######## csa_resolver ########
[src/rtl/csa_resolver.sv]
// csa_resolver: carry-propagate back end for the Wallace-tree multiplier.
// Resolves the redundant (S, C) pair from the last CSA stage into S + 2*C,
// CHUNK bits per clock, with valid/ready handshakes on both sides.
// Optional feature: define CSA_RESOLVER_OVF_EN to add the 'ovf' output, which flags
// results that do not fit in WIDTH bits.
module csa_resolver #(
    parameter int unsigned WIDTH = 64,
    parameter int unsigned CHUNK = 16
) (
    input  logic             clk,
    input  logic             rst_n,
    input  logic             in_valid,
    output logic             in_ready,
    input  logic [WIDTH-1:0] s_in,
    input  logic [WIDTH-1:0] c_in,
    output logic             out_valid,
    input  logic             out_ready,
    output logic [WIDTH+1:0] sum_out
`ifdef CSA_RESOLVER_OVF_EN
    ,
    output logic             ovf
`endif
);

    localparam int unsigned NCHUNK = (WIDTH + 2 + CHUNK - 1) / CHUNK;
    localparam int unsigned EXTW   = NCHUNK * CHUNK;
    localparam int unsigned CNTW   = (NCHUNK > 1) ? $clog2(NCHUNK) : 1;
    localparam logic [CNTW-1:0] LastCnt = CNTW'(NCHUNK - 1);

    typedef enum logic [1:0] {StIdle, StRun, StDone} state_e;

    state_e state_q, state_d;

    // Operands and result kept as chunk arrays so the active chunk is a plain index.
    logic [NCHUNK-1:0][CHUNK-1:0] a_q, b_q, sum_q;
    logic [NCHUNK-1:0][CHUNK-1:0] a_ext, b_ext;
    logic [EXTW-1:0]              sum_flat;
    logic                         carry_q;
    logic [CNTW-1:0]              cnt_q;
    logic [CHUNK:0]               chunk_add;

    // S sits at weight 2^i, C at 2^(i+1): shift C left by one before zero-extending.
    assign a_ext    = EXTW'(s_in);
    assign b_ext    = EXTW'({c_in, 1'b0});
    assign sum_flat = sum_q;

    // Ripple adder for the chunk currently being resolved.
    assign chunk_add = {1'b0, a_q[cnt_q]} + {1'b0, b_q[cnt_q]} + {{CHUNK{1'b0}}, carry_q};

    // Padding bits above WIDTH+2 are always zero and never leave the block.
    if (EXTW > WIDTH + 2) begin : g_pad
        logic unused_pad;
        assign unused_pad = ^sum_flat[EXTW-1:WIDTH+2];
    end

    // State register.
    always_ff @(posedge clk or negedge rst_n) begin
        if (!rst_n) begin
            state_q <= StIdle;
        end else begin
            state_q <= state_d;
        end
    end

    // Next-state logic: accept in IDLE, one chunk per RUN cycle, hold in DONE until taken.
    always_comb begin
        state_d = state_q;
        case (state_q)
            StIdle:  if (in_valid) state_d = StRun;
            StRun:   if (cnt_q == LastCnt) state_d = StDone;
            StDone:  if (out_ready) state_d = StIdle;
            default: state_d = StIdle;
        endcase
    end

    // Datapath: capture on accept, then resolve chunk cnt_q each RUN cycle.
    always_ff @(posedge clk or negedge rst_n) begin
        if (!rst_n) begin
            a_q     <= '0;
            b_q     <= '0;
            sum_q   <= '0;
            carry_q <= 1'b0;
            cnt_q   <= '0;
        end else if (state_q == StIdle && in_valid) begin
            a_q     <= a_ext;
            b_q     <= b_ext;
            sum_q   <= '0;
            carry_q <= 1'b0;
            cnt_q   <= '0;
        end else if (state_q == StRun) begin
            sum_q[cnt_q] <= chunk_add[CHUNK-1:0];
            carry_q      <= chunk_add[CHUNK];
            cnt_q        <= cnt_q + CNTW'(1);
        end
    end

    // Outputs decoded from state; in_ready and out_valid are mutually exclusive by construction.
    always_comb begin
        in_ready  = (state_q == StIdle);
        out_valid = (state_q == StDone);
        sum_out   = sum_flat[WIDTH+1:0];
`ifdef CSA_RESOLVER_OVF_EN
        ovf       = out_valid & (|sum_flat[WIDTH+1:WIDTH]);
`endif
    end

endmodule
[config.mk]
export PLATFORM = sky130hd
export DESIGN_NAME = csa_resolver
export DESIGN_NICKNAME = d
export VERILOG_FILES = /design/src/rtl/csa_resolver.sv
export SDC_FILE = /design/constraint.sdc
export NUM_CORES = 1
export LEC_CHECK = 0
export CORE_MARGIN = 2
export CORE_UTILIZATION = 45
export DETAILED_ROUTE_END_ITERATION = 10
export GPL_TIMING_DRIVEN = 0
export PLACE_DENSITY = 0.73
export SLEW_MARGIN = 20
export SYNTH_ARGS = -nofsm -noshare
export SYNTH_HDL_FRONTEND = slang
export SYNTH_SLANG_ARGS = --single-unit
[constraint.sdc]
create_clock -name clk -period 5.07 [get_ports clk]
set_input_delay 1.014 -clock clk [delete_from_list [all_inputs] [get_ports clk]]
set_output_delay 1.014 -clock clk [all_outputs]
set_load 0.01 [all_outputs]
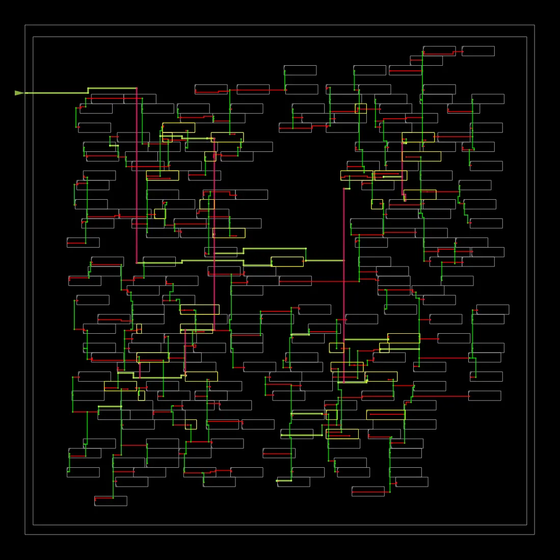
**Above:** csa_resolver (clock wiring as the flow saved it).
Clock buffer cells: 18
clock sink count: 200
CTS buffer count: 17
Latency at later pin: 440 ps

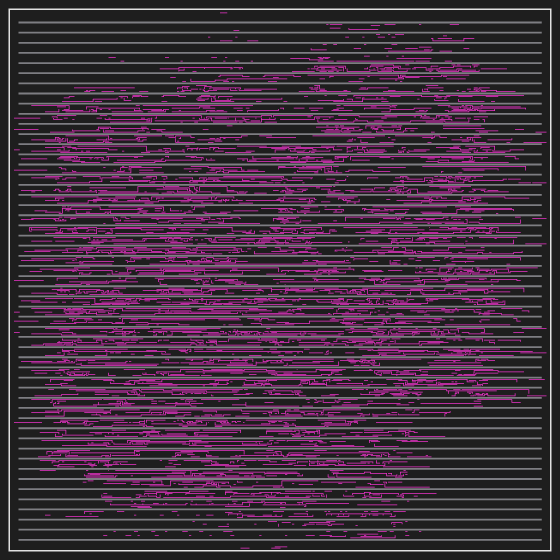
**Above:** csa_resolver (metal 1).
Supply wires on this layer in grey.
longest straight run: 40.9 um
share of all routed wire: 44%
main direction: horizontal
met1 GRT Util: 0.389
detailed-route wire length: 26.8 mm
vias: 7,954

==> Changelog: implementation <==
### Implementation results

* Outcome: complete, no violations
* Logic area at roughly 3700 um^2
* Initial antenna violation count at 0
* Count of pins over their slew limit at 0
* Gr ovfl total at 0
* Max cap viols at 0
* Synth flops at 200
* Count leader, synth: nand2_1
* CP Launch Type: flip-flop
* Yosys aoi share at 0.132
* Clk_skew at 10.9 ps
* Post-Synthesis Cells at 986
* Num rows at 51
* Setup CP Type: flip-flop to flip-flop
* N_taps at between 200 and 300
* H-tree Lvls at 4
* Critical path endpoint: sum_out[44]
* # diodes at 0
* Area share, top type at 0.561
* Final total power at 0.00827 W
## cell usage in the layout (no fill, tap or decap), drive strengths merged, types with 5 or more instances in the layout
cell type,n
nand2,399
dfrtp,200
clkdlybuf4s50,198
clkbuf,76
nand3,65
o21ai,62
a22o,32
a221o,30
nor2,29
a21oi,24
ha,17
inv,13
xor2,10
o211ai,6
buf,6
a21o,5
nand2b,5
## per-stage QoR
step,setup WS (ps),instances
after global placement,-5230,1450
after global routing,50.9,1484
final,328,1484
after detailed placement,441,1452
after CTS,435,1484
after floorplan,1520,986

######## rect_fill_engine ########
$ cat config.mk
export PLATFORM = sky130hd
export DESIGN_NAME = rect_fill_engine
export DESIGN_NICKNAME = d
export VERILOG_FILES = /design/src/rtl/rect_fill_engine.sv
export SDC_FILE = /design/constraint.sdc
export NUM_CORES = 1
export LEC_CHECK = 0
export CORE_MARGIN = 1
export CORE_UTILIZATION = 39
export CTS_BUF_LIST = sky130_fd_sc_hd__clkbuf_8
export DETAILED_ROUTE_END_ITERATION = 7
export HOLD_SLACK_MARGIN = 0.03
export PLACE_DENSITY = 0.67
export SLEW_MARGIN = 20
export SYNTH_ARGS = -nofsm -noshare
export SYNTH_HDL_FRONTEND = slang
export SYNTH_SLANG_ARGS = --single-unit
$ cat constraint.sdc
create_clock -name Clock -period 7.1 [get_ports Clock]
set_clock_uncertainty 0.1 [all_clocks]
set_input_delay 2.13 -clock Clock [delete_from_list [all_inputs] [get_ports Clock]]
set_output_delay 2.13 -clock Clock [all_outputs]
set_load 0.02 [all_outputs]
$ cat src/rtl/rect_fill_engine.sv
`timescale 1ns/1ps
// Rectangle fill engine: owns the video-memory write port and writes one covered cell per clock.
// Latency: first engine write appears the cycle after iStart; oDone pulses the cycle after the last write.
// Backpressure: a CPU write (iCpuWrite) takes the port with zero latency and stalls the engine for that cycle.
//
// Ports:
//   Clock, Reset                - clock, asynchronous active-high reset
//   iStart, iX0/iX1, iY0/iY1    - fill command: corners in either order, sampled only in IDLE
//   iColor                      - fill colour, latched with the command
//   iAbort                      - cancels a fill in progress (no oDone)
//   iCpuWrite/Address/Data      - CPU single-pixel write, passed straight through with priority
//   oWriteEnable/Address/DataOut- video memory write port, address is {y,x}
//   oBusy, oDone                - status: busy in FILL/DONE, one-cycle done pulse
module rect_fill_engine #(
  parameter int X_W     = 5,
  parameter int Y_W     = 5,
  parameter int COLOR_W = 3
) (
  input  logic               Clock,
  input  logic               Reset,
  input  logic               iStart,
  input  logic [X_W-1:0]     iX0,
  input  logic [X_W-1:0]     iX1,
  input  logic [Y_W-1:0]     iY0,
  input  logic [Y_W-1:0]     iY1,
  input  logic [COLOR_W-1:0] iColor,
  input  logic               iAbort,
  input  logic               iCpuWrite,
  input  logic [X_W+Y_W-1:0] iCpuAddress,
  input  logic [COLOR_W-1:0] iCpuData,
  output logic               oWriteEnable,
  output logic [X_W+Y_W-1:0] oWriteAddress,
  output logic [COLOR_W-1:0] oDataOut,
  output logic               oBusy,
  output logic               oDone
);

  typedef enum logic [1:0] {
    IDLE = 2'd0,
    FILL = 2'd1,
    DONE = 2'd2
  } state_t;

  state_t state, nextState;

  logic [X_W-1:0]     xMin, xMax, curX;
  logic [Y_W-1:0]     yMin, yMax, curY;
  logic [COLOR_W-1:0] color;

  // The engine only advances on a cycle where it actually owns the port.
  logic engineWrite;
  logic lastCell;

  assign engineWrite = (state == FILL) && !iAbort && !iCpuWrite;
  // Termination compares against the latched bounds, so a full 0..max
  // fill never needs the counters to wrap.
  assign lastCell    = (curX == xMax) && (curY == yMax);

  always_comb begin
    nextState = state;
    case (state)
      IDLE: if (iStart) nextState = FILL;
      FILL: begin
        if (iAbort)                     nextState = IDLE;
        else if (!iCpuWrite && lastCell) nextState = DONE;
      end
      DONE:    nextState = IDLE;
      default: nextState = IDLE;
    endcase
  end

  always_ff @(posedge Clock or posedge Reset) begin
    if (Reset) begin
      state <= IDLE;
      xMin  <= '0;
      xMax  <= '0;
      yMin  <= '0;
      yMax  <= '0;
      curX  <= '0;
      curY  <= '0;
      color <= '0;
    end else begin
      state <= nextState;
      if (state == IDLE && iStart) begin
        xMin  <= (iX0 < iX1) ? iX0 : iX1;
        xMax  <= (iX0 < iX1) ? iX1 : iX0;
        yMin  <= (iY0 < iY1) ? iY0 : iY1;
        yMax  <= (iY0 < iY1) ? iY1 : iY0;
        curX  <= (iX0 < iX1) ? iX0 : iX1;
        curY  <= (iY0 < iY1) ? iY0 : iY1;
        color <= iColor;
      end else if (engineWrite) begin
        // Raster order: sweep x across the row, then wrap to xMin on the next row.
        // On the last cell the counters hold; they are reloaded by the next command.
        if (curX != xMax) begin
          curX <= curX + 1'b1;
        end else if (curY != yMax) begin
          curX <= xMin;
          curY <= curY + 1'b1;
        end
      end
    end
  end

  // Write-port mux: CPU first in any state (even during reset), then engine.
  always_comb begin
    oWriteEnable  = 1'b0;
    oWriteAddress = '0;
    oDataOut      = '0;
    if (iCpuWrite) begin
      oWriteEnable  = 1'b1;
      oWriteAddress = iCpuAddress;
      oDataOut      = iCpuData;
    end else if (engineWrite) begin
      oWriteEnable  = 1'b1;
      oWriteAddress = {curY, curX};
      oDataOut      = color;
    end
  end

  assign oBusy = (state != IDLE);
  assign oDone = (state == DONE);

endmodule

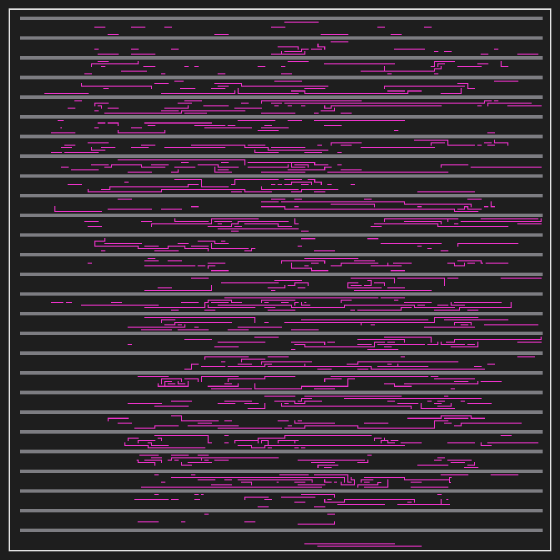
**Above:** rect_fill_engine (metal 1).
Supply wires on this layer in grey.
main direction: horizontal
share of all routed wire: 50%
met1 GRT Util: 0.246
detailed-route wire length: 4.68 mm
vias: 1,796

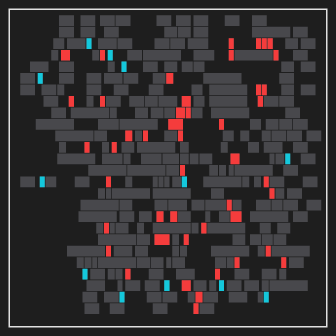
**Above:** rect_fill_engine (gate-type map).
[inv cells] cyan | cells: 12 | most used: inv_1 | where: widely spread
[nand cells] red | cells: 46 | most used: nand2_1
Comb area share: 0.432
fin cells: 356
most frequent logic cell in the layout: clkdlybuf4s50_1

==> Changelog: implementation <==
### Implementation results

* Outcome: complete, no violations
* Flop pwr share at 0.400
* Synth flops at 30
* Worst-case clock buffer depth at 2
* Layout cells sized above 1 at 0.0699
* Setup CP Type: primary input to primary output
* Hold Crit Depth at 2
* CP Launch Type: primary input
* Latency at later pin at 280 ps
* Count leader, synth: nand2_1
* Buf/Inv on CP at 3
* Wire length per cell at 13.1 um
* Signal buffers share of area at 0.216
* Gpl congestion at 0.750
* Io pins at 57
* Area delta synth->final at 34.6%
* CTS tree: yes
* Gr ovfl total at 0
* Post-Synthesis Cells at approximately 230
* Largest cell class by area: multi-input combinational cells
* Vias per cell at about 5.0
* First-pass DRT Iterations at 4
* Util after Layout at 0.542
* Int Pwr at about 0.00043 W
* CP dominant cell by count: clkdlybuf4s50_1
* Register share of the cell area at 0.271
* Comb. pwr at 0.000269 W
* Core area at 5110 um^2
* Post_cts resized at 0
* Clk pwr at 0.000138 W
* Synth Area in Adders at 0.0609
* Final instance area at 2770 um^2
* Worst R2R Path Depth at 6
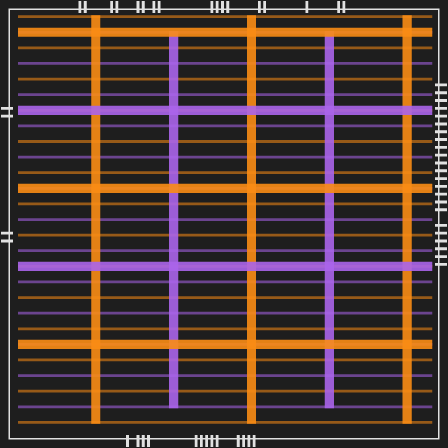
**Above:** rect_fill_engine (PDN straps and rails).
Pins as bars on the die edge.
[VSS] orange
[VDD] purple
signal pins: 57
met1 rails: 27
rows: 26
met5 straps: 5

-- routing by layer --
layer | part of all wire | wire, um | global-route usage | vias up
met4 | 0.014 | 65 | 0.0629 | 0
li1 | - | - | - | 927
met1 | 0.50 | 2340 | 0.246 | 822
met5 | 0 | 0 | 0 | -
met3 | 0.040 | 189 | 0.0325 | 5
met2 | 0.45 | 2090 | 0.279 | 42
-- state kept, by name, summed over array words and instances (netlist names) --
name and cells:
curX 5, curY 5, xMax 5, xMin 5
yMax 5, color 3, state 2

######## rst_seq_ctrl ########
File: src/rtl/rst_seq_ctrl.sv
// Sequenced reset controller: synchronises rst_n, then releases NSTG stage resets in order,
// waiting for each stage ack with a timeout, and latches a sticky error on timeout or ack loss.
module rst_seq_ctrl #(
    parameter int NSTG = 4,
    parameter int DLY  = 4,
    parameter int TMO  = 64
) (
    input  logic            clk,
    input  logic            rst_n,
    input  logic            sw_rst,
    input  logic [NSTG-1:0] ack,
    output logic [NSTG-1:0] stg_rst_n,
    output logic            busy,
    output logic            done,
    output logic            err,
    output logic [2:0]      dbg_state
);

    typedef enum logic [2:0] {
        ASSERT   = 3'd0,
        WAIT_ACK = 3'd1,
        GAP      = 3'd2,
        DONE     = 3'd3,
        ERR      = 3'd4
    } state_t;

    localparam int CMAX = (DLY > TMO) ? DLY : TMO;
    localparam int CW   = $clog2(CMAX + 1);
    localparam int IW   = (NSTG > 1) ? $clog2(NSTG) : 1;

    localparam logic [CW-1:0] ASSERT_END = CW'(DLY - 1);
    localparam logic [CW-1:0] GAP_END    = CW'(DLY);
    localparam logic [CW-1:0] TMO_END    = CW'(TMO - 1);
    localparam logic [IW-1:0] LAST_IDX   = IW'(NSTG - 1);

    logic sync_q1;
    logic rst_sync_n;

    state_t          state, state_d;
    logic [CW-1:0]   cnt, cnt_d;
    logic [IW-1:0]   idx, idx_d;
    logic [NSTG-1:0] stg_d;
    logic            busy_d, done_d, err_d;

    always_ff @(posedge clk or negedge rst_n) begin
        if (!rst_n) begin
            sync_q1    <= 1'b0;
            rst_sync_n <= 1'b0;
        end else begin
            sync_q1    <= 1'b1;
            rst_sync_n <= sync_q1;
        end
    end

    always_ff @(posedge clk or negedge rst_n) begin
        if (!rst_n) begin
            state     <= ASSERT;
            cnt       <= '0;
            idx       <= '0;
            stg_rst_n <= '0;
            busy      <= 1'b1;
            done      <= 1'b0;
            err       <= 1'b0;
        end else begin
            state     <= state_d;
            cnt       <= cnt_d;
            idx       <= idx_d;
            stg_rst_n <= stg_d;
            busy      <= busy_d;
            done      <= done_d;
            err       <= err_d;
        end
    end

    // The gap after a recognised ack spans one settle edge plus DLY counted edges.
    always_comb begin
        state_d = state;
        cnt_d   = cnt;
        idx_d   = idx;
        stg_d   = stg_rst_n;
        busy_d  = busy;
        done_d  = done;
        err_d   = err;

        case (state)
            ASSERT: begin
                stg_d  = '0;
                busy_d = 1'b1;
                done_d = 1'b0;
                err_d  = 1'b0;
                if (!rst_sync_n) begin
                    cnt_d = '0;
                end else if (cnt == ASSERT_END) begin
                    stg_d   = NSTG'(1);
                    cnt_d   = '0;
                    state_d = WAIT_ACK;
                end else begin
                    cnt_d = cnt + 1'b1;
                end
            end
            WAIT_ACK: begin
                if (ack[idx]) begin
                    cnt_d = '0;
                    if (idx == LAST_IDX) begin
                        state_d = DONE;
                        done_d  = 1'b1;
                        busy_d  = 1'b0;
                    end else begin
                        idx_d   = idx + 1'b1;
                        state_d = GAP;
                    end
                end else if (cnt == TMO_END) begin
                    state_d = ERR;
                end else begin
                    cnt_d = cnt + 1'b1;
                end
            end
            GAP: begin
                if (cnt == GAP_END) begin
                    stg_d   = stg_rst_n | (NSTG'(1) << idx);
                    cnt_d   = '0;
                    state_d = WAIT_ACK;
                end else begin
                    cnt_d = cnt + 1'b1;
                end
            end
            DONE: begin
                if (ack != '1) begin
                    state_d = ERR;
                end
            end
            ERR: begin
                state_d = ERR;
            end
            default: begin
                state_d = ERR;
            end
        endcase

        // Any entry into ERR drops every stage and makes the fault sticky.
        if (state_d == ERR) begin
            stg_d  = '0;
            err_d  = 1'b1;
            done_d = 1'b0;
            busy_d = 1'b0;
            cnt_d  = '0;
        end

        if (sw_rst) begin
            state_d = ASSERT;
            stg_d   = '0;
            done_d  = 1'b0;
            err_d   = 1'b0;
            busy_d  = 1'b1;
            idx_d   = '0;
            cnt_d   = '0;
        end
    end

    assign dbg_state = state;

endmodule

File: config.mk
export PLATFORM = sky130hd
export DESIGN_NAME = rst_seq_ctrl
export DESIGN_NICKNAME = d
export VERILOG_FILES = /design/src/rtl/rst_seq_ctrl.sv
export SDC_FILE = /design/constraint.sdc
export NUM_CORES = 1
export LEC_CHECK = 0
export CAP_MARGIN = 20
export CORE_ASPECT_RATIO = 0.8
export CORE_MARGIN = 8
export CORE_UTILIZATION = 45
export CTS_BUF_LIST = sky130_fd_sc_hd__clkbuf_4 sky130_fd_sc_hd__clkbuf_8
export DETAILED_ROUTE_END_ITERATION = 12
export DONT_BUFFER_PORTS = 1
export GPL_TIMING_DRIVEN = 1
export MAX_ROUTING_LAYER = met4
export PLACE_DENSITY_LB_ADDON = 0.12
export SKIP_CTS_REPAIR_TIMING = 1
export SYNTH_ARGS = -nofsm -noshare
export SYNTH_HDL_FRONTEND = slang
export SYNTH_SLANG_ARGS = --single-unit
File: constraint.sdc
create_clock -name clk -period 1.8 [get_ports clk]
set_input_delay 0.18 -clock clk [delete_from_list [all_inputs] [get_ports clk]]
set_output_delay 0.18 -clock clk [all_outputs]
set_load 0.02 [all_outputs]
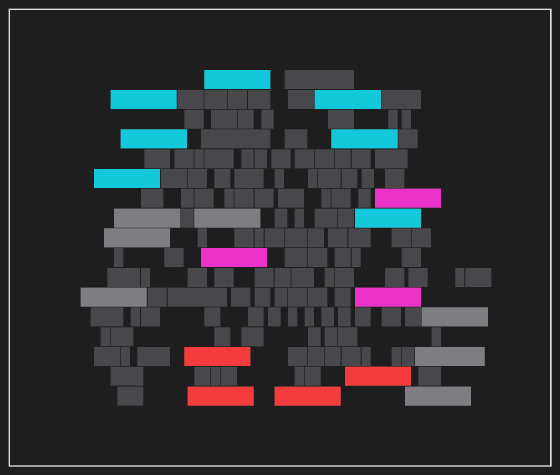
**Above:** rst_seq_ctrl (sequential cells coloured by netlist name).
Other sequential cells in the stronger grey, the rest of the logic in the fainter grey.
[`dbg_state`] magenta | flops: 3
[`cnt`] cyan | flops: 7
[`stg_rst_n`] red | flops: 4 | where: south
not coloured: 7
register share of the cell area: 0.343
Reg area: 527 um^2
Sequential Power: 0.000481 W
Util after Layout: 0.573

==> Changelog: implementation <==
### Implementation results

* Violated checks: negative hold slack, negative setup slack
* Comb area share at 0.452
* Busiest grt layer: met2
* Async SR Flop Fraction at 1.00
* Hold Fails Final Rpt at 1
* Post-DP Area at ~1400 um^2
* XOR-XNOR Cells, Area Fraction at 0.0358
* Grt met2 use at 0.206
* Yosys stat chip area at 1220 um^2
* # diodes at 0
* WP data arrival at 2020 ps
* Layout cells sized above 1 at 0.270
* Buffers on Ports at 0
* Synth mux share at 0.0266
* Top Layer Used: met4
* Lkg Pwr at 0.660 nW
* Count leader, synth: dfrtp_1
* Fin cells at approximately 190
* Worst hold slack at -9.56 ps
* Avg Cell Area, Syn at 9.70 um^2
* Final setup margin at -17.9 ps
* Reg2Reg Setup Slack at -20 ps
* Setup violations, final at 6
* Gpl congestion at 0.861
* Min Tclk post-route at 1820 ps
* Final instance area at 1540 um^2
* Outcome: complete, but fails checks
* Post-synthesis cell type count at 41
* Synth flops at 21
* Largest register FFs at 7
* Die Y-Extent at between 60 and 70 um
* Initial antenna violation count at 0
power by group:
group / internal, W / leakage (nW) / switching (W)
logic: 0.0000258 / 0.357 / 0.0000364
registers: 0.000477 / 0.284 / 0.00000399
clock network: 0.000102 / 0.0184 / 0.000145
total: 0.000604 / 0.660 / 0.000185
final timing paths:
kind,startpoint,end,cells after the start
worst min-delay path,sw_rst,busy,2
min in group asynchronous,rst_n,dbg_state[0],1
worst min register to register,sync_q1,rst_sync_n,0
max in group asynchronous,rst_n,cnt[3],1
worst max-delay path,cnt[5],cnt[6],4
worst max register to register,cnt[5],cnt[6],4

######## uart_rx_ctrl_flat ########
**uart_rx_ctrl_flat: sequential cells coloured by netlist name**

Other sequential cells in the stronger grey, the rest of the logic in the fainter grey.
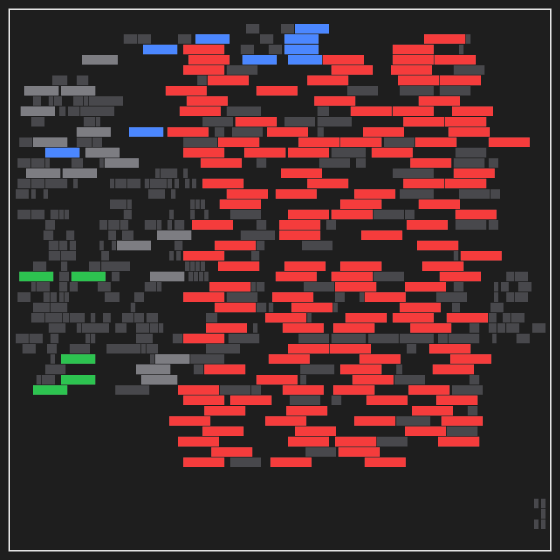
**uart_rx_ctrl_flat: clock wiring as the flow saved it**

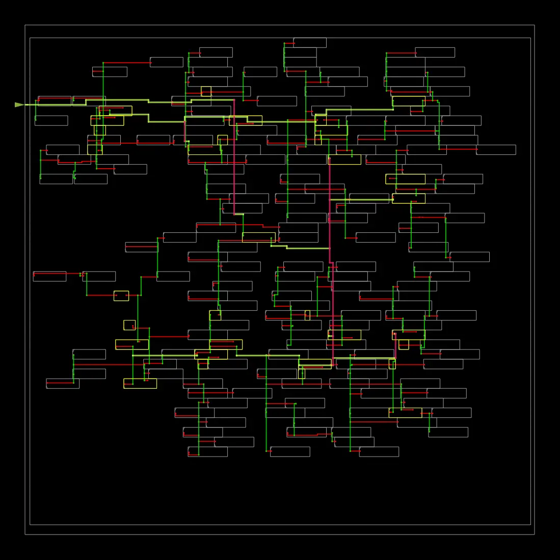
**uart_rx_ctrl_flat: PDN straps and rails**

Pins as bars on the die edge.
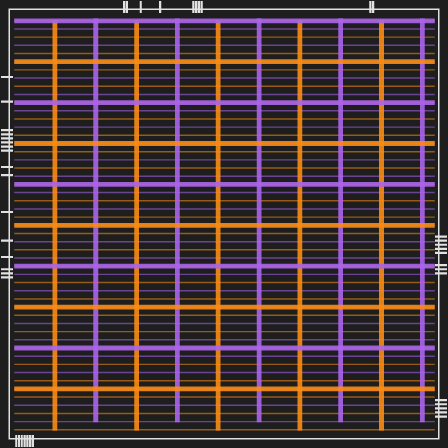
--- src/rtl/uart_pkg.sv ---
// Shared UART definitions: controller state encoding, status word bit positions
// and the bit-period helper used by the receiver, transmitter and controller.
package uart_pkg;

   typedef enum logic [1:0] {
      INIT  = 2'd0,
      RUN   = 2'd1,
      FLUSH = 2'd2
   } rx_state_e;

   localparam int EMPTY_BIT = 15;
   localparam int OVF_BIT   = 14;

   function automatic int bit_period(input int clk_freq, input int baud_rate);
      return clk_freq / baud_rate;
   endfunction

endpackage

--- src/rtl/uart_rx_ctrl_if.sv ---
// CPU/receiver-facing signal bundle of the UART receive controller.
// master = receiver + CPU side, slave = the controller.
interface uart_rx_ctrl_if #(
   parameter int DEPTH = 16
);
   localparam int CW = $clog2(DEPTH) + 1;

   logic [15:0]   rx_out;
   logic          rx_ready;
   logic          rx_clear;
   logic          rd_en;
   logic          flush;
   logic          ovf_clr;
   logic [15:0]   out;
   logic [CW-1:0] count;
   logic          overflow;
   logic          idle;

   modport master (
      output rx_out, rx_ready, rd_en, flush, ovf_clr,
      input  rx_clear, out, count, overflow, idle
   );

   modport slave (
      input  rx_out, rx_ready, rd_en, flush, ovf_clr,
      output rx_clear, out, count, overflow, idle
   );

endinterface

--- src/rtl/sync_fifo.sv ---
// Single-clock FIFO with show-ahead head output; a push into a full FIFO
// is accepted only when a pop frees the slot in the same cycle.
module sync_fifo #(
   parameter int WIDTH = 8,
   parameter int DEPTH = 16
) (
   input  logic                   clk,
   input  logic                   rst,
   input  logic                   push,
   input  logic                   pop,
   input  logic                   flush,
   input  logic [WIDTH-1:0]       din,
   output logic [WIDTH-1:0]       dout,
   output logic                   full,
   output logic                   empty,
   output logic [$clog2(DEPTH):0] count
);
   localparam int AW = $clog2(DEPTH);

   logic [WIDTH-1:0] mem [DEPTH];
   logic [AW-1:0]    wr_ptr_reg;
   logic [AW-1:0]    rd_ptr_reg;
   logic [AW:0]      count_reg;
   logic             do_push;
   logic             do_pop;

   assign full    = (count_reg == (AW+1)'(DEPTH));
   assign empty   = (count_reg == '0);
   assign do_pop  = pop && !empty && !flush;
   assign do_push = push && (!full || do_pop) && !flush;

   always_ff @(posedge clk or posedge rst) begin
      if (rst) begin
         wr_ptr_reg <= '0;
         rd_ptr_reg <= '0;
         count_reg  <= '0;
      end else if (flush) begin
         wr_ptr_reg <= '0;
         rd_ptr_reg <= '0;
         count_reg  <= '0;
      end else begin
         // Pointers are AW bits wide, so they wrap modulo DEPTH on their own.
         if (do_push) wr_ptr_reg <= wr_ptr_reg + AW'(1);
         if (do_pop)  rd_ptr_reg <= rd_ptr_reg + AW'(1);
         unique case ({do_push, do_pop})
            2'b10:   count_reg <= count_reg + (AW+1)'(1);
            2'b01:   count_reg <= count_reg - (AW+1)'(1);
            default: count_reg <= count_reg;
         endcase
      end
   end

   always_ff @(posedge clk) begin
      if (do_push) mem[wr_ptr_reg] <= din;
   end

   assign dout  = mem[rd_ptr_reg];
   assign count = count_reg;

endmodule

--- src/rtl/uart_rx_ctrl.sv ---
// UART receive controller: edge-detected byte capture into a FIFO, Hack-style status
// word, receiver clear sequencing, sticky overflow. Idle timer under UART_RX_CTRL_TIMEOUT_EN.
module uart_rx_ctrl
   import uart_pkg::*;
#(
   parameter int DEPTH      = 16,
   parameter int CLK_FREQ   = 100000000,
   parameter int BAUD_RATE  = 115200,
   parameter int IDLE_BYTES = 2,
   parameter int CLR_CYCLES = 2
) (
   input  logic          CLK_100MHz,
   input  logic          clear,
   uart_rx_ctrl_if.slave bus
);
   localparam int CW          = $clog2(DEPTH) + 1;
   localparam int CLR_W       = $clog2(CLR_CYCLES + 1);
   localparam int IDLE_THRESH = IDLE_BYTES * 10 * bit_period(CLK_FREQ, BAUD_RATE);

   rx_state_e        state_reg, state_next;
   logic [CLR_W-1:0] clr_cnt_reg, clr_cnt_next;
   logic             rx_clear_reg;
   logic             rdy_s_reg, rdy_q_reg;
   logic [8:0]       data_s_reg;
   logic             overflow_reg, overflow_next;
   logic             fifo_flush;
   logic             push_evt, pop_req, ovf_set;
   logic             fifo_full, fifo_empty;
   logic [7:0]       fifo_head;
   logic [CW-1:0]    fifo_count;
   logic [15:0]      out_word;
   logic             unused_rx_bits;

   assign unused_rx_bits = ^bus.rx_out[14:8];

   // Receiver outputs are registered first; the edge detect then compares
   // that stage against its own delayed copy, so a held rx_ready pushes once.
   always_ff @(posedge CLK_100MHz or posedge clear) begin
      if (clear) begin
         state_reg    <= INIT;
         clr_cnt_reg  <= '0;
         rx_clear_reg <= 1'b1;
         rdy_s_reg    <= 1'b0;
         rdy_q_reg    <= 1'b0;
         data_s_reg   <= '0;
         overflow_reg <= 1'b0;
      end else begin
         state_reg    <= state_next;
         clr_cnt_reg  <= clr_cnt_next;
         rx_clear_reg <= (state_next != RUN);
         rdy_s_reg    <= bus.rx_ready;
         rdy_q_reg    <= rdy_s_reg;
         data_s_reg   <= {bus.rx_out[15], bus.rx_out[7:0]};
         overflow_reg <= overflow_next;
      end
   end

   always_comb begin
      state_next   = state_reg;
      clr_cnt_next = '0;
      fifo_flush   = 1'b0;
      unique case (state_reg)
         INIT, FLUSH: begin
            clr_cnt_next = clr_cnt_reg + CLR_W'(1);
            if (clr_cnt_reg == CLR_W'(CLR_CYCLES - 1)) begin
               state_next   = RUN;
               clr_cnt_next = '0;
            end
         end
         RUN: begin
            if (bus.flush) begin
               state_next = FLUSH;
               fifo_flush = 1'b1;
            end
         end
         default: state_next = INIT;
      endcase
   end

   assign push_evt = (state_reg == RUN) && !bus.flush &&
                     rdy_s_reg && !rdy_q_reg && !data_s_reg[8];
   assign pop_req  = (state_reg == RUN) && !bus.flush && bus.rd_en;
   assign ovf_set  = push_evt && fifo_full && !pop_req;

   always_comb begin
      overflow_next = overflow_reg;
      if (ovf_set)          overflow_next = 1'b1;
      else if (bus.ovf_clr) overflow_next = 1'b0;
   end

   sync_fifo #(
      .WIDTH (8),
      .DEPTH (DEPTH)
   ) u_fifo (
      .clk   (CLK_100MHz),
      .rst   (clear),
      .push  (push_evt),
      .pop   (pop_req),
      .flush (fifo_flush),
      .din   (data_s_reg[7:0]),
      .dout  (fifo_head),
      .full  (fifo_full),
      .empty (fifo_empty),
      .count (fifo_count)
   );

   always_comb begin
      out_word            = '0;
      out_word[EMPTY_BIT] = fifo_empty;
      out_word[OVF_BIT]   = overflow_reg;
      if (!fifo_empty) out_word[7:0] = fifo_head;
   end

   assign bus.out      = out_word;
   assign bus.count    = fifo_count;
   assign bus.overflow = overflow_reg;
   assign bus.rx_clear = rx_clear_reg;

`ifdef UART_RX_CTRL_TIMEOUT_EN
   localparam int TMR_W = $clog2(IDLE_THRESH + 1);

   logic             armed_reg;
   logic [TMR_W-1:0] timer_reg;
   logic             idle_reg;
   logic             push_ok;

   assign push_ok = push_evt && (!fifo_full || pop_req);

   // Pulse lands exactly IDLE_THRESH edges after the push edge that zeroed the timer.
   always_ff @(posedge CLK_100MHz or posedge clear) begin
      if (clear) begin
         armed_reg <= 1'b0;
         timer_reg <= '0;
         idle_reg  <= 1'b0;
      end else begin
         idle_reg <= 1'b0;
         if (fifo_flush) begin
            armed_reg <= 1'b0;
            timer_reg <= '0;
         end else if (push_ok) begin
            armed_reg <= 1'b1;
            timer_reg <= '0;
         end else if (armed_reg) begin
            if (timer_reg == TMR_W'(IDLE_THRESH - 1)) begin
               idle_reg  <= 1'b1;
               armed_reg <= 1'b0;
            end else begin
               timer_reg <= timer_reg + TMR_W'(1);
            end
         end
      end
   end

   assign bus.idle = idle_reg;
`else
   logic unused_idle_cfg;

   assign unused_idle_cfg = (IDLE_THRESH == 0);
   assign bus.idle        = 1'b0;
`endif

endmodule
--- src/flat_wrapper.sv ---
// flat-port wrapper written by rule: the top's interface ports become plain ports
module uart_rx_ctrl_flat import uart_pkg::*;
#(
   parameter int DEPTH      = 16,
   parameter int CLK_FREQ   = 100000000,
   parameter int BAUD_RATE  = 115200,
   parameter int IDLE_BYTES = 2,
   parameter int CLR_CYCLES = 2
)
  (CLK_100MHz, clear, bus_rx_out, bus_rx_ready, bus_rd_en, bus_flush, bus_ovf_clr, bus_rx_clear, bus_out, bus_count, bus_overflow, bus_idle);
  uart_rx_ctrl_if #(.DEPTH(DEPTH)) bus_i ();
  input  logic CLK_100MHz;
  input  logic clear;
  input wire logic [$bits(bus_i.rx_out)-1:0] bus_rx_out;
  input wire logic [$bits(bus_i.rx_ready)-1:0] bus_rx_ready;
  input wire logic [$bits(bus_i.rd_en)-1:0] bus_rd_en;
  input wire logic [$bits(bus_i.flush)-1:0] bus_flush;
  input wire logic [$bits(bus_i.ovf_clr)-1:0] bus_ovf_clr;
  output wire logic [$bits(bus_i.rx_clear)-1:0] bus_rx_clear;
  output wire logic [$bits(bus_i.out)-1:0] bus_out;
  output wire logic [$bits(bus_i.count)-1:0] bus_count;
  output wire logic [$bits(bus_i.overflow)-1:0] bus_overflow;
  output wire logic [$bits(bus_i.idle)-1:0] bus_idle;
  assign bus_i.rx_out = bus_rx_out;
  assign bus_i.rx_ready = bus_rx_ready;
  assign bus_i.rd_en = bus_rd_en;
  assign bus_i.flush = bus_flush;
  assign bus_i.ovf_clr = bus_ovf_clr;
  assign bus_rx_clear = bus_i.rx_clear;
  assign bus_out = bus_i.out;
  assign bus_count = bus_i.count;
  assign bus_overflow = bus_i.overflow;
  assign bus_idle = bus_i.idle;
  uart_rx_ctrl #(.DEPTH(DEPTH), .CLK_FREQ(CLK_FREQ), .BAUD_RATE(BAUD_RATE), .IDLE_BYTES(IDLE_BYTES), .CLR_CYCLES(CLR_CYCLES)) u_core (.CLK_100MHz(CLK_100MHz), .clear(clear), .bus(bus_i));
endmodule
--- config.mk ---
export PLATFORM = sky130hd
export DESIGN_NAME = uart_rx_ctrl_flat
export DESIGN_NICKNAME = d
export VERILOG_FILES = /design/src/rtl/uart_pkg.sv /design/src/rtl/uart_rx_ctrl_if.sv /design/src/rtl/sync_fifo.sv /design/src/rtl/uart_rx_ctrl.sv /design/src/flat_wrapper.sv
export SDC_FILE = /design/constraint.sdc
export NUM_CORES = 1
export LEC_CHECK = 0
export CORE_MARGIN = 1
export CORE_UTILIZATION = 33
export DETAILED_ROUTE_END_ITERATION = 8
export PLACE_DENSITY = 0.51
export SETUP_SLACK_MARGIN = 0.3
export SYNTH_ARGS = -nofsm -noshare
export SYNTH_HDL_FRONTEND = slang
export SYNTH_HIERARCHICAL = 1
export SYNTH_SLANG_ARGS = --single-unit
--- constraint.sdc ---
create_clock -name CLK_100MHz -period 8.15 [get_ports CLK_100MHz]
set_input_delay 1.63 -clock CLK_100MHz [delete_from_list [all_inputs] [get_ports CLK_100MHz]]
set_output_delay 1.63 -clock CLK_100MHz [all_outputs]
set_load 0.01 [all_outputs]
==> Changelog: implementation <==
### Implementation results

* Synth Area in Adders at 0.0185
* Outcome: complete, no violations
* Buffers on Ports at 31
* Mapped Area at around 6500 um^2
* Lkg Pwr at 2.56 nW
* First-pass DRT Iterations at 5
* Clock power share at 0.333
* Post-synth EDFFs at approximately 130
* CP Launch Type: flip-flop
* Top Layer Used: met4
* Initial antenna violation count at 0
* Largest register FFs at 128
* Met1 GRT Util at 0.166
* Busiest grt layer: met2
* Grt met2 use at 0.221
* Num rows at 50
* Largest cell class by area: registers
Notes on 'sequential cells coloured by netlist name' of uart_rx_ctrl_flat above:
[`u_core/u_fifo/mem`] red | flops: 128
[`u_core/data_s_reg`] blue | flops: 9 | where: north
[`u_core/u_fifo/count`] green | flops: 5
not coloured: 16

Notes on 'clock wiring as the flow saved it' of uart_rx_ctrl_flat above:
CTS buffer count: 17
Clock buffer cells: 17
clock sink count: 158

Notes on 'PDN straps and rails' of uart_rx_ctrl_flat above:
[VSS] orange
[VDD] purple
rows: 50
met4 straps: 10
core area: 19,000 um^2
Max VDD drop: 0.000170 V
Die Y-Extent: 142 um
Die Wd: 142 um

power groups by stage:
stage	combinational [W]	clock (W)	sequential [W]
2_1_floorplan	0.000396	0	0.000963
3_3_place_gp	0.000539	0	0.000990
3_5_place_dp	0.000542	0	0.000992
4_1_cts	0.000544	0.000771	0.000976
5_1_grt	0.000583	0.000802	0.000985
6_report	0.000534	0.000752	0.000972
worst max-delay path, stage by stage, from the launching register on:
cell and delay (ps):
dfrtp_2 640, buf_4 490, mux4_2 570, a22oi_1 260, nand2_1 170, nor2b_1 160, clkdlybuf4s50_1 510

######## sum_window_stats_flat ########
**sum_window_stats_flat: PDN straps and rails**

Pins as bars on the die edge.
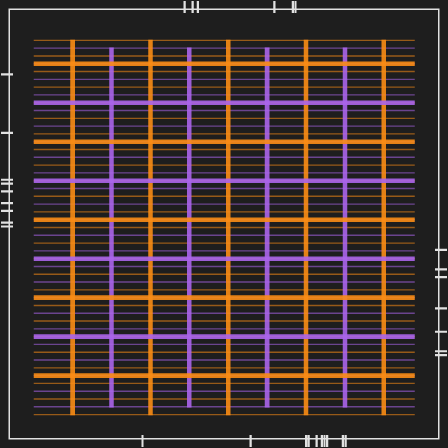
**sum_window_stats_flat: metal 1**

Supply wires on this layer in grey.
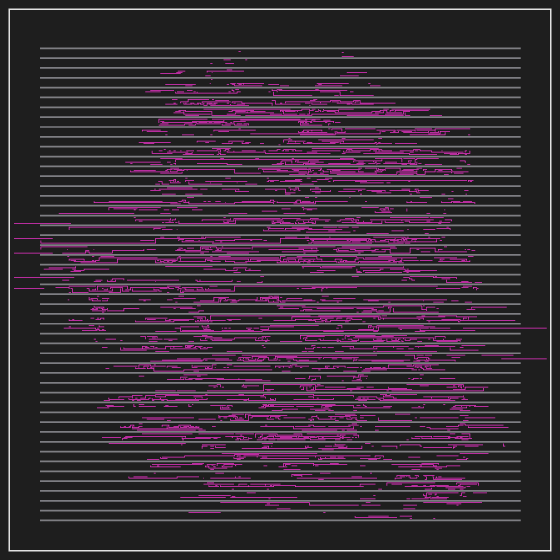
--- config.mk ---
export PLATFORM = sky130hd
export DESIGN_NAME = sum_window_stats_flat
export DESIGN_NICKNAME = d
export VERILOG_FILES = /design/src/rtl/sum_window_stats_if.sv /design/src/rtl/sum_window_stats.sv /design/src/flat_wrapper.sv
export SDC_FILE = /design/constraint.sdc
export NUM_CORES = 1
export LEC_CHECK = 0
export ABC_AREA = 1
export CORE_MARGIN = 8
export CORE_UTILIZATION = 28
export CTS_CLUSTER_SIZE = 40
export DETAILED_ROUTE_END_ITERATION = 10
export MAX_ROUTING_LAYER = met4
export PLACE_DENSITY = 0.47
export SLEW_MARGIN = 30
export SYNTH_ARGS = -nofsm -noshare
export SYNTH_HDL_FRONTEND = slang
export SYNTH_SLANG_ARGS = --single-unit
--- constraint.sdc ---
create_clock -name clk -period 2.9 [get_ports clk]
set_input_delay 0.58 -clock clk [delete_from_list [all_inputs] [get_ports clk]]
set_output_delay 0.58 -clock clk [all_outputs]
set_load 0.05 [all_outputs]
--- src/rtl/sum_window_stats_if.sv ---
// Sample stream in and result byte stream out of the window statistics stage.
// master = the statistics block; slave = whoever feeds samples and drains bytes.
interface sum_window_stats_if;
    logic [7:0] sum_in;
    logic       sum_valid;
    logic [7:0] out_data;
    logic       out_valid;
    logic       out_ready;
    logic       out_last;

    modport master (
        input  sum_in,
        input  sum_valid,
        input  out_ready,
        output out_data,
        output out_valid,
        output out_last
    );

    modport slave (
        output sum_in,
        output sum_valid,
        output out_ready,
        input  out_data,
        input  out_valid,
        input  out_last
    );
endinterface

--- src/rtl/sum_window_stats.sv ---
// Windowed total/min/max of the adder sum stream; each finished window is held in a
// one-deep result buffer and streamed out as four bytes while the next window accumulates.
module sum_window_stats #(
    parameter int WINDOW = 8
) (
    input  logic                clk,
    input  logic                rst,
    sum_window_stats_if.master  bus,
    input  logic                clear,
    output logic                overrun,
    output logic [7:0]          win_count
);

    localparam logic [7:0] LAST_IDX = 8'(WINDOW - 1);

    typedef enum logic [2:0] {
        IDLE = 3'd0,
        B0   = 3'd1,
        B1   = 3'd2,
        B2   = 3'd3,
        B3   = 3'd4
    } state_t;

    // Accumulation state
    logic [15:0] acc_reg;
    logic [7:0]  cnt_reg;
    logic [7:0]  min_reg;
    logic [7:0]  max_reg;

    // Readout state
    state_t      state_reg, state_next;
    logic [31:0] res_reg, res_next;
    logic [7:0]  out_data_reg, out_data_next;
    logic        out_valid_reg, out_valid_next;
    logic        out_last_reg, out_last_next;
    logic        overrun_reg, overrun_next;

    logic        accept;
    logic        first;
    logic        complete;
    logic        hs;
    logic        buf_free;
    logic        load;
    logic [15:0] total_fin;
    logic [7:0]  min_fin;
    logic [7:0]  max_fin;
    logic [7:0]  res_byte [4];

    assign accept    = bus.sum_valid && !clear;
    assign first     = (cnt_reg == 8'd0);
    assign complete  = accept && (cnt_reg == LAST_IDX);
    assign total_fin = acc_reg + {8'h00, bus.sum_in};

    // The window's first sample seeds min/max regardless of the stale register contents.
    assign min_fin = (first || (bus.sum_in < min_reg)) ? bus.sum_in : min_reg;
    assign max_fin = (first || (bus.sum_in > max_reg)) ? bus.sum_in : max_reg;

    assign hs       = out_valid_reg && bus.out_ready;
    assign buf_free = (state_reg == IDLE) || ((state_reg == B3) && hs);
    assign load     = complete && buf_free;

    always_ff @(posedge clk) begin
        if (rst || clear) begin
            acc_reg <= 16'd0;
            cnt_reg <= 8'd0;
            min_reg <= 8'd0;
            max_reg <= 8'd0;
        end else if (accept) begin
            if (complete) begin
                acc_reg <= 16'd0;
                cnt_reg <= 8'd0;
                min_reg <= 8'd0;
                max_reg <= 8'd0;
            end else begin
                acc_reg <= total_fin;
                cnt_reg <= cnt_reg + 8'd1;
                min_reg <= min_fin;
                max_reg <= max_fin;
            end
        end
    end

    // Byte view of the next buffer contents, in readout order B0..B3.
    generate
        for (genvar gi = 0; gi < 4; gi++) begin : g_res_byte
            assign res_byte[gi] = res_next[8*gi +: 8];
        end
    endgenerate

    always_comb begin
        state_next   = state_reg;
        res_next     = res_reg;
        overrun_next = overrun_reg;

        if (load) begin
            state_next = B0;
            res_next   = {max_fin, min_fin, total_fin};
        end else if (hs) begin
            case (state_reg)
                B0:      state_next = B1;
                B1:      state_next = B2;
                B2:      state_next = B3;
                B3:      state_next = IDLE;
                default: state_next = IDLE;
            endcase
        end

        if (clear) begin
            overrun_next = 1'b0;
        end else if (complete && !buf_free) begin
            overrun_next = 1'b1;
        end

        // Outputs are registered from the next state so they track the FSM with no extra delay.
        out_valid_next = (state_next != IDLE);
        out_last_next  = (state_next == B3);
        case (state_next)
            B0:      out_data_next = res_byte[0];
            B1:      out_data_next = res_byte[1];
            B2:      out_data_next = res_byte[2];
            B3:      out_data_next = res_byte[3];
            default: out_data_next = 8'h00;
        endcase
    end

    always_ff @(posedge clk) begin
        if (rst) begin
            state_reg     <= IDLE;
            res_reg       <= 32'd0;
            out_data_reg  <= 8'h00;
            out_valid_reg <= 1'b0;
            out_last_reg  <= 1'b0;
            overrun_reg   <= 1'b0;
        end else begin
            state_reg     <= state_next;
            res_reg       <= res_next;
            out_data_reg  <= out_data_next;
            out_valid_reg <= out_valid_next;
            out_last_reg  <= out_last_next;
            overrun_reg   <= overrun_next;
        end
    end

    assign bus.out_data  = out_data_reg;
    assign bus.out_valid = out_valid_reg;
    assign bus.out_last  = out_last_reg;
    assign overrun       = overrun_reg;
    assign win_count     = cnt_reg;

endmodule
--- src/flat_wrapper.sv ---
// flat-port wrapper written by rule: the top's interface ports become plain ports
module sum_window_stats_flat 
#(
    parameter int WINDOW = 8
)
  (clk, rst, clear, overrun, win_count, bus_sum_in, bus_sum_valid, bus_out_ready, bus_out_data, bus_out_valid, bus_out_last);
  sum_window_stats_if bus_i ();
  input  logic clk;
  input  logic rst;
  input  logic clear;
  output logic overrun;
  output logic [7:0] win_count;
  input wire logic [$bits(bus_i.sum_in)-1:0] bus_sum_in;
  input wire logic [$bits(bus_i.sum_valid)-1:0] bus_sum_valid;
  input wire logic [$bits(bus_i.out_ready)-1:0] bus_out_ready;
  output wire logic [$bits(bus_i.out_data)-1:0] bus_out_data;
  output wire logic [$bits(bus_i.out_valid)-1:0] bus_out_valid;
  output wire logic [$bits(bus_i.out_last)-1:0] bus_out_last;
  assign bus_i.sum_in = bus_sum_in;
  assign bus_i.sum_valid = bus_sum_valid;
  assign bus_i.out_ready = bus_out_ready;
  assign bus_out_data = bus_i.out_data;
  assign bus_out_valid = bus_i.out_valid;
  assign bus_out_last = bus_i.out_last;
  sum_window_stats #(.WINDOW(WINDOW)) u_core (.clk(clk), .rst(rst), .bus(bus_i), .clear(clear), .overrun(overrun), .win_count(win_count));
endmodule
==> Changelog: implementation <==
### Implementation results

* Hold Crit Start: u_core.overrun
* Core area at ~17,000 um^2
* Synth area leaders: dfxtp_1, nand2_1, nand3_1
* Final setup margin at 310 ps
* Met2 WL at around 6.1 mm
* FILL cells at ~1,900
* Worst R2R Path Depth at 11
* Post-layout period usage at 0.893
* Register share of the cell area at 0.281
* DRT met1 WL at 7.36 mm
* Post-DP Area at 5790 um^2
* Yosys stat chip area at 4980 um^2
* Outcome: complete, no violations
* Number of non-clock buffers at 73
* Tool warnings at 27
* Total die area at 22,300 um^2
* Top cells by count, synth: nand2_1, dfxtp_1, nand3_1, inv_1, nor2_1
* FFs & Latches at 86
* Die Wd at 149 um
* Largest cell class by area: multi-input combinational cells
* CP dominant cell by count: nand2_1
* # Post-CTS Setup Buffers at 0
* Grt met2 use at 0.200
* CP delay by family, top: simple AND/OR/NAND/NOR gates
* Critical path endpoint: u_core.bus.out_data[0]
* H-tree Lvls at 3
* N_taps at 225
* Most frequent cells in the layout: nand2_1, nand3_1, dfxtp_1
Notes on 'PDN straps and rails' of sum_window_stats_flat above:
[VDD] purple
[VSS] orange
met1 rails: 49
met4 straps: 9
met5 straps: 9

Notes on 'metal 1' of sum_window_stats_flat above:
wire length on this layer: 7,360 um
nets with wire on the layer: 793
share of all routed wire: 52%
longest straight run: 56.1 um
main direction: horizontal

how the worst min path moves through the flow:
stage,to,slack [ps],cells after the start
5_1_grt,u_core.acc_reg[0],480,2
3_5_place_dp,u_core.overrun,460,1
4_1_cts,u_core.acc_reg[2],470,2
2_1_floorplan,u_core.acc_reg[2],450,2
3_3_place_gp,u_core.overrun,450,1
6_report,u_core.overrun,470,1
cells by family after synthesis:
group,synth area share
compound gates,0.0772
xor+xnor,0.00704
fa+ha+maj,0.0669
buf+inv,0.0900
flops,0.346
simple gates,0.413

######## score_keeper ########
**score_keeper: gate-type map**

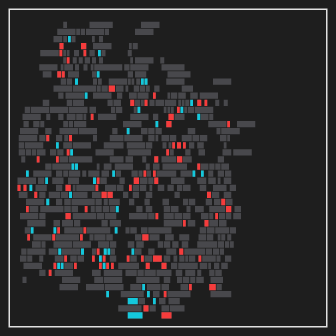
**score_keeper: clock wiring as the flow saved it**

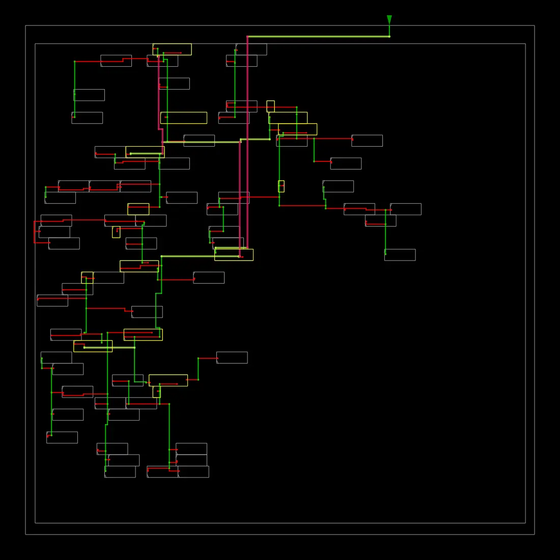
===== config.mk =====
export PLATFORM = sky130hd
export DESIGN_NAME = score_keeper
export DESIGN_NICKNAME = d
export VERILOG_FILES = /design/src/rtl/score_keeper.sv
export SDC_FILE = /design/constraint.sdc
export NUM_CORES = 1
export LEC_CHECK = 0
export CAP_MARGIN = 20
export CORE_MARGIN = 2
export CORE_UTILIZATION = 30
export CTS_CLUSTER_SIZE = 30
export DETAILED_ROUTE_END_ITERATION = 7
export DONT_BUFFER_PORTS = 1
export HOLD_SLACK_MARGIN = 0.1
export SYNTH_ARGS = -nofsm -noshare
export SYNTH_HDL_FRONTEND = slang
export SYNTH_SLANG_ARGS = --single-unit
export TNS_END_PERCENT = 1

===== constraint.sdc =====
create_clock -name clk -period 5.65 [get_ports clk]
set_input_delay 0.8475 -clock clk [delete_from_list [all_inputs] [get_ports clk]]
set_output_delay 0.8475 -clock clk [all_outputs]
set_load 0.02 [all_outputs]

===== src/rtl/score_keeper.sv =====
// ============================================================================
//  Module      : score_keeper
//  Description : Game-state bookkeeping for the HUD. Turns hit pulses into a
//                saturating score, tracks lives, the death/respawn/game-over
//                sequence and the high score. Outputs update per frame.
//  Revision    : 1.0  initial release
// ============================================================================
`default_nettype none

module score_keeper #(
    parameter int START_LIVES   = 3,
    parameter int DEATH_FRAMES  = 60,
    parameter int EXTRA_LIFE_AT = 1500,
    parameter int UFO_POINTS    = 100,
    parameter int MAX_SCORE     = 9999
) (
    input  logic        clk,
    input  logic        rst_n,
    input  logic        frame_tick,
    input  logic        new_game,
    input  logic        alien_hit,
    input  logic [1:0]  alien_type,
    input  logic        ufo_hit,
    input  logic        player_hit,
    output logic [13:0] score,
    output logic [1:0]  lives,
    output logic [13:0] hi_score,
    output logic        dying,
    output logic        game_over
);

    typedef enum logic [1:0] {
        ST_IDLE      = 2'd0,
        ST_PLAYING   = 2'd1,
        ST_DYING     = 2'd2,
        ST_GAME_OVER = 2'd3
    } state_t;

    localparam logic [13:0] c_max_score   = 14'(MAX_SCORE);
    localparam logic [14:0] c_extra_at    = 15'(EXTRA_LIFE_AT);
    localparam logic [14:0] c_ufo_points  = 15'(UFO_POINTS);
    localparam logic [1:0]  c_start_lives = 2'(START_LIVES);
    localparam logic [7:0]  c_death_len   = 8'(DEATH_FRAMES);
    localparam logic [1:0]  c_max_lives   = 2'd3;

    state_t      r_state;
    logic [13:0] r_score;
    logic [1:0]  r_lives;
    logic [13:0] r_score_out;
    logic [1:0]  r_lives_out;
    logic [13:0] r_hi_score;
    logic        r_dying;
    logic        r_game_over;
    logic        r_extra_given;
    logic [7:0]  r_death_cnt;

    state_t      w_state_nxt;
    logic [13:0] w_score_nxt;
    logic [1:0]  w_lives_nxt;
    logic        w_extra_nxt;
    logic [7:0]  w_death_cnt_nxt;
    logic [14:0] w_points;
    logic [14:0] w_sum;
    logic [13:0] w_score_sat;
    logic        w_award;
    logic        w_hit_accept;

    // Points for this cycle, summed one bit wider than the score so the
    // saturation compare sees any overflow past MAX_SCORE.
    always_comb begin
        w_points = 15'd0;
        if (alien_hit) begin
            case (alien_type)
                2'd0:    w_points = 15'd10;
                2'd1:    w_points = 15'd20;
                2'd2:    w_points = 15'd30;
                default: w_points = 15'd0;
            endcase
        end
        if (ufo_hit) begin
            w_points = w_points + c_ufo_points;
        end
        w_sum       = {1'b0, r_score} + w_points;
        w_score_sat = (w_sum > {1'b0, c_max_score}) ? c_max_score : w_sum[13:0];
    end

    always_comb begin
        w_state_nxt     = r_state;
        w_score_nxt     = r_score;
        w_lives_nxt     = r_lives;
        w_extra_nxt     = r_extra_given;
        w_death_cnt_nxt = r_death_cnt;
        w_award         = 1'b0;
        w_hit_accept    = 1'b0;

        if (new_game) begin
            w_state_nxt = ST_PLAYING;
            w_score_nxt = 14'd0;
            w_lives_nxt = c_start_lives;
            w_extra_nxt = 1'b0;
        end else begin
            if (r_state == ST_PLAYING || r_state == ST_DYING) begin
                w_score_nxt = w_score_sat;
                if (!r_extra_given && ({1'b0, w_score_sat} >= c_extra_at)) begin
                    w_award     = 1'b1;
                    w_extra_nxt = 1'b1;
                end
            end

            w_hit_accept = (r_state == ST_PLAYING) && player_hit;

            // A hit and an award in the same cycle cancel out.
            if (w_hit_accept && !w_award) begin
                w_lives_nxt = r_lives - 2'd1;
            end else if (!w_hit_accept && w_award && (r_lives != c_max_lives)) begin
                w_lives_nxt = r_lives + 2'd1;
            end

            case (r_state)
                ST_PLAYING: begin
                    if (w_hit_accept) begin
                        w_state_nxt     = ST_DYING;
                        w_death_cnt_nxt = c_death_len;
                    end
                end
                ST_DYING: begin
                    if (frame_tick) begin
                        if (r_death_cnt <= 8'd1) begin
                            w_death_cnt_nxt = 8'd0;
                            w_state_nxt     = (w_lives_nxt == 2'd0) ? ST_GAME_OVER : ST_PLAYING;
                        end else begin
                            w_death_cnt_nxt = r_death_cnt - 8'd1;
                        end
                    end
                end
                default: ;
            endcase
        end
    end

    always_ff @(posedge clk) begin
        if (!rst_n) begin
            r_state       <= ST_IDLE;
            r_score       <= 14'd0;
            r_lives       <= c_start_lives;
            r_score_out   <= 14'd0;
            r_lives_out   <= c_start_lives;
            r_hi_score    <= 14'd0;
            r_dying       <= 1'b0;
            r_game_over   <= 1'b0;
            r_extra_given <= 1'b0;
            r_death_cnt   <= 8'd0;
        end else begin
            r_state       <= w_state_nxt;
            r_score       <= w_score_nxt;
            r_lives       <= w_lives_nxt;
            r_extra_given <= w_extra_nxt;
            r_death_cnt   <= w_death_cnt_nxt;
            r_dying       <= (w_state_nxt == ST_DYING);
            r_game_over   <= (w_state_nxt == ST_GAME_OVER);

            // HUD copies move only at frame boundaries, or at once on a new game.
            if (new_game || frame_tick) begin
                r_score_out <= w_score_nxt;
                r_lives_out <= w_lives_nxt;
            end

            if ((r_state == ST_DYING) && (w_state_nxt == ST_GAME_OVER) &&
                (w_score_nxt > r_hi_score)) begin
                r_hi_score <= w_score_nxt;
            end
        end
    end

    assign score     = r_score_out;
    assign lives     = r_lives_out;
    assign hi_score  = r_hi_score;
    assign dying     = r_dying;
    assign game_over = r_game_over;

endmodule

`default_nettype wire


==> Changelog: implementation <==
### Implementation results

* Total die area at 14,700 um^2
* # Cells Yosys at 515
* Logic area at 2880 um^2
* Root buffer cell: clkbuf_16
* Max stage delay on crit path at ~460 ps
* Post-layout period usage at 0.978
* Buf/Inv on CP at 4
* RSZ-0062 raised after global routing: yes
* Cell count along the critical path at 28
* Fin nets at 601
* CP max-delay cell: mux4_2
* Worst R2R Path Depth at 20
* M3 GR Usage at 0.0399
* Yosys stat chip area at 4130 um^2
* Wire length per cell at approximately 16 um
* Main logic family: simple AND/OR/NAND/NOR gates
* Worst Tran Pin Value at 983 ps
* Register share of the cell area at 0.223
* Die Y-Extent at 121 um
* Worst Hold End: r_death_cnt[5]
* Int Pwr at 0.000836 W
* Signal buffers share of area at 0.100
* Top cells by count, synth: dfxtp_1, nand2_1, inv_1, a21oi_1, nor2_1
* RR Startpoint: r_score[5]
* Synth Area in Adders at 0.0985
* XOR-XNOR Cells, Area Fraction at 0.0309
* Ys flop type: dfxtp_1
* Outcome: complete, no violations
* Clock power share at 0.490
* Crit path DRT at 5910 ps
* GR Util All Layers at 0.165
* Largest cell class by area: multi-input combinational cells
* Post-synthesis cell type count at between 70 and 80
* Worst R2R End: hi_score[1]
* Iter 0 DRT Violations at 191
* Post-Synthesis Cells at around 500
* Synth mux share at 0.0473
* Top Layer Used: met4
* Yosys aoi share at 0.221
About 'gate-type map' of score_keeper:
[nand cells] red | cells: 81 | most used: nand2_1
[inv cells] cyan | cells: 45 | most used: inv_1

About 'clock wiring as the flow saved it' of score_keeper:
clk pwr: 0.000542 W
CTS buffer count: 9

[stage by stage]
stage | std cells | hold WS [ps] | area [um^2] | worst slack, ps | setup TNS [ps]
6_report | 742 | 471 | 5300 | 123 | 0
5_1_grt | 742 | 514 | 5300 | -125 | -1310
4_1_cts | 729 | 473 | 5010 | 15.7 | 0
3_5_place_dp | 712 | 466 | 4700 | -313 | -3980
3_3_place_gp | 712 | 452 | 4700 | -299 | -4130
2_1_floorplan | 515 | 441 | 4240 | -2.37 | -4.75

######## instr_fetch_unit ########
## config.mk

```make
export PLATFORM = sky130hd
export DESIGN_NAME = instr_fetch_unit
export DESIGN_NICKNAME = d
export VERILOG_FILES = /design/src/rtl/ifetch_pkg.sv /design/src/rtl/toggle_edge_detect.sv /design/src/rtl/instr_fetch_unit.sv
export SDC_FILE = /design/constraint.sdc
export NUM_CORES = 1
export LEC_CHECK = 0
export ABC_AREA = 1
export CAP_MARGIN = 0
export CORE_MARGIN = 3
export CORE_UTILIZATION = 47
export CTS_CLUSTER_SIZE = 40
export DETAILED_ROUTE_END_ITERATION = 16
export PLACE_DENSITY = 0.76
export SYNTH_ARGS = -nofsm -noshare
export SYNTH_HDL_FRONTEND = slang
export SYNTH_SLANG_ARGS = --single-unit
```

## constraint.sdc

```tcl
create_clock -name clock -period 1.9 [get_ports clock]
set_clock_uncertainty 0.05 [all_clocks]
set_input_delay 0.38 -clock clock [delete_from_list [all_inputs] [get_ports clock]]
set_output_delay 0.38 -clock clock [all_outputs]
set_load 0.02 [all_outputs]
```

## src/rtl/ifetch_pkg.sv

```systemverilog
// Shared types and constants for the instruction-fetch stage.
// The optional memory timeout is enabled with the IFETCH_TIMEOUT_EN macro.
package ifetch_pkg;

    localparam int DEF_ADDR_W  = 8;
    localparam int DEF_INSTR_W = 16;

    localparam logic [DEF_INSTR_W-1:0] NOP_INSTR = '0;

    typedef enum logic [1:0] {
        ST_IDLE = 2'd0,
        ST_REQ  = 2'd1,
        ST_DONE = 2'd2
    } ifetch_state_t;

endpackage

```

## src/rtl/toggle_edge_detect.sv

```systemverilog
// Level-change detector for stage strobes: pulses for one cycle whenever
// the input differs from the value registered on the previous edge.
module toggle_edge_detect (
    input  logic clock,
    input  logic reset_n,
    input  logic level,
    output logic pulse
);

    logic level_prev;

    always_ff @(posedge clock or negedge reset_n) begin
        if (!reset_n) begin
            level_prev <= 1'b0;
        end else begin
            level_prev <= level;
        end
    end

    assign pulse = level ^ level_prev;

endmodule

```

## src/rtl/instr_fetch_unit.sv

```systemverilog
// Instruction-fetch stage: strobe toggle -> memory req/ack -> instruction register.
// Define IFETCH_TIMEOUT_EN to abort fetches after TIMEOUT cycles without mem_ack.
import ifetch_pkg::*;

module instr_fetch_unit #(
    parameter int ADDR_W  = DEF_ADDR_W,
    parameter int INSTR_W = DEF_INSTR_W,
    parameter int TIMEOUT = 15
) (
    input  logic               clock,
    input  logic               reset_n,
    input  logic [ADDR_W-1:0]  new_pc,
    input  logic               if_stage,
    output logic               mem_req,
    output logic [ADDR_W-1:0]  mem_addr,
    input  logic               mem_ack,
    input  logic [INSTR_W-1:0] mem_rdata,
    output logic [INSTR_W-1:0] instr,
    output logic [ADDR_W-1:0]  instr_pc,
    output logic [ADDR_W-1:0]  pc_plus1,
    output logic               instr_valid,
    output logic               busy,
    output logic               overrun,
    output logic               fetch_err
);

    logic          fetch_req;
    ifetch_state_t state;
    logic          pend;
    logic [ADDR_W-1:0] pend_pc;

`ifdef IFETCH_TIMEOUT_EN
    localparam int CNT_W = $clog2(TIMEOUT + 1);
    logic [CNT_W-1:0] wait_cnt;
`else
    assign fetch_err = 1'b0;
`endif

    toggle_edge_detect u_if_edge (
        .clock   (clock),
        .reset_n (reset_n),
        .level   (if_stage),
        .pulse   (fetch_req)
    );

    always_ff @(posedge clock or negedge reset_n) begin
        if (!reset_n) begin
            state       <= ST_IDLE;
            mem_req     <= 1'b0;
            mem_addr    <= '0;
            instr       <= '0;
            instr_pc    <= '0;
            pc_plus1    <= '0;
            instr_valid <= 1'b0;
            busy        <= 1'b0;
            overrun     <= 1'b0;
            pend        <= 1'b0;
            pend_pc     <= '0;
`ifdef IFETCH_TIMEOUT_EN
            wait_cnt    <= '0;
            fetch_err   <= 1'b0;
`endif
        end else begin
            case (state)
                ST_IDLE: begin
                    if (fetch_req) begin
                        mem_req  <= 1'b1;
                        mem_addr <= new_pc;
                        busy     <= 1'b1;
                        state    <= ST_REQ;
`ifdef IFETCH_TIMEOUT_EN
                        wait_cnt <= '0;
`endif
                    end
                end

                ST_REQ: begin
                    // A toggle during a fetch parks in the one-deep slot; latest wins.
                    if (fetch_req) begin
                        pend    <= 1'b1;
                        pend_pc <= new_pc;
                        if (pend) begin
                            overrun <= 1'b1;
                        end
                    end
                    if (mem_ack) begin
                        instr       <= mem_rdata;
                        instr_pc    <= mem_addr;
                        pc_plus1    <= mem_addr + 1'b1;
                        mem_req     <= 1'b0;
                        instr_valid <= 1'b1;
                        state       <= ST_DONE;
                    end
`ifdef IFETCH_TIMEOUT_EN
                    else if (wait_cnt == CNT_W'(TIMEOUT - 1)) begin
                        instr       <= INSTR_W'(NOP_INSTR);
                        instr_pc    <= mem_addr;
                        pc_plus1    <= mem_addr + 1'b1;
                        fetch_err   <= 1'b1;
                        mem_req     <= 1'b0;
                        instr_valid <= 1'b1;
                        state       <= ST_DONE;
                    end else begin
                        wait_cnt <= wait_cnt + 1'b1;
                    end
`endif
                end

                ST_DONE: begin
                    instr_valid <= 1'b0;
                    if (fetch_req) begin
                        mem_req  <= 1'b1;
                        mem_addr <= new_pc;
                        pend     <= 1'b0;
                        state    <= ST_REQ;
                        if (pend) begin
                            overrun <= 1'b1;
                        end
`ifdef IFETCH_TIMEOUT_EN
                        wait_cnt <= '0;
`endif
                    end else if (pend) begin
                        mem_req  <= 1'b1;
                        mem_addr <= pend_pc;
                        pend     <= 1'b0;
                        state    <= ST_REQ;
`ifdef IFETCH_TIMEOUT_EN
                        wait_cnt <= '0;
`endif
                    end else begin
                        busy  <= 1'b0;
                        state <= ST_IDLE;
                    end
                end

                default: begin
                    state <= ST_IDLE;
                end
            endcase
        end
    end

endmodule

```

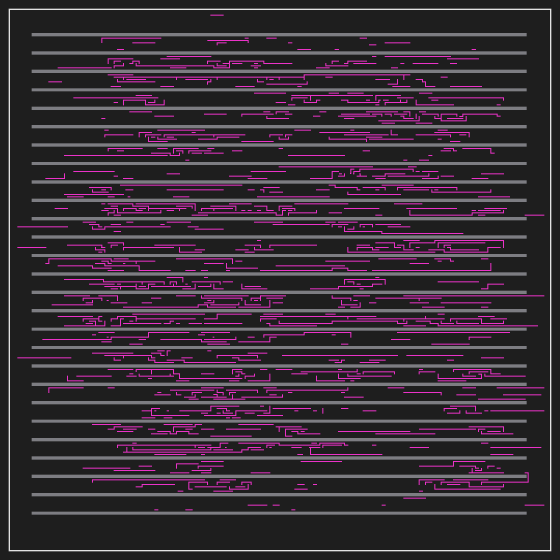
**Above:** instr_fetch_unit (metal 1).
Supply wires on this layer in grey.
longest straight run: 28.1 um
nets with wire on the layer: 362

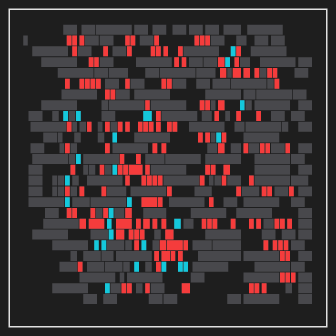
**Above:** instr_fetch_unit (gate-type map).
[nand cells] red | cells: 153 | most used: nand2_1
[inv cells] cyan | cells: 25 | most used: inv_1

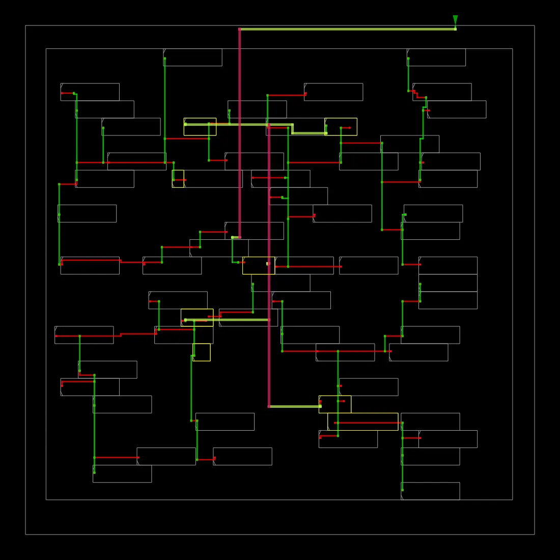
**Above:** instr_fetch_unit (clock wiring as the flow saved it).
clk pwr: 0.000764 W
FFs & Latches: 56
Clock buffer cells: 5

==> Changelog: implementation <==
### Implementation results

* RSZ-0062 raised after global routing: no
* GR Util All Layers at 0.187
* Setup CP Type: flip-flop to primary output
* Crit end category: primary output
* Hold Crit Depth at 1
* Largest cell class by area: registers
* Met2 WL at 2.61 mm
* # Cells Yosys at 300
* Count of pins over their slew limit at 0
* Worst-case clock buffer depth at 2
* ANT nets after route at 0
* Final total power at approximately 0.0057 W
* Max cap viols at 0
* N_taps at 70
* Total die area at 6370 um^2
* Max frequency at 547 MHz
* Logic area at roughly 1000 um^2
* Clock sink count at 56
* # Post-CTS Setup Buffers at 0
* Reg area at 1400 um^2
* Largest net degree at the start of global routing at 28
* Global-route wire length before repair at between 9 and 10 mm
* Max stage delay on crit path at 650 ps
* Synth flops at 56
* Post-Synthesis Cells at 300
* Fin nets at 412
* Outcome: complete, no violations
* Register share of the cell area at 0.403
* Avg Cell Area, Syn at ~8.5 um^2
* PD cells at 1650 nW/um^2
* Initial antenna violation count at 0
cell families (layout without fill, tap and decap cells):
family / Yosys count / count (layout) / share of synthesized area
buffers and inverters: 33 / 110 / 0.0611
AOI/OAI and AO/OA: 35 / 35 / 0.0802
adders and majority gates: 8 / 8 / 0.0391
other: 1 / 1 / 0.00146
DFF: 56 / 56 / 0.547
and+or+nand+nor: 166 / 166 / 0.267
xor gates and xnor gates: 1 / 1 / 0.00342
power by group:
part           internal (W)  total (W)  switching (W)
Sequential          0.00173    0.00211       0.000370
Combinational       0.00125    0.00287        0.00162
Clock              0.000390   0.000764       0.000373

######## spi_tx_arbiter_flat ########
==> src/rtl/spi_tx_arbiter_if.sv <==
// spi_tx_arbiter_if: requester-side and SPI-master-side signals of the transmit arbiter
interface spi_tx_arbiter_if #(
    parameter int NUM_REQ = 2,
    parameter int DATA_W  = 8
);
    logic [NUM_REQ-1:0]        req;
    logic [NUM_REQ*DATA_W-1:0] req_data;
    logic [NUM_REQ-1:0]        ack;
    logic [NUM_REQ-1:0]        err;
    logic                      busy;
    logic [DATA_W-1:0]         spi_tx_data;
    logic                      spi_start_tx;
    logic                      spi_tx_done;
    modport slave (
        input  req, req_data, spi_tx_done,
        output ack, err, busy, spi_tx_data, spi_start_tx
    );
    modport master (
        output req, req_data, spi_tx_done,
        input  ack, err, busy, spi_tx_data, spi_start_tx
    );
endinterface

==> src/rtl/spi_tx_arbiter.sv <==
// spi_tx_arbiter: round-robin sharing of one SPI master transmit channel among requesters
module spi_tx_arbiter #(
    parameter int NUM_REQ        = 2,
    parameter int DATA_W         = 8,
    parameter int TIMEOUT_CYCLES = 1000000
) (
    input logic             clk,
    input logic             reset,
    spi_tx_arbiter_if.slave bus
);
    localparam int IW = NUM_REQ > 1 ? $clog2(NUM_REQ) : 1;
    localparam int TW = TIMEOUT_CYCLES > 0 ? $clog2(TIMEOUT_CYCLES + 1) : 1;
    typedef enum logic [2:0] {IDLE, START, WAIT, ACK, ERR} state_t;
    state_t              state_q, state_d;
    logic [IW-1:0]       last_q, last_d, g_q, g_d, gnt_idx, cand_idx;
    logic                gnt_found;
    int                  cand;
    logic [TW-1:0]       timer_q, timer_d;
    logic [DATA_W-1:0]   data_q, data_d, gnt_data;
    logic [NUM_REQ-1:0]  ack_q, ack_d, err_q, err_d;
    logic                start_q, start_d, busy_q, busy_d;
    // descending scan so the smallest offset past last_grant is the one kept
    always_comb begin
        gnt_found = 1'b0;
        gnt_idx   = '0;
        cand      = 0;
        cand_idx  = '0;
        gnt_data  = '0;
        for (int k = NUM_REQ - 1; k >= 0; k--) begin
            cand     = int'(last_q) + k + 1;
            cand_idx = IW'(cand >= NUM_REQ ? cand - NUM_REQ : cand);
            if (bus.req[cand_idx]) begin
                gnt_found = 1'b1;
                gnt_idx   = cand_idx;
            end
        end
        for (int i = 0; i < NUM_REQ; i++)
            if (IW'(i) == gnt_idx) gnt_data = bus.req_data[i*DATA_W +: DATA_W];
    end
    always_comb begin
        state_d = state_q;
        last_d  = last_q;
        g_d     = g_q;
        timer_d = timer_q;
        data_d  = data_q;
        case (state_q)
            IDLE: begin
                state_d = gnt_found ? START : IDLE;
                g_d     = gnt_found ? gnt_idx : g_q;
                data_d  = gnt_found ? gnt_data : data_q;
            end
            START: begin
                timer_d = '0;
                state_d = WAIT;
            end
            WAIT: begin
                timer_d = &timer_q ? timer_q : timer_q + 1'b1;
                state_d = bus.spi_tx_done ? ACK :
                          (TIMEOUT_CYCLES != 0 && timer_q == TW'(TIMEOUT_CYCLES - 1)) ? ERR : WAIT;
            end
            ACK, ERR: begin
                last_d  = g_q;
                state_d = IDLE;
            end
            default: state_d = IDLE;
        endcase
        start_d = state_d == START;
        busy_d  = state_d != IDLE;
        ack_d   = state_d == ACK ? NUM_REQ'(1) << g_d : '0;
        err_d   = state_d == ERR ? NUM_REQ'(1) << g_d : '0;
    end
    always_ff @(posedge clk) begin
        if (reset) begin
            state_q <= IDLE;
            last_q  <= IW'(NUM_REQ - 1);
            g_q     <= '0;
            timer_q <= '0;
            data_q  <= '0;
            ack_q   <= '0;
            err_q   <= '0;
            start_q <= 1'b0;
            busy_q  <= 1'b0;
        end else begin
            state_q <= state_d;
            last_q  <= last_d;
            g_q     <= g_d;
            timer_q <= timer_d;
            data_q  <= data_d;
            ack_q   <= ack_d;
            err_q   <= err_d;
            start_q <= start_d;
            busy_q  <= busy_d;
        end
    end
    assign bus.ack          = ack_q;
    assign bus.err          = err_q;
    assign bus.busy         = busy_q;
    assign bus.spi_tx_data  = data_q;
    assign bus.spi_start_tx = start_q;
endmodule
==> src/flat_wrapper.sv <==
// flat-port wrapper written by rule: the top's interface ports become plain ports
module spi_tx_arbiter_flat 
#(
    parameter int NUM_REQ        = 2,
    parameter int DATA_W         = 8,
    parameter int TIMEOUT_CYCLES = 1000000
)
  (clk, reset, bus_req, bus_req_data, bus_spi_tx_done, bus_ack, bus_err, bus_busy, bus_spi_tx_data, bus_spi_start_tx);
  spi_tx_arbiter_if #(.NUM_REQ(NUM_REQ), .DATA_W(DATA_W)) bus_i ();
  input logic clk;
  input logic reset;
  input wire logic [$bits(bus_i.req)-1:0] bus_req;
  input wire logic [$bits(bus_i.req_data)-1:0] bus_req_data;
  input wire logic [$bits(bus_i.spi_tx_done)-1:0] bus_spi_tx_done;
  output wire logic [$bits(bus_i.ack)-1:0] bus_ack;
  output wire logic [$bits(bus_i.err)-1:0] bus_err;
  output wire logic [$bits(bus_i.busy)-1:0] bus_busy;
  output wire logic [$bits(bus_i.spi_tx_data)-1:0] bus_spi_tx_data;
  output wire logic [$bits(bus_i.spi_start_tx)-1:0] bus_spi_start_tx;
  assign bus_i.req = bus_req;
  assign bus_i.req_data = bus_req_data;
  assign bus_i.spi_tx_done = bus_spi_tx_done;
  assign bus_ack = bus_i.ack;
  assign bus_err = bus_i.err;
  assign bus_busy = bus_i.busy;
  assign bus_spi_tx_data = bus_i.spi_tx_data;
  assign bus_spi_start_tx = bus_i.spi_start_tx;
  spi_tx_arbiter #(.NUM_REQ(NUM_REQ), .DATA_W(DATA_W), .TIMEOUT_CYCLES(TIMEOUT_CYCLES)) u_core (.clk(clk), .reset(reset), .bus(bus_i));
endmodule
==> config.mk <==
export PLATFORM = sky130hd
export DESIGN_NAME = spi_tx_arbiter_flat
export DESIGN_NICKNAME = d
export VERILOG_FILES = /design/src/rtl/spi_tx_arbiter_if.sv /design/src/rtl/spi_tx_arbiter.sv /design/src/flat_wrapper.sv
export SDC_FILE = /design/constraint.sdc
export NUM_CORES = 1
export LEC_CHECK = 0
export CORE_UTILIZATION = 43
export CTS_CLUSTER_DIAMETER = 40
export CTS_CLUSTER_SIZE = 14
export DETAILED_ROUTE_END_ITERATION = 16
export PLACE_DENSITY_LB_ADDON = 0.2
export SYNTH_ARGS = -nofsm -noshare
export SYNTH_HDL_FRONTEND = slang
export SYNTH_SLANG_ARGS = --single-unit
==> constraint.sdc <==
create_clock -name clk -period 2.32 [get_ports clk]
set_input_delay 0.696 -clock clk [delete_from_list [all_inputs] [get_ports clk]]
set_output_delay 0.696 -clock clk [all_outputs]
set_load 0.02 [all_outputs]
==> Changelog: implementation <==
### Implementation results

* Comb area share at 0.443
* Root buffer cell: clkbuf_8
* Gr ovfl total at 0
* Area delta synth->final at 26.4%
* Combinational Power Share at 0.204
* Post-layout period usage at 0.905
* Global-route wire length before repair at 7.81 mm
* Final instance area at approximately 2500 um^2
* Setup CP Type: primary input to flip-flop
* Top Layer Used: met4
* CTS tree: yes
* First-pass DRT Iterations at 4
* Met1 GRT Util at 0.276
* DRC errors left at 0
* H-tree Lvls at 2
* # Post-CTS Setup Buffers at 0
* Clock power share at 0.306
* Largest net degree at the start of global routing at 17
* Sequential Power at 0.000726 W
* Mapped Area at 1950 um^2
* RR Startpoint: u_core.state_q[1]
* Count leader, synth: dfxtp_1
* Lkg Pwr at 0.845 nW
* Synth Area in Adders at 0.00642
* Hold Crit Depth at 2
* Outcome: complete, no violations
* Comb. pwr at 0.000303 W
* XOR-XNOR Cells, Area Fraction at 0.00449
* CP delay by family, top: simple AND/OR/NAND/NOR gates
* Hold-fix buffers, CTS at 0
* Worst Tran Pin Value at 746 ps
* Wire length per cell at between 10 and 15 um
* Number of non-clock buffers at 45
* Layout cells sized above 1 at 0.0868
* Post_cts resized at 0
* Synth flops at 39
* Clock transition at path regs at 80 ps
* Gpl congestion at 0.812
* Max frequency at 476 MHz
* Post-DP Area at approximately 2400 um^2
## placed cells by master, fill, tap and decap left out, types with 5 or more instances in the layout
cell	n
clkdlybuf4s50_1	34
nand4_1	5
nor4_1	6
a211oi_1	13
or3_1	9
mux2i_1	16
nand2_1	18
o31ai_1	9
nand3_1	10
clkbuf_8	5
a21oi_1	13
buf_4	11
dfxtp_1	39
nor2_1	15
or4_1	10
inv_1	5
## worst register-to-register path, delay by kind of cell (launching register included)
kind	cells	cell delay, ps
AOI/OAI and AO/OA	1	140
DFF	1	470
and+or+nand+nor	3	1410
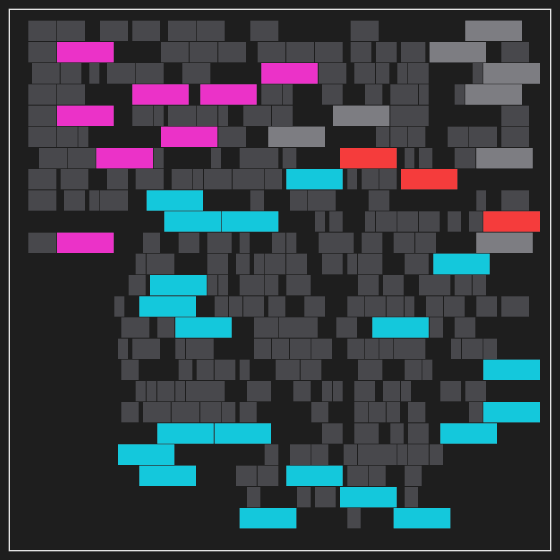
**Above:** spi_tx_arbiter_flat (sequential cells coloured by netlist name).
Other sequential cells in the stronger grey, the rest of the logic in the fainter grey.
[`u_core.bus.spi_tx_data`] magenta | flops: 8 | where: north-west
[`u_core.state_q`] red | flops: 3
[`u_core.timer_q`] cyan | flops: 20
not coloured: 8


######## buffet_mem_arbiter ########
**buffet_mem_arbiter: PDN straps and rails**

Pins as bars on the die edge.
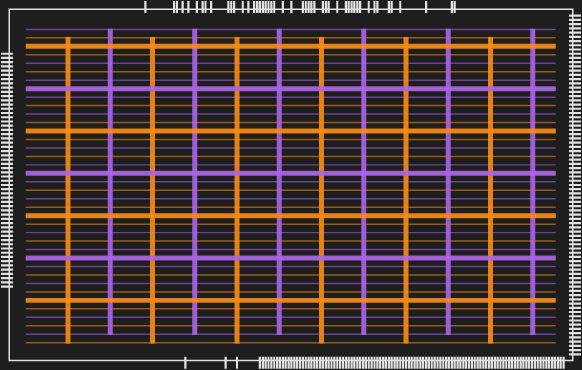
**buffet_mem_arbiter: clock wiring as the flow saved it**

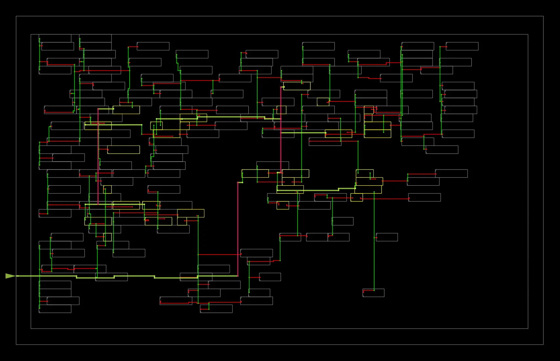
**buffet_mem_arbiter: gate-type map**

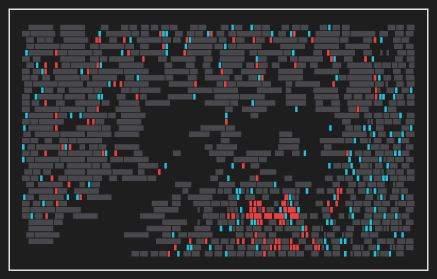
[src/rtl/buffet_mem_arbiter.sv]
// -----------------------------------------------------------------------------
// buffet_mem_arbiter
//
// Shares one single-port SRAM (1-cycle read latency) between the buffet write
// path and the read-scanner read path. At most one memory operation is granted
// per cycle, chosen round-robin or write-priority (with a starvation guard for
// reads). Read data returns through a 2-entry output buffer, and reads are only
// granted while a buffer slot is guaranteed for the returning word, so
// downstream backpressure never drops data.
//
// Ports
//   clk, rst            clock, synchronous active-high reset
//   clk_en              0 = hold all state, no grants, enables low
//   write_priority      0 = round-robin, 1 = write-priority + starvation guard
//   wr_addr/wr_data/wr_valid, wr_ready      write request / grant
//   rd_addr/rd_valid, rd_ready              read request / grant
//   rd_data/rd_data_valid, rd_data_ready    read response (output buffer head)
//   addr_to_mem/data_to_mem/wen_to_mem/ren_to_mem   SRAM request
//   data_from_mem       SRAM read data, valid the cycle after ren_to_mem
// -----------------------------------------------------------------------------
module buffet_mem_arbiter #(
    parameter int DATA_WIDTH   = 64,
    parameter int ADDR_WIDTH   = 9,
    parameter int STARVE_LIMIT = 4
) (
    input  logic                  clk,
    input  logic                  rst,
    input  logic                  clk_en,
    input  logic                  write_priority,
    input  logic [ADDR_WIDTH-1:0] wr_addr,
    input  logic [DATA_WIDTH-1:0] wr_data,
    input  logic                  wr_valid,
    output logic                  wr_ready,
    input  logic [ADDR_WIDTH-1:0] rd_addr,
    input  logic                  rd_valid,
    output logic                  rd_ready,
    output logic [DATA_WIDTH-1:0] rd_data,
    output logic                  rd_data_valid,
    input  logic                  rd_data_ready,
    output logic [ADDR_WIDTH-1:0] addr_to_mem,
    output logic [DATA_WIDTH-1:0] data_to_mem,
    output logic                  wen_to_mem,
    output logic                  ren_to_mem,
    input  logic [DATA_WIDTH-1:0] data_from_mem
);

    localparam int                  STARVE_W   = $clog2(STARVE_LIMIT + 1);
    localparam logic [STARVE_W-1:0] STARVE_MAX = STARVE_W'(STARVE_LIMIT);

    typedef enum logic {
        FAVOUR_WR = 1'b0,
        FAVOUR_RD = 1'b1
    } rr_side_e;

    // Output buffer: two entries addressed by a head pointer and a count.
    logic [DATA_WIDTH-1:0] r_buf [2];
    logic                  r_head;
    logic [1:0]            r_count;
    logic                  r_inflight;    // a read was issued last enabled cycle
    rr_side_e              r_rr_ptr;
    logic [STARVE_W-1:0]   r_starve_cnt;

    logic       w_active;
    logic       w_pop;
    logic       w_push;
    logic [1:0] w_occ_after_pop;
    logic [2:0] w_slots_used;
    logic       w_rd_ok;
    logic       w_wr_ok;
    logic       w_gnt_wr;
    logic       w_gnt_rd;

    assign w_active = clk_en & ~rst;
    assign w_pop    = w_active & (r_count != 2'd0) & rd_data_ready;
    assign w_push   = w_active & r_inflight;

    // A slot being popped this cycle is free by the time the word returns, so
    // counting occupancy after the pop sustains one read per cycle while the
    // consumer keeps up, and still never lets a returning word find no room.
    assign w_occ_after_pop = r_count - {1'b0, w_pop};
    assign w_slots_used    = {1'b0, w_occ_after_pop} + {2'b00, r_inflight};
    assign w_rd_ok         = w_active & rd_valid & (w_slots_used < 3'd2);
    assign w_wr_ok         = w_active & wr_valid;

    // NOTE: every always_comb output gets a default on its first line, so no
    // path leaves it unassigned and no latch is inferred.
    always_comb begin
        w_gnt_wr = w_wr_ok;
        w_gnt_rd = w_rd_ok;
        if (w_wr_ok && w_rd_ok) begin
            if (write_priority) begin
                w_gnt_rd = (r_starve_cnt == STARVE_MAX);
            end else begin
                w_gnt_rd = (r_rr_ptr == FAVOUR_RD);
            end
            w_gnt_wr = ~w_gnt_rd;
        end
    end

    // SRAM request: purely combinational from the grant, zero when idle.
    always_comb begin
        addr_to_mem = '0;
        data_to_mem = '0;
        wen_to_mem  = 1'b0;
        ren_to_mem  = 1'b0;
        if (w_gnt_wr) begin
            addr_to_mem = wr_addr;
            data_to_mem = wr_data;
            wen_to_mem  = 1'b1;
        end else if (w_gnt_rd) begin
            addr_to_mem = rd_addr;
            ren_to_mem  = 1'b1;
        end
    end

    assign wr_ready      = w_gnt_wr;
    assign rd_ready      = w_gnt_rd;
    assign rd_data_valid = ~rst & (r_count != 2'd0);
    assign rd_data       = rd_data_valid ? r_buf[r_head] : '0;

    // NOTE: the buffer storage has no reset; r_count alone says which entries
    // are meaningful, so clearing the data would only add reset fan-out.
    // The tail is head+count; with count 2 a push only happens alongside a pop,
    // so writing into the head slot being popped is safe.
    always_ff @(posedge clk) begin
        if (w_push) begin
            r_buf[r_head ^ r_count[0]] <= data_from_mem;
        end
    end

    // NOTE: all state registers use non-blocking assignments so every flop
    // samples pre-edge values regardless of statement order.
    always_ff @(posedge clk) begin
        if (rst) begin
            r_head       <= 1'b0;
            r_count      <= 2'd0;
            r_inflight   <= 1'b0;
            r_rr_ptr     <= FAVOUR_WR;
            r_starve_cnt <= '0;
        end else if (clk_en) begin
            r_inflight <= w_gnt_rd;
            r_count    <= r_count + {1'b0, w_push} - {1'b0, w_pop};
            if (w_pop) begin
                r_head <= ~r_head;
            end

            // Round-robin pointer moves only when both sides competed.
            if (!write_priority && w_wr_ok && w_rd_ok) begin
                r_rr_ptr <= w_gnt_wr ? FAVOUR_RD : FAVOUR_WR;
            end

            // Consecutive cycles an eligible read lost to a write, saturating.
            if (!w_rd_ok || w_gnt_rd) begin
                r_starve_cnt <= '0;
            end else if (r_starve_cnt != STARVE_MAX) begin
                r_starve_cnt <= r_starve_cnt + 1'b1;
            end
        end
    end

endmodule
[config.mk]
export PLATFORM = sky130hd
export DESIGN_NAME = buffet_mem_arbiter
export DESIGN_NICKNAME = d
export VERILOG_FILES = /design/src/rtl/buffet_mem_arbiter.sv
export SDC_FILE = /design/constraint.sdc
export NUM_CORES = 1
export LEC_CHECK = 0
export ABC_AREA = 1
export CORE_ASPECT_RATIO = 0.6
export CORE_MARGIN = 5
export CORE_UTILIZATION = 38
export CTS_CLUSTER_SIZE = 16
export DETAILED_ROUTE_END_ITERATION = 10
export HOLD_SLACK_MARGIN = 0.02
export PLACE_DENSITY = 0.86
export SLEW_MARGIN = 20
export SYNTH_ARGS = -nofsm -noshare
export SYNTH_HDL_FRONTEND = slang
export SYNTH_SLANG_ARGS = --single-unit
[constraint.sdc]
create_clock -name clk -period 4.41 [get_ports clk]
set_input_delay 0.882 -clock clk [delete_from_list [all_inputs] [get_ports clk]]
set_output_delay 0.882 -clock clk [all_outputs]
set_load 0.02 [all_outputs]
==> Changelog: implementation <==
### Implementation results

* Synth warn at 0
* Tool warnings at 27
* M3 GR Usage at 0.0661
* Outcome: complete, no violations
* Pre-CTS setup slack at 199 ps
* Met3 WL at around 1.5 mm
* Count of pins over their slew limit at 0
* Lkg Pwr at approximately 4.3 nW
* FILL cells at 1,381
* Wire length per cell at 17.3 um
* RSZ-0062 raised after global routing: no
* CTS buffer count at 17
* Net Sw Power at 0.000794 W
* Met1 GRT Util at 0.229
* DRT met1 WL at about 8 mm
* Mapped Area at roughly 6600 um^2
* Post-synth EDFFs at roughly 130
* RR Startpoint: r_count[1]
* N_taps at 234
* Hold Crit Start: r_rr_ptr
* CP max-delay cell: clkdlybuf4s50_1
* Comb gates at ~280
* Count leader, synth: inv_1
* Cell count along the critical path at 10
* H-tree Lvls at 4
* Worst R2R Path Depth at 10
* Worst R2R End: r_count[1]
* Seq/Total Area, Yosys at 0.607
* Hold-fix buffers, CTS at 0
* Worst Tran Pin Value at roughly 470 ps
* Final instance area at 10,400 um^2
* Layout cells sized above 1 at 0.174
* FP Util at 0.387
* Worst-case clock buffer depth at 2
* Combinational Power Share at 0.125
* Comb. pwr at between 0.0004 and 0.0005 W
* Reg2Reg Setup Slack at 2610 ps
* WP data arrival at approximately 3300 ps
* Fin cells at 1,130
* Synth area leaders: edfxtp_1, mux2_2, inv_1
* Fin nets at 1,035
* Post-Synthesis Cells at 579
About 'PDN straps and rails' of buffet_mem_arbiter:
[VSS] orange
[VDD] purple
rows: 37
signal pins: 295
Max VDD drop: 0.000272 V
Die Wd: 181 um
Die Y-Extent: 112 um

About 'clock wiring as the flow saved it' of buffet_mem_arbiter:
Latency at later pin: 410 ps
Clock buffer cells: 17

About 'gate-type map' of buffet_mem_arbiter:
[nand cells] red | cells: 114 | most used: nand2_1 | where: widely spread
[inv cells] cyan | cells: 143 | most used: inv_1 | where: widely spread

kinds of logic (layout without fill, tap and decap cells):
| family | count (synthesis) | in the layout | share of synthesized area |
|---|---|---|---|
| fa+ha+maj | 3 | 3 | 0.00566 |
| simple gates | 194 | 194 | 0.153 |
| xor+xnor | 4 | 4 | 0.00529 |
| compound gates | 12 | 12 | 0.0117 |
| mux | 64 | 64 | 0.109 |
| flops | 137 | 137 | 0.607 |
| buf+inv | 165 | 478 | 0.109 |
| other cells | 0 | 4 | 0 |

######## zz_pingpong_ctrl ########
**zz_pingpong_ctrl: metal 1**

Supply wires on this layer in grey.
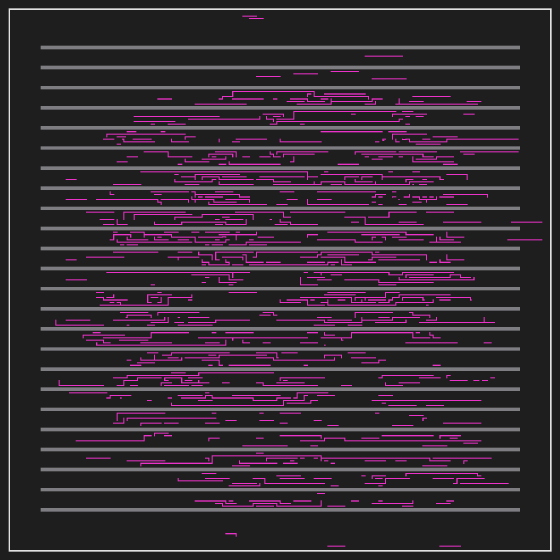
## src/rtl/zz_pingpong_ctrl.sv

```systemverilog
//------------------------------------------------------------------------------
// zz_pingpong_ctrl
//
// Ping-pong controller that shares two single-port 64x10 SRAM banks between a
// raster-order writer and a zigzag-order reader. While one bank is being
// filled with frame N, the other bank is drained in zigzag order (frame N-1).
// Blocks stream continuously, with no bubble between frames.
//
// Optional feature (macro SCAN_MODE_SEL_EN):
//   When defined, adds input scan_mode. It is sampled on the first read of a
//   frame and held for that frame. 0 selects zigzag order, 1 selects raster
//   order.
//
// Ports:
//   clk, rst           clock, asynchronous active-high reset
//   scan_mode          (SCAN_MODE_SEL_EN only) read order select per frame
//   vld_in, din        raster-order input sample and its valid
//   rdy_in             controller can take a sample this cycle
//   rdy_out            sink accepts a sample next cycle (1-cycle lookahead)
//   vld_out, dout      zigzag-order output sample and its valid
//   sof_out, eof_out   first / last sample of a frame, qualified by vld_out
//   ovf                sticky: a sample was offered while rdy_in was low
//   mem_cs_n/w_en/r_en per-bank chip select (active low) and enables
//   mem_addr0/1        per-bank address
//   mem_din            shared write data
//   mem_dout0/1        per-bank registered read data (1-cycle latency)
//------------------------------------------------------------------------------
`timescale 1ns/1ps

module zz_pingpong_ctrl #(
  parameter int DATA_WIDTH   = 10,
  parameter int MAT_DIM_LOG2 = 3
) (
  input  logic                      clk,
  input  logic                      rst,
`ifdef SCAN_MODE_SEL_EN
  input  logic                      scan_mode,
`endif
  input  logic                      vld_in,
  input  logic [DATA_WIDTH-1:0]     din,
  output logic                      rdy_in,
  input  logic                      rdy_out,
  output logic                      vld_out,
  output logic [DATA_WIDTH-1:0]     dout,
  output logic                      sof_out,
  output logic                      eof_out,
  output logic                      ovf,
  output logic [1:0]                mem_cs_n,
  output logic [1:0]                mem_w_en,
  output logic [1:0]                mem_r_en,
  output logic [2*MAT_DIM_LOG2-1:0] mem_addr0,
  output logic [2*MAT_DIM_LOG2-1:0] mem_addr1,
  output logic [DATA_WIDTH-1:0]     mem_din,
  input  logic [DATA_WIDTH-1:0]     mem_dout0,
  input  logic [DATA_WIDTH-1:0]     mem_dout1
);

  localparam int AW = 2 * MAT_DIM_LOG2;
  localparam int CW = MAT_DIM_LOG2;
  localparam logic [AW-1:0] LAST_ADDR = {AW{1'b1}};
  localparam logic [CW-1:0] MAX_COORD = {CW{1'b1}};

  typedef enum logic [1:0] {
    BANK_EMPTY,
    BANK_FILLING,
    BANK_FULL,
    BANK_DRAINING
  } bank_state_e;

  bank_state_e       bank0_q, bank0_d;
  bank_state_e       bank1_q, bank1_d;
  logic              wr_bank_q, wr_bank_d;
  logic              rd_bank_q, rd_bank_d;
  logic [AW-1:0]     wr_cnt_q, wr_cnt_d;
  logic [AW-1:0]     rd_cnt_q, rd_cnt_d;
  logic [CW-1:0]     row_q, row_d;
  logic [CW-1:0]     col_q, col_d;
  logic              ovf_q, ovf_d;
  logic              vld_out_q, vld_out_d;
  logic              sof_q, sof_d;
  logic              eof_q, eof_d;
  logic              rd_sel_q, rd_sel_d;
`ifdef SCAN_MODE_SEL_EN
  logic              scan_q, scan_d;
  logic              scan_eff;
`endif

  bank_state_e       wr_state;
  bank_state_e       rd_state;
  logic              wr_go;
  logic              rd_go;
  logic              wr_last;
  logic              rd_last;
  logic [1:0]        wr_en_v;
  logic [1:0]        rd_en_v;
  logic [AW-1:0]     rd_addr;

  // A bank is written only while EMPTY/FILLING and read only while
  // FULL/DRAINING, so a single bank never sees a write and a read together.
  function automatic bank_state_e next_bank(input bank_state_e cur,
                                            input logic        wr,
                                            input logic        rd,
                                            input logic        wl,
                                            input logic        rl);
    bank_state_e nxt;
    nxt = cur;
    if (wr) nxt = wl ? BANK_FULL : BANK_FILLING;
    if (rd) nxt = rl ? BANK_EMPTY : BANK_DRAINING;
    return nxt;
  endfunction

  // Handshake decode and memory port drive. Everything the SRAMs see is
  // decided combinationally from this cycle's handshake.
  always_comb begin
    wr_state = wr_bank_q ? bank1_q : bank0_q;
    rd_state = rd_bank_q ? bank1_q : bank0_q;
    rdy_in   = (wr_state == BANK_EMPTY) || (wr_state == BANK_FILLING);
    wr_go    = vld_in & rdy_in;
    rd_go    = rdy_out & ((rd_state == BANK_FULL) || (rd_state == BANK_DRAINING));
    wr_last  = (wr_cnt_q == LAST_ADDR);
    rd_last  = (rd_cnt_q == LAST_ADDR);
    wr_en_v  = {wr_go & wr_bank_q, wr_go & ~wr_bank_q};
    rd_en_v  = {rd_go & rd_bank_q, rd_go & ~rd_bank_q};

`ifdef SCAN_MODE_SEL_EN
    // The first read of a frame uses the live pin; later reads use the
    // value captured on that first read.
    scan_eff = (rd_cnt_q == '0) ? scan_mode : scan_q;
    rd_addr  = scan_eff ? rd_cnt_q : {row_q, col_q};
`else
    rd_addr  = {row_q, col_q};
`endif

    mem_w_en  = wr_en_v;
    mem_r_en  = rd_en_v;
    mem_cs_n  = ~(wr_en_v | rd_en_v);
    mem_din   = din;
    mem_addr0 = wr_en_v[0] ? wr_cnt_q : (rd_en_v[0] ? rd_addr : '0);
    mem_addr1 = wr_en_v[1] ? wr_cnt_q : (rd_en_v[1] ? rd_addr : '0);
  end

  // Next-state logic: bank states, write/read pointers, zigzag walker and
  // the registered output flags.
  always_comb begin
    bank0_d   = next_bank(bank0_q, wr_en_v[0], rd_en_v[0], wr_last, rd_last);
    bank1_d   = next_bank(bank1_q, wr_en_v[1], rd_en_v[1], wr_last, rd_last);
    wr_bank_d = wr_bank_q;
    rd_bank_d = rd_bank_q;
    wr_cnt_d  = wr_cnt_q;
    rd_cnt_d  = rd_cnt_q;
    row_d     = row_q;
    col_d     = col_q;
    ovf_d     = ovf_q | (vld_in & ~rdy_in);
    vld_out_d = rd_go;
    sof_d     = rd_go & (rd_cnt_q == '0);
    eof_d     = rd_go & rd_last;
    rd_sel_d  = rd_go ? rd_bank_q : rd_sel_q;
`ifdef SCAN_MODE_SEL_EN
    scan_d    = (rd_go && (rd_cnt_q == '0)) ? scan_mode : scan_q;
`endif

    if (wr_go) begin
      if (wr_last) begin
        wr_cnt_d  = '0;
        wr_bank_d = ~wr_bank_q;
      end else begin
        wr_cnt_d  = wr_cnt_q + 1'b1;
      end
    end

    if (rd_go) begin
      if (rd_last) begin
        rd_cnt_d  = '0;
        row_d     = '0;
        col_d     = '0;
        rd_bank_d = ~rd_bank_q;
      end else begin
        rd_cnt_d  = rd_cnt_q + 1'b1;
        // Even anti-diagonals run up-right, odd ones down-left; the edge
        // cases turn the walk onto the next diagonal.
        if ((row_q[0] ^ col_q[0]) == 1'b0) begin
          if (col_q == MAX_COORD) begin
            row_d = row_q + 1'b1;
          end else if (row_q == '0) begin
            col_d = col_q + 1'b1;
          end else begin
            row_d = row_q - 1'b1;
            col_d = col_q + 1'b1;
          end
        end else begin
          if (row_q == MAX_COORD) begin
            col_d = col_q + 1'b1;
          end else if (col_q == '0) begin
            row_d = row_q + 1'b1;
          end else begin
            row_d = row_q + 1'b1;
            col_d = col_q - 1'b1;
          end
        end
      end
    end
  end

  // State registers. Reset drops any partially written or unread frame.
  always_ff @(posedge clk or posedge rst) begin
    if (rst) begin
      bank0_q   <= BANK_EMPTY;
      bank1_q   <= BANK_EMPTY;
      wr_bank_q <= 1'b0;
      rd_bank_q <= 1'b0;
      wr_cnt_q  <= '0;
      rd_cnt_q  <= '0;
      row_q     <= '0;
      col_q     <= '0;
      ovf_q     <= 1'b0;
      vld_out_q <= 1'b0;
      sof_q     <= 1'b0;
      eof_q     <= 1'b0;
      rd_sel_q  <= 1'b0;
`ifdef SCAN_MODE_SEL_EN
      scan_q    <= 1'b0;
`endif
    end else begin
      bank0_q   <= bank0_d;
      bank1_q   <= bank1_d;
      wr_bank_q <= wr_bank_d;
      rd_bank_q <= rd_bank_d;
      wr_cnt_q  <= wr_cnt_d;
      rd_cnt_q  <= rd_cnt_d;
      row_q     <= row_d;
      col_q     <= col_d;
      ovf_q     <= ovf_d;
      vld_out_q <= vld_out_d;
      sof_q     <= sof_d;
      eof_q     <= eof_d;
      rd_sel_q  <= rd_sel_d;
`ifdef SCAN_MODE_SEL_EN
      scan_q    <= scan_d;
`endif
    end
  end

  // Output data comes from whichever bank was read last cycle. It is forced
  // to zero when not valid so that idle and reset outputs are all quiet.
  always_comb begin
    vld_out = vld_out_q;
    sof_out = sof_q;
    eof_out = eof_q;
    ovf     = ovf_q;
    dout    = '0;
    if (vld_out_q) dout = rd_sel_q ? mem_dout1 : mem_dout0;
  end

endmodule
```

## config.mk

```make
export PLATFORM = sky130hd
export DESIGN_NAME = zz_pingpong_ctrl
export DESIGN_NICKNAME = d
export VERILOG_FILES = /design/src/rtl/zz_pingpong_ctrl.sv
export SDC_FILE = /design/constraint.sdc
export NUM_CORES = 1
export LEC_CHECK = 0
export CORE_MARGIN = 4
export CORE_UTILIZATION = 45
export DETAILED_ROUTE_END_ITERATION = 7
export PLACE_DENSITY = 0.83
export SYNTH_ARGS = -nofsm -noshare
export SYNTH_HDL_FRONTEND = slang
export SYNTH_SLANG_ARGS = --single-unit
```

## constraint.sdc

```tcl
create_clock -name clk -period 2.7 [get_ports clk]
set_clock_uncertainty 0.05 [all_clocks]
set_input_delay 0.27 -clock clk [delete_from_list [all_inputs] [get_ports clk]]
set_output_delay 0.27 -clock clk [all_outputs]
set_load 0.05 [all_outputs]
```

==> Changelog: implementation <==
### Implementation results

* Area delta synth->final at 36.3%
* DRT met1 WL at 2.00 mm
* Core area at 4060 um^2
* Hold Fails Final Rpt at 0
* Latency at later pin at around 270 ps
* CP delay by family, top: buffers and inverters
* Hold-fix buffers, CTS at 0
* Post-layout period usage at 0.921
* Outcome: complete, no violations
* Launch point of the critical path: rd_bank_q
* Worst R2R Path Depth at 6
* Synth flops at 27
* Reg2Reg Setup Slack at 810 ps
* Post-synth EDFFs at 0
* Post-DP HPWL at around 3.4 mm
* Root buffer cell: clkbuf_8
* Number of non-clock buffers at ~61
* Post_cts resized at 0
* Largest net degree at the start of global routing at 28
* Layout clock area frac at 0.0173
* CP Launch Type: flip-flop
* Max stage delay on crit path at 810 ps
* Setup violations, final at 0
* Mapped Area at 1910 um^2
* Worst R2R End: row_q[0]
* Most frequent cells in the layout: clkdlybuf4s50_1, dfrtp_1, nand2_1
* Buffers on Ports at 56
* GR Util All Layers at 0.175
* CP max-delay cell: clkdlybuf4s50_1
* Gpl congestion at 0.855
About 'metal 1' of zz_pingpong_ctrl:
longest straight run: 22.5 um
share of all routed wire: 45%

==> cells by family (layout without fill, tap and decap cells) <==
family | Yosys count | in the layout | synth area share
adder cells (fa/ha/maj) | 11 | 11 | 0.0722
XOR/XNOR | 9 | 9 | 0.0493
multiplexers | 16 | 16 | 0.0906
flip-flops | 27 | 27 | 0.355
buffers and inverters | 29 | 76 | 0.0880
AND/OR/NAND/NOR | 65 | 65 | 0.185
AND-OR/OR-AND | 42 | 42 | 0.160
==> power by group <==
part | switching, W | internal, W
sequential | 0.000215 | 0.000530
combinational | 0.000577 | 0.000537
clock | 0.000119 | 0.000106
total | 0.000912 | 0.00117

######## mem_access_unit ########
**mem_access_unit: sequential cells coloured by netlist name**

Other sequential cells in the stronger grey, the rest of the logic in the fainter grey.
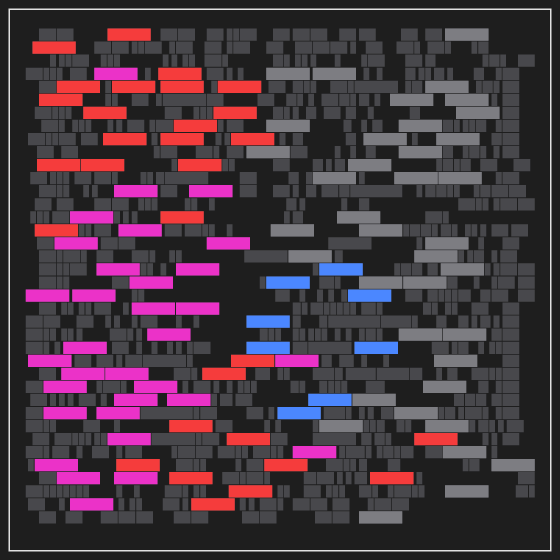
**src/rtl/mem_access_unit.sv**
```systemverilog
// MEM-stage load/store initiator: turns lw/sw control into a req/ack bus
// transaction, stalls the pipeline until completion, flags misalignment and timeouts.
module mem_access_unit #(
    parameter int          MAX_WAIT = 15,
    parameter logic [31:0] ERR_DATA = 32'h0000_0000
) (
    input  logic        clk,
    input  logic        rst,
    input  logic        mem_read_in,
    input  logic        mem_write_in,
    input  logic [31:0] address_in,
    input  logic [31:0] write_data_in,
    output logic [31:0] read_data_out,
    output logic        mem_stall,
    output logic        misaligned,
    output logic        bus_timeout,
    output logic        bus_req,
    output logic        bus_we,
    output logic [31:0] bus_addr,
    output logic [31:0] bus_wdata,
    input  logic        bus_ack,
    input  logic [31:0] bus_rdata
);

    typedef enum logic [1:0] {
        ST_IDLE = 2'd0,
        ST_REQ  = 2'd1,
        ST_DONE = 2'd2
    } state_t;

    localparam logic [7:0] LAST_CNT = 8'(MAX_WAIT - 1);

    state_t      state_q, state_d;
    logic        req_q, req_d;
    logic        we_q, we_d;
    logic        both_q, both_d;
    logic [31:0] addr_q, addr_d;
    logic [31:0] wdata_q, wdata_d;
    logic [31:0] rdata_q, rdata_d;
    logic [7:0]  cnt_q, cnt_d;
    logic        tmo_q, tmo_d;

    logic        acc_s;
    logic        aligned_s;
    logic        stall_s;
    logic        misal_s;
    logic [31:0] rdout_s;

    assign acc_s     = mem_read_in | mem_write_in;
    assign aligned_s = (address_in[1:0] == 2'b00);

    // State and bus-side registers
    always_ff @(posedge clk or negedge rst) begin
        if (!rst) begin
            state_q <= ST_IDLE;
            req_q   <= 1'b0;
            we_q    <= 1'b0;
            both_q  <= 1'b0;
            addr_q  <= 32'h0000_0000;
            wdata_q <= 32'h0000_0000;
            rdata_q <= 32'h0000_0000;
            cnt_q   <= 8'd0;
            tmo_q   <= 1'b0;
        end else begin
            state_q <= state_d;
            req_q   <= req_d;
            we_q    <= we_d;
            both_q  <= both_d;
            addr_q  <= addr_d;
            wdata_q <= wdata_d;
            rdata_q <= rdata_d;
            cnt_q   <= cnt_d;
            tmo_q   <= tmo_d;
        end
    end

    // Next-state logic and combinational pipeline-side outputs
    always_comb begin
        state_d = state_q;
        req_d   = req_q;
        we_d    = we_q;
        both_d  = both_q;
        addr_d  = addr_q;
        wdata_d = wdata_q;
        rdata_d = rdata_q;
        cnt_d   = cnt_q;
        tmo_d   = tmo_q;
        stall_s = 1'b0;
        misal_s = 1'b0;
        rdout_s = 32'h0000_0000;
        case (state_q)
            ST_IDLE: begin
                if (acc_s && aligned_s) begin
                    stall_s = 1'b1;
                    state_d = ST_REQ;
                    req_d   = 1'b1;
                    we_d    = mem_write_in;
                    both_d  = mem_read_in & mem_write_in;
                    addr_d  = {address_in[31:2], 2'b00};
                    wdata_d = write_data_in;
                    cnt_d   = 8'd0;
                end else if (acc_s) begin
                    misal_s = 1'b1;
                    rdout_s = ERR_DATA;
                end else begin
                    rdout_s = 32'h0000_0000;
                end
            end
            ST_REQ: begin
                stall_s = 1'b1;
                // Ack wins over expiry when both land on the same edge
                if (bus_ack) begin
                    req_d   = 1'b0;
                    state_d = ST_DONE;
                    if (!we_q) begin
                        rdata_d = bus_rdata;
                    end else begin
                        rdata_d = rdata_q;
                    end
                end else if (cnt_q == LAST_CNT) begin
                    req_d   = 1'b0;
                    rdata_d = ERR_DATA;
                    tmo_d   = 1'b1;
                    state_d = ST_DONE;
                end else begin
                    cnt_d = cnt_q + 8'd1;
                end
            end
            ST_DONE: begin
                state_d = ST_IDLE;
                tmo_d   = 1'b0;
                if (both_q) begin
                    rdout_s = ERR_DATA;
                end else if (we_q) begin
                    rdout_s = 32'h0000_0000;
                end else begin
                    rdout_s = rdata_q;
                end
            end
            default: begin
                state_d = ST_IDLE;
                req_d   = 1'b0;
                tmo_d   = 1'b0;
            end
        endcase
    end

    // Stall drops with reset itself so a held request cannot freeze the pipe
    assign mem_stall     = stall_s & rst;
    assign misaligned    = misal_s;
    assign read_data_out = rdout_s;
    assign bus_timeout   = tmo_q;
    assign bus_req       = req_q;
    assign bus_we        = we_q;
    assign bus_addr      = addr_q;
    assign bus_wdata     = wdata_q;

endmodule

```
**config.mk**
```make
export PLATFORM = sky130hd
export DESIGN_NAME = mem_access_unit
export DESIGN_NICKNAME = d
export VERILOG_FILES = /design/src/rtl/mem_access_unit.sv
export SDC_FILE = /design/constraint.sdc
export NUM_CORES = 1
export LEC_CHECK = 0
export ABC_AREA = 1
export CAP_MARGIN = 15
export CORE_MARGIN = 3
export CORE_UTILIZATION = 43
export DETAILED_ROUTE_END_ITERATION = 8
export GPL_ROUTABILITY_DRIVEN = 0
export PLACE_DENSITY_LB_ADDON = 0.08
export SYNTH_ARGS = -nofsm -noshare
export SYNTH_HDL_FRONTEND = slang
export SYNTH_SLANG_ARGS = --single-unit
```
**constraint.sdc**
```tcl
create_clock -name clk -period 3.31 [get_ports clk]
set_input_delay 0.331 -clock clk [delete_from_list [all_inputs] [get_ports clk]]
set_output_delay 0.331 -clock clk [all_outputs]
set_load 0.02 [all_outputs]
```
==> Changelog: implementation <==
### Implementation results

* Clk_skew at slightly above 9 ps
* RSZ-0062 raised after global routing: no
* Placed Cells at 896
* Final setup margin at around 700 ps
* Worst hold slack at approximately 430 ps
* Post_cts resized at 0
* Vias per cell at 4.82
* Max stage delay on crit path at around 640 ps
* Normalized max-slew margin at 0.302
* Grt met2 use at 0.334
* Final instance area at approximately 7200 um^2
* Reg2Reg Setup Slack at 1400 ps
* Yosys stat chip area at 4880 um^2
* Met1 GRT Util at 0.272
* # Post-CTS Setup Buffers at 0
* Tool warnings at 27
* Post-synth top area cell: dfrtp_1
* Met3 WL at about 1.2 mm
* Root buffer cell: clkbuf_16
* Outcome: complete, no violations
* Count leader, synth: nand2_1
* Die Y-Extent at 113 um
* Hold Fails Final Rpt at 0
* Latency at later pin at 350 ps
* Total die area at 12,700 um^2
* Met2 WL at 6.35 mm
* Critical path endpoint: read_data_out[6]
* Main logic family: simple AND/OR/NAND/NOR gates
* RR Startpoint: state_q[0]
* Post-DP HPWL at 9.28 mm
* Max frequency at 382 MHz
* N_taps at 140
* FP Util at 0.445
* Fin cells at roughly 910
* Synth flops at 108
* DRC errors left at 0
* Comb gates at 425
* Area delta synth->final at 48.0%
About 'sequential cells coloured by netlist name' of mem_access_unit:
[`bus_addr`] red | flops: 30
[`bus_wdata`] magenta | flops: 32
[`cnt_q`] blue | flops: 8 | where: centre
not coloured: 38
Reg area: 2700 um^2
Sequential Power: 0.00193 W
register share of the cell area: 0.374
Util after Layout: 0.658

## how the worst min path moves through the flow
stage / start / endpoint / slack, ps / depth (start not counted)
after global placement: rst / bus_addr[20] / 270 / 1
after detailed placement: rst / rdata_q[16] / 270 / 1
final: rst / rdata_q[16] / 430 / 2
after global routing: rst / rdata_q[20] / 460 / 2
after CTS: rst / rdata_q[16] / 440 / 2
after floorplan: rst / both_q / 40 / 0
## where the power goes
group	leakage (nW)	switching [W]	total [W]	internal, W
clock	0.163	0.000465	0.00120	0.000738
sequential	1.37	0.000236	0.00193	0.00169
combinational	1.90	0.000789	0.00146	0.000670

######## micro_udp_engine_arp_rx_mw ########
**micro_udp_engine_arp_rx_mw: metal 1**

Supply wires on this layer in grey.
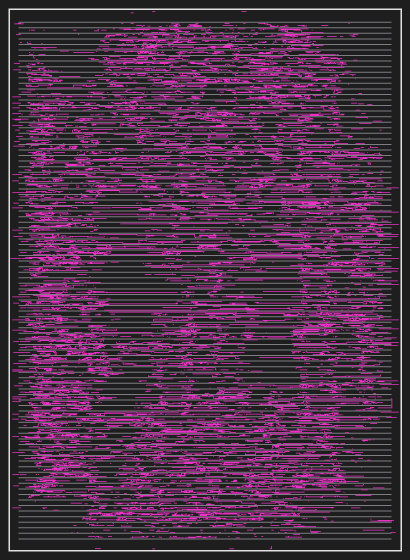
**micro_udp_engine_arp_rx_mw: clock wiring as the flow saved it**

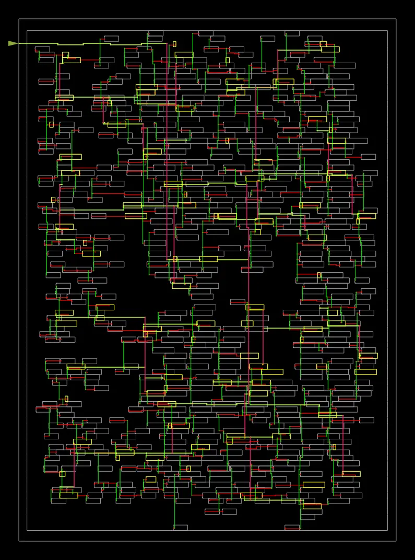
`config.mk`:
```
export PLATFORM = sky130hd
export DESIGN_NAME = micro_udp_engine_arp_rx_mw
export DESIGN_NICKNAME = d
export VERILOG_FILES = /design/src/rtl/micro_udp_engine_arp_rx_mw.sv
export SDC_FILE = /design/constraint.sdc
export NUM_CORES = 1
export LEC_CHECK = 0
export CORE_ASPECT_RATIO = 1.4
export CORE_MARGIN = 4
export CORE_UTILIZATION = 52
export CTS_CLUSTER_DIAMETER = 50
export DETAILED_ROUTE_END_ITERATION = 16
export GPL_ROUTABILITY_DRIVEN = 0
export PLACE_DENSITY = 0.77
export SLEW_MARGIN = 15
export SYNTH_ARGS = -nofsm -noshare
export SYNTH_HDL_FRONTEND = slang
export SYNTH_SLANG_ARGS = --single-unit
```
`constraint.sdc`:
```
create_clock -name clk -period 11.6 [get_ports clk]
set_input_delay 2.32 -clock clk [delete_from_list [all_inputs] [get_ports clk]]
set_output_delay 2.32 -clock clk [all_outputs]
set_load 0.05 [all_outputs]
```
`src/rtl/micro_udp_engine_arp_rx_mw.sv`:
```
// ARP receive parser: assembles the 28-byte ARP body from a 64/128/256-bit stream, validates it, drives table inserts and a reply queue.
// Eop -> insert/push in 2 cycles; sink never stalls, full reply queue drops. Counters only with MICRO_UDP_ENGINE_ARP_RX_STATS_EN.
`timescale 1ns/1ps
module micro_udp_engine_arp_rx_mw #(
    parameter int unsigned DATA_W           = 256,
    parameter logic [47:0] CONFIG_MAC_ADDR  = 48'h0,
    parameter logic [31:0] CONFIG_IP_ADDR   = 32'h0,
    parameter int unsigned REPLY_FIFO_DEPTH = 4
) (
    input  logic                          clk,
    input  logic                          reset_n,
    input  logic [DATA_W-1:0]             arp_rx_data,
    input  logic [$clog2(DATA_W/8)-1:0]   arp_rx_empty,
    input  logic                          arp_rx_startofpacket,
    input  logic                          arp_rx_endofpacket,
    input  logic                          arp_rx_valid,
    output logic                          arp_table_insert,
    output logic [47:0]                   arp_table_mac,
    output logic [31:0]                   arp_table_ipv4,
    output logic                          arp_reply_valid,
    input  logic                          arp_reply_ready,
    output logic [47:0]                   arp_reply_tha,
    output logic [31:0]                   arp_reply_tpa,
    output logic [15:0]                   stat_rx_ok,
    output logic [15:0]                   stat_rx_err,
    output logic [15:0]                   stat_reply_drop
);

    localparam int unsigned BYTES   = DATA_W / 8;
    localparam int unsigned ARP_LEN = 28;
    localparam int unsigned N_BEATS = (ARP_LEN * 8 + DATA_W - 1) / DATA_W;
    localparam int unsigned CAP_W   = N_BEATS * DATA_W;
    localparam int unsigned BEAT_W  = 3;
    localparam int unsigned AW      = $clog2(REPLY_FIFO_DEPTH);
    localparam int unsigned CNT_W   = AW + 1;

    typedef enum logic [1:0] {
        S_IDLE,
        S_COLLECT,
        S_EVAL,
        S_ERR
    } state_t;

    typedef struct packed {
        logic [47:0] tha;
        logic [31:0] tpa;
    } reply_t;

    state_t              state_q, state_d;
    logic [BEAT_W-1:0]   beat_q, beat_d;
    logic [BEAT_W-1:0]   beats_before;
    logic [CAP_W-1:0]    cap_q, cap_d;
    logic                cap_en;
    logic [15:0]         bytes_rx;
    logic                enough;

    // Beat index of the current beat within its packet; a sop beat always restarts at zero.
    assign beats_before = arp_rx_startofpacket ? '0 : beat_q;
    assign bytes_rx     = 16'(beats_before) * 16'(BYTES) + 16'(BYTES) - 16'(arp_rx_empty);
    assign enough       = (bytes_rx >= 16'(ARP_LEN));

    always_ff @(posedge clk) begin
        if (!reset_n) begin
            state_q <= S_IDLE;
        end else begin
            state_q <= state_d;
        end
    end

    always_comb begin
        state_d = state_q;
        beat_d  = beat_q;
        cap_en  = 1'b0;
        if (state_q != S_COLLECT) begin
            state_d = S_IDLE;
        end
        if (arp_rx_valid && (arp_rx_startofpacket || state_q == S_COLLECT)) begin
            cap_en = (beats_before < BEAT_W'(N_BEATS));
            beat_d = cap_en ? beats_before + BEAT_W'(1) : beats_before;
            if (arp_rx_endofpacket) begin
                state_d = enough ? S_EVAL : S_ERR;
            end else begin
                state_d = S_COLLECT;
            end
        end
    end

    always_comb begin
        cap_d = cap_q;
        for (int k = 0; k < int'(N_BEATS); k++) begin
            if (cap_en && beats_before == BEAT_W'(k)) begin
                cap_d[CAP_W-1-k*DATA_W -: DATA_W] = arp_rx_data;
            end
        end
    end

    always_ff @(posedge clk) begin
        if (!reset_n) begin
            beat_q <= '0;
            cap_q  <= '0;
        end else begin
            beat_q <= beat_d;
            cap_q  <= cap_d;
        end
    end

    logic [15:0] f_htype, f_ptype, f_oper;
    logic [7:0]  f_hlen, f_plen;
    logic [47:0] f_sha;
    logic [31:0] f_spa, f_tpa;

    assign f_htype = cap_q[CAP_W-1   -: 16];
    assign f_ptype = cap_q[CAP_W-17  -: 16];
    assign f_hlen  = cap_q[CAP_W-33  -: 8];
    assign f_plen  = cap_q[CAP_W-41  -: 8];
    assign f_oper  = cap_q[CAP_W-49  -: 16];
    assign f_sha   = cap_q[CAP_W-65  -: 48];
    assign f_spa   = cap_q[CAP_W-113 -: 32];
    assign f_tpa   = cap_q[CAP_W-193 -: 32];

    logic hdr_ok, eval_pass, ins_req, push_req, ok_inc, err_inc;

    always_comb begin
        hdr_ok    = (f_htype == 16'h0001) && (f_ptype == 16'h0800) &&
                    (f_hlen == 8'd6) && (f_plen == 8'd4) &&
                    ((f_oper == 16'd1) || (f_oper == 16'd2));
        eval_pass = (state_q == S_EVAL) && hdr_ok;
        ins_req   = eval_pass && (f_spa != 32'h0);
        push_req  = eval_pass && (f_oper == 16'd1) && (f_tpa == CONFIG_IP_ADDR);
        ok_inc    = eval_pass;
        // A sop while collecting aborts the packet in flight; at most one error source is active per cycle.
        err_inc   = ((state_q == S_EVAL) && !hdr_ok) || (state_q == S_ERR) ||
                    (arp_rx_valid && arp_rx_startofpacket && state_q == S_COLLECT);
    end

    logic        insert_q;
    logic [47:0] mac_q;
    logic [31:0] ipv4_q;

    always_ff @(posedge clk) begin
        if (!reset_n) begin
            insert_q <= 1'b0;
            mac_q    <= '0;
            ipv4_q   <= '0;
        end else begin
            insert_q <= ins_req;
            if (ins_req) begin
                mac_q  <= f_sha;
                ipv4_q <= f_spa;
            end
        end
    end

    assign arp_table_insert = insert_q;
    assign arp_table_mac    = mac_q;
    assign arp_table_ipv4   = ipv4_q;

    reply_t            fifo_q [REPLY_FIFO_DEPTH];
    logic [AW-1:0]     wr_ptr_q, rd_ptr_q;
    logic [CNT_W-1:0]  count_q, count_d;
    logic              fifo_full, fifo_pop, fifo_push, fifo_drop;

    assign fifo_full = (count_q == CNT_W'(REPLY_FIFO_DEPTH));
    assign fifo_pop  = (count_q != '0) && arp_reply_ready;
    assign fifo_push = push_req && (!fifo_full || fifo_pop);
    assign fifo_drop = push_req && fifo_full && !fifo_pop;

    always_comb begin
        count_d = count_q;
        case ({fifo_push, fifo_pop})
            2'b10:   count_d = count_q + CNT_W'(1);
            2'b01:   count_d = count_q - CNT_W'(1);
            default: count_d = count_q;
        endcase
    end

    always_ff @(posedge clk) begin
        if (!reset_n) begin
            wr_ptr_q <= '0;
            rd_ptr_q <= '0;
            count_q  <= '0;
            for (int i = 0; i < int'(REPLY_FIFO_DEPTH); i++) begin
                fifo_q[i] <= '0;
            end
        end else begin
            count_q <= count_d;
            if (fifo_push) begin
                fifo_q[wr_ptr_q] <= '{tha: f_sha, tpa: f_spa};
                wr_ptr_q         <= wr_ptr_q + AW'(1);
            end
            if (fifo_pop) begin
                rd_ptr_q <= rd_ptr_q + AW'(1);
            end
        end
    end

    assign arp_reply_valid = (count_q != '0);
    assign arp_reply_tha   = fifo_q[rd_ptr_q].tha;
    assign arp_reply_tpa   = fifo_q[rd_ptr_q].tpa;

`ifdef MICRO_UDP_ENGINE_ARP_RX_STATS_EN
    logic [15:0] ok_cnt_q, err_cnt_q, drop_cnt_q;

    always_ff @(posedge clk) begin
        if (!reset_n) begin
            ok_cnt_q   <= '0;
            err_cnt_q  <= '0;
            drop_cnt_q <= '0;
        end else begin
            if (ok_inc && ok_cnt_q != 16'hFFFF) begin
                ok_cnt_q <= ok_cnt_q + 16'd1;
            end
            if (err_inc && err_cnt_q != 16'hFFFF) begin
                err_cnt_q <= err_cnt_q + 16'd1;
            end
            if (fifo_drop && drop_cnt_q != 16'hFFFF) begin
                drop_cnt_q <= drop_cnt_q + 16'd1;
            end
        end
    end

    assign stat_rx_ok      = ok_cnt_q;
    assign stat_rx_err     = err_cnt_q;
    assign stat_reply_drop = drop_cnt_q;

    logic unused_ok;
    assign unused_ok = ^{CONFIG_MAC_ADDR, cap_q};
`else
    assign stat_rx_ok      = 16'h0;
    assign stat_rx_err     = 16'h0;
    assign stat_reply_drop = 16'h0;

    logic unused_ok;
    assign unused_ok = ^{CONFIG_MAC_ADDR, cap_q, ok_inc, err_inc, fifo_drop};
`endif

endmodule

```
==> Changelog: implementation <==
### Implementation results

* N_taps at roughly 620
* Yosys stat chip area at 24,400 um^2
* Outcome: complete, no violations
* Synth mux share at 0.0754
* Launch point of the critical path: arp_reply_ready
* Util after Layout at 0.646
* Net Sw Power at 0.00103 W
* DRC errors left at 0
* Final total power at 0.00453 W
* Setup TNS at 0 ps
* Post-synth EDFFs at 320
* Count leader, synth: nand2_1
* Post-DP HPWL at 39.0 mm
* Reg area at 15,000 um^2
* Root buffer cell: clkbuf_16
* Top reg by flops: fifo_q
* Synth flops at 591
* Signal buffers share of area at 0.121
* CP dominant cell by count: buf_4
* FILL cells at 3,544
* Min Tclk post-route at 6150 ps
* Worst-case clock buffer depth at 3
* Largest cell class by area: registers
* Avg Cell Area, Syn at 11.1 um^2
* Gr ovfl total at 0
* Fin nets at 2,744
* Post-synth top area cell: edfxtp_1
* Mapped Area at 24,400 um^2
* # Post-CTS Setup Buffers at 0
* Main logic family: simple AND/OR/NAND/NOR gates
* H-tree Lvls at 2
* Vias in the first global route at 17,716
* Wire length per cell at about 20 um
* Die Wd at 191 um
* Most frequent logic cell in the layout: nand2_1
* Met3 WL at 4.33 mm
* Hold Fails Final Rpt at 0
* Ys flop type: edfxtp_1
* # diodes at 1
* Initial antenna violation count at 2
* Comb gates at 1,448
Notes on 'metal 1' of micro_udp_engine_arp_rx_mw above:
nets with wire on the layer: 2,435
longest straight run: 47.4 um
share of all routed wire: 37%
wire length on this layer: 23.2 mm
vias: 17,105
met1 GRT Util: 0.288
detailed-route wire length: 62.4 mm

Notes on 'clock wiring as the flow saved it' of micro_udp_engine_arp_rx_mw above:
clk pwr: 0.00187 W
clk_skew: 20.6 ps
Latency at later pin: 590 ps

-- through the flow --
stage	instance area, um^2	instances	hold WS (ps)
finish	29800	3135	463
floorplan	24600	2249	439
global route	29800	3135	492
detailed placement	27900	3032	457
CTS	29800	3134	467
global placement	27900	3032	449
-- final timing paths --
path	end	slack (ps)	depth (start not counted)
max	fifo_q[1][63]	5450	9
min	arp_table_ipv4[0]	460	2
max reg2reg	fifo_q[1][63]	6380	8
min reg2reg	arp_table_ipv4[0]	460	2
-- layer usage --
metal  vias to the layer above  track usage
li1                       7983            -
met1                      8309        0.288
met2                       666        0.433
met3                       145       0.0450
met4                         2        0.105
met5                         -            0


==> gallery <==
Sequential cells coloured by netlist name.
Other sequential cells in the stronger grey, the rest of the logic in the fainter grey.
Plate I
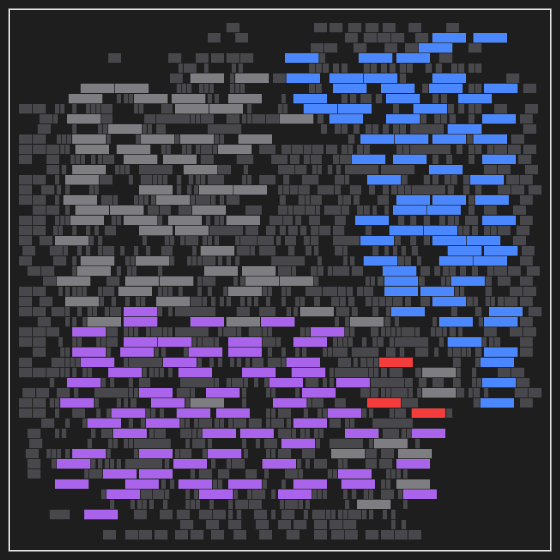
Plate II
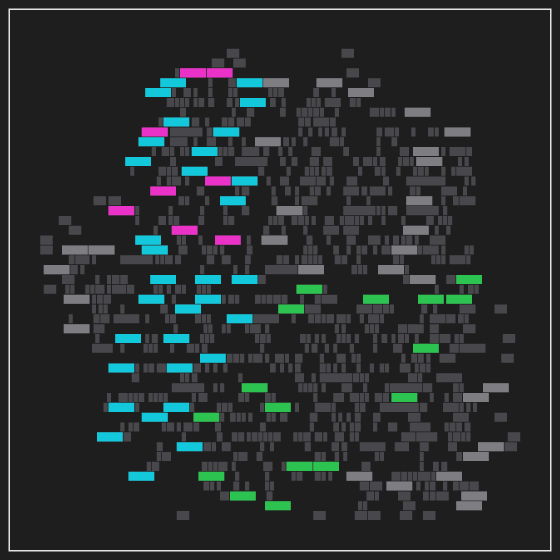
Plate III
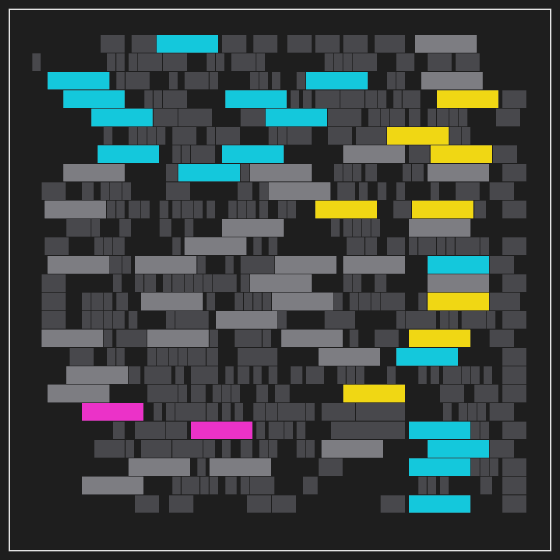
Plate IV
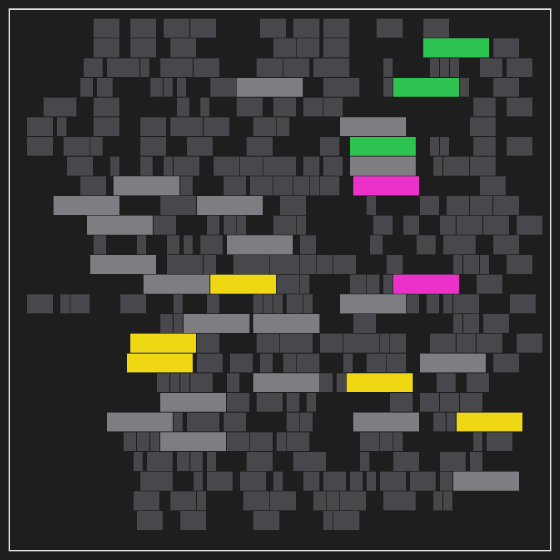
Plate V
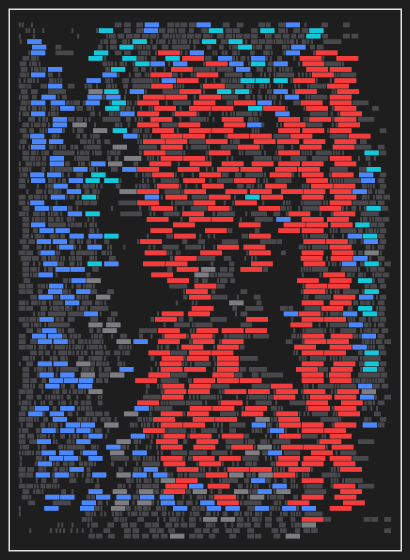
Plate VI
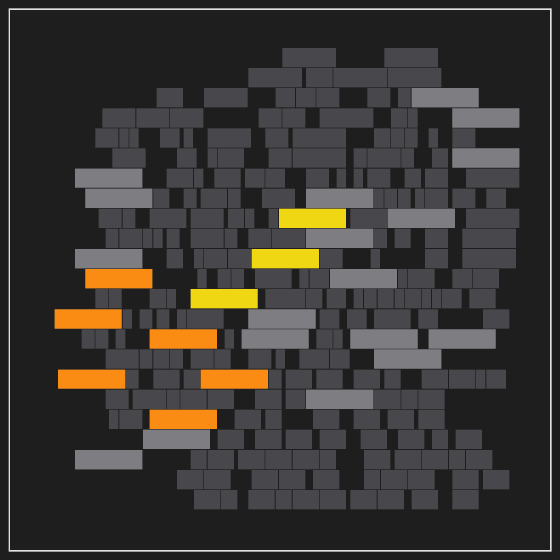
sum_window_stats_flat: Plate II
csa_resolver: Plate I
rect_fill_engine: Plate IV
instr_fetch_unit: Plate III
micro_udp_engine_arp_rx_mw: Plate V
zz_pingpong_ctrl: Plate VI
The one with the most cells is Plate V.

Key to Plate III:
[`instr_pc`] yellow | flops: 8
[`state`] magenta | flops: 2
[`instr`] cyan | flops: 16 | where: widely spread


## Gallery

Metal 1.
Supply wires on this layer in grey.
picture 1
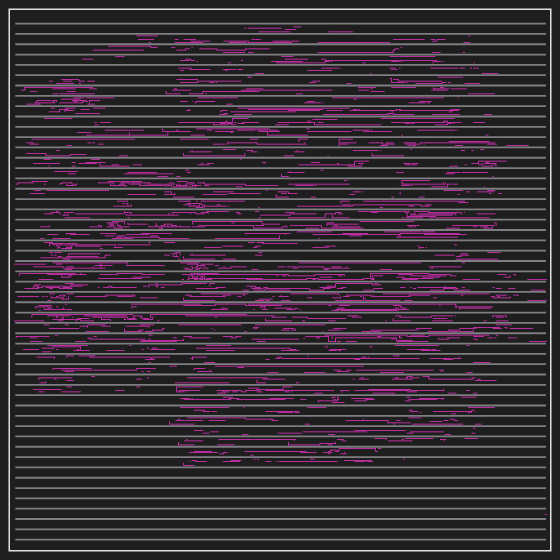
picture 2
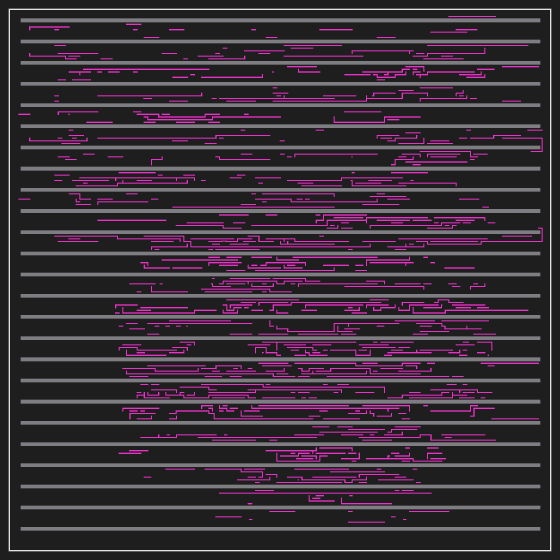
picture 3
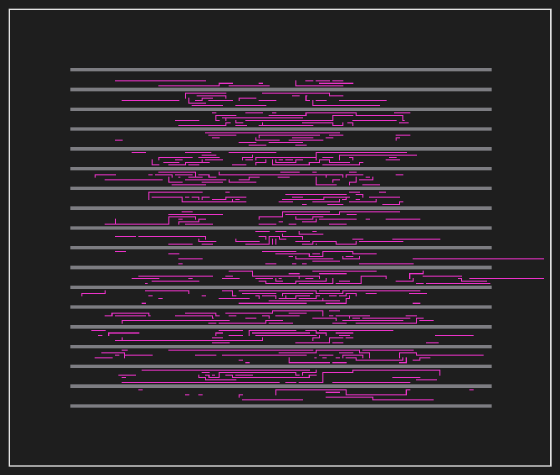
picture 4
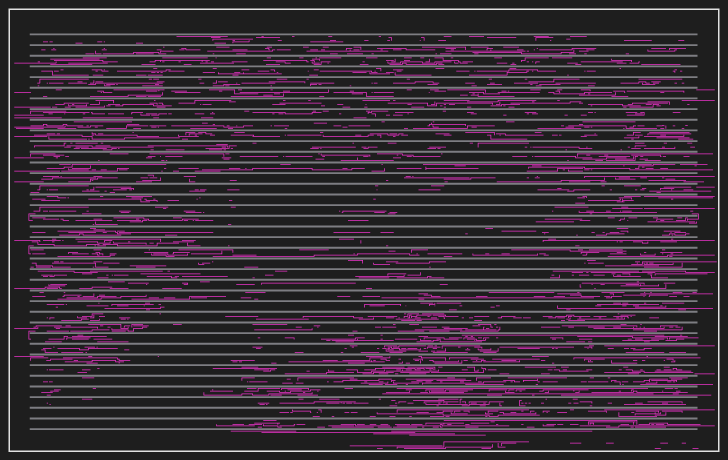
- uart_rx_ctrl_flat = picture 1
- spi_tx_arbiter_flat = picture 2
- buffet_mem_arbiter = picture 4
- rst_seq_ctrl = picture 3

Power figures rest on the tool's default switching activity, not on a simulated workload.
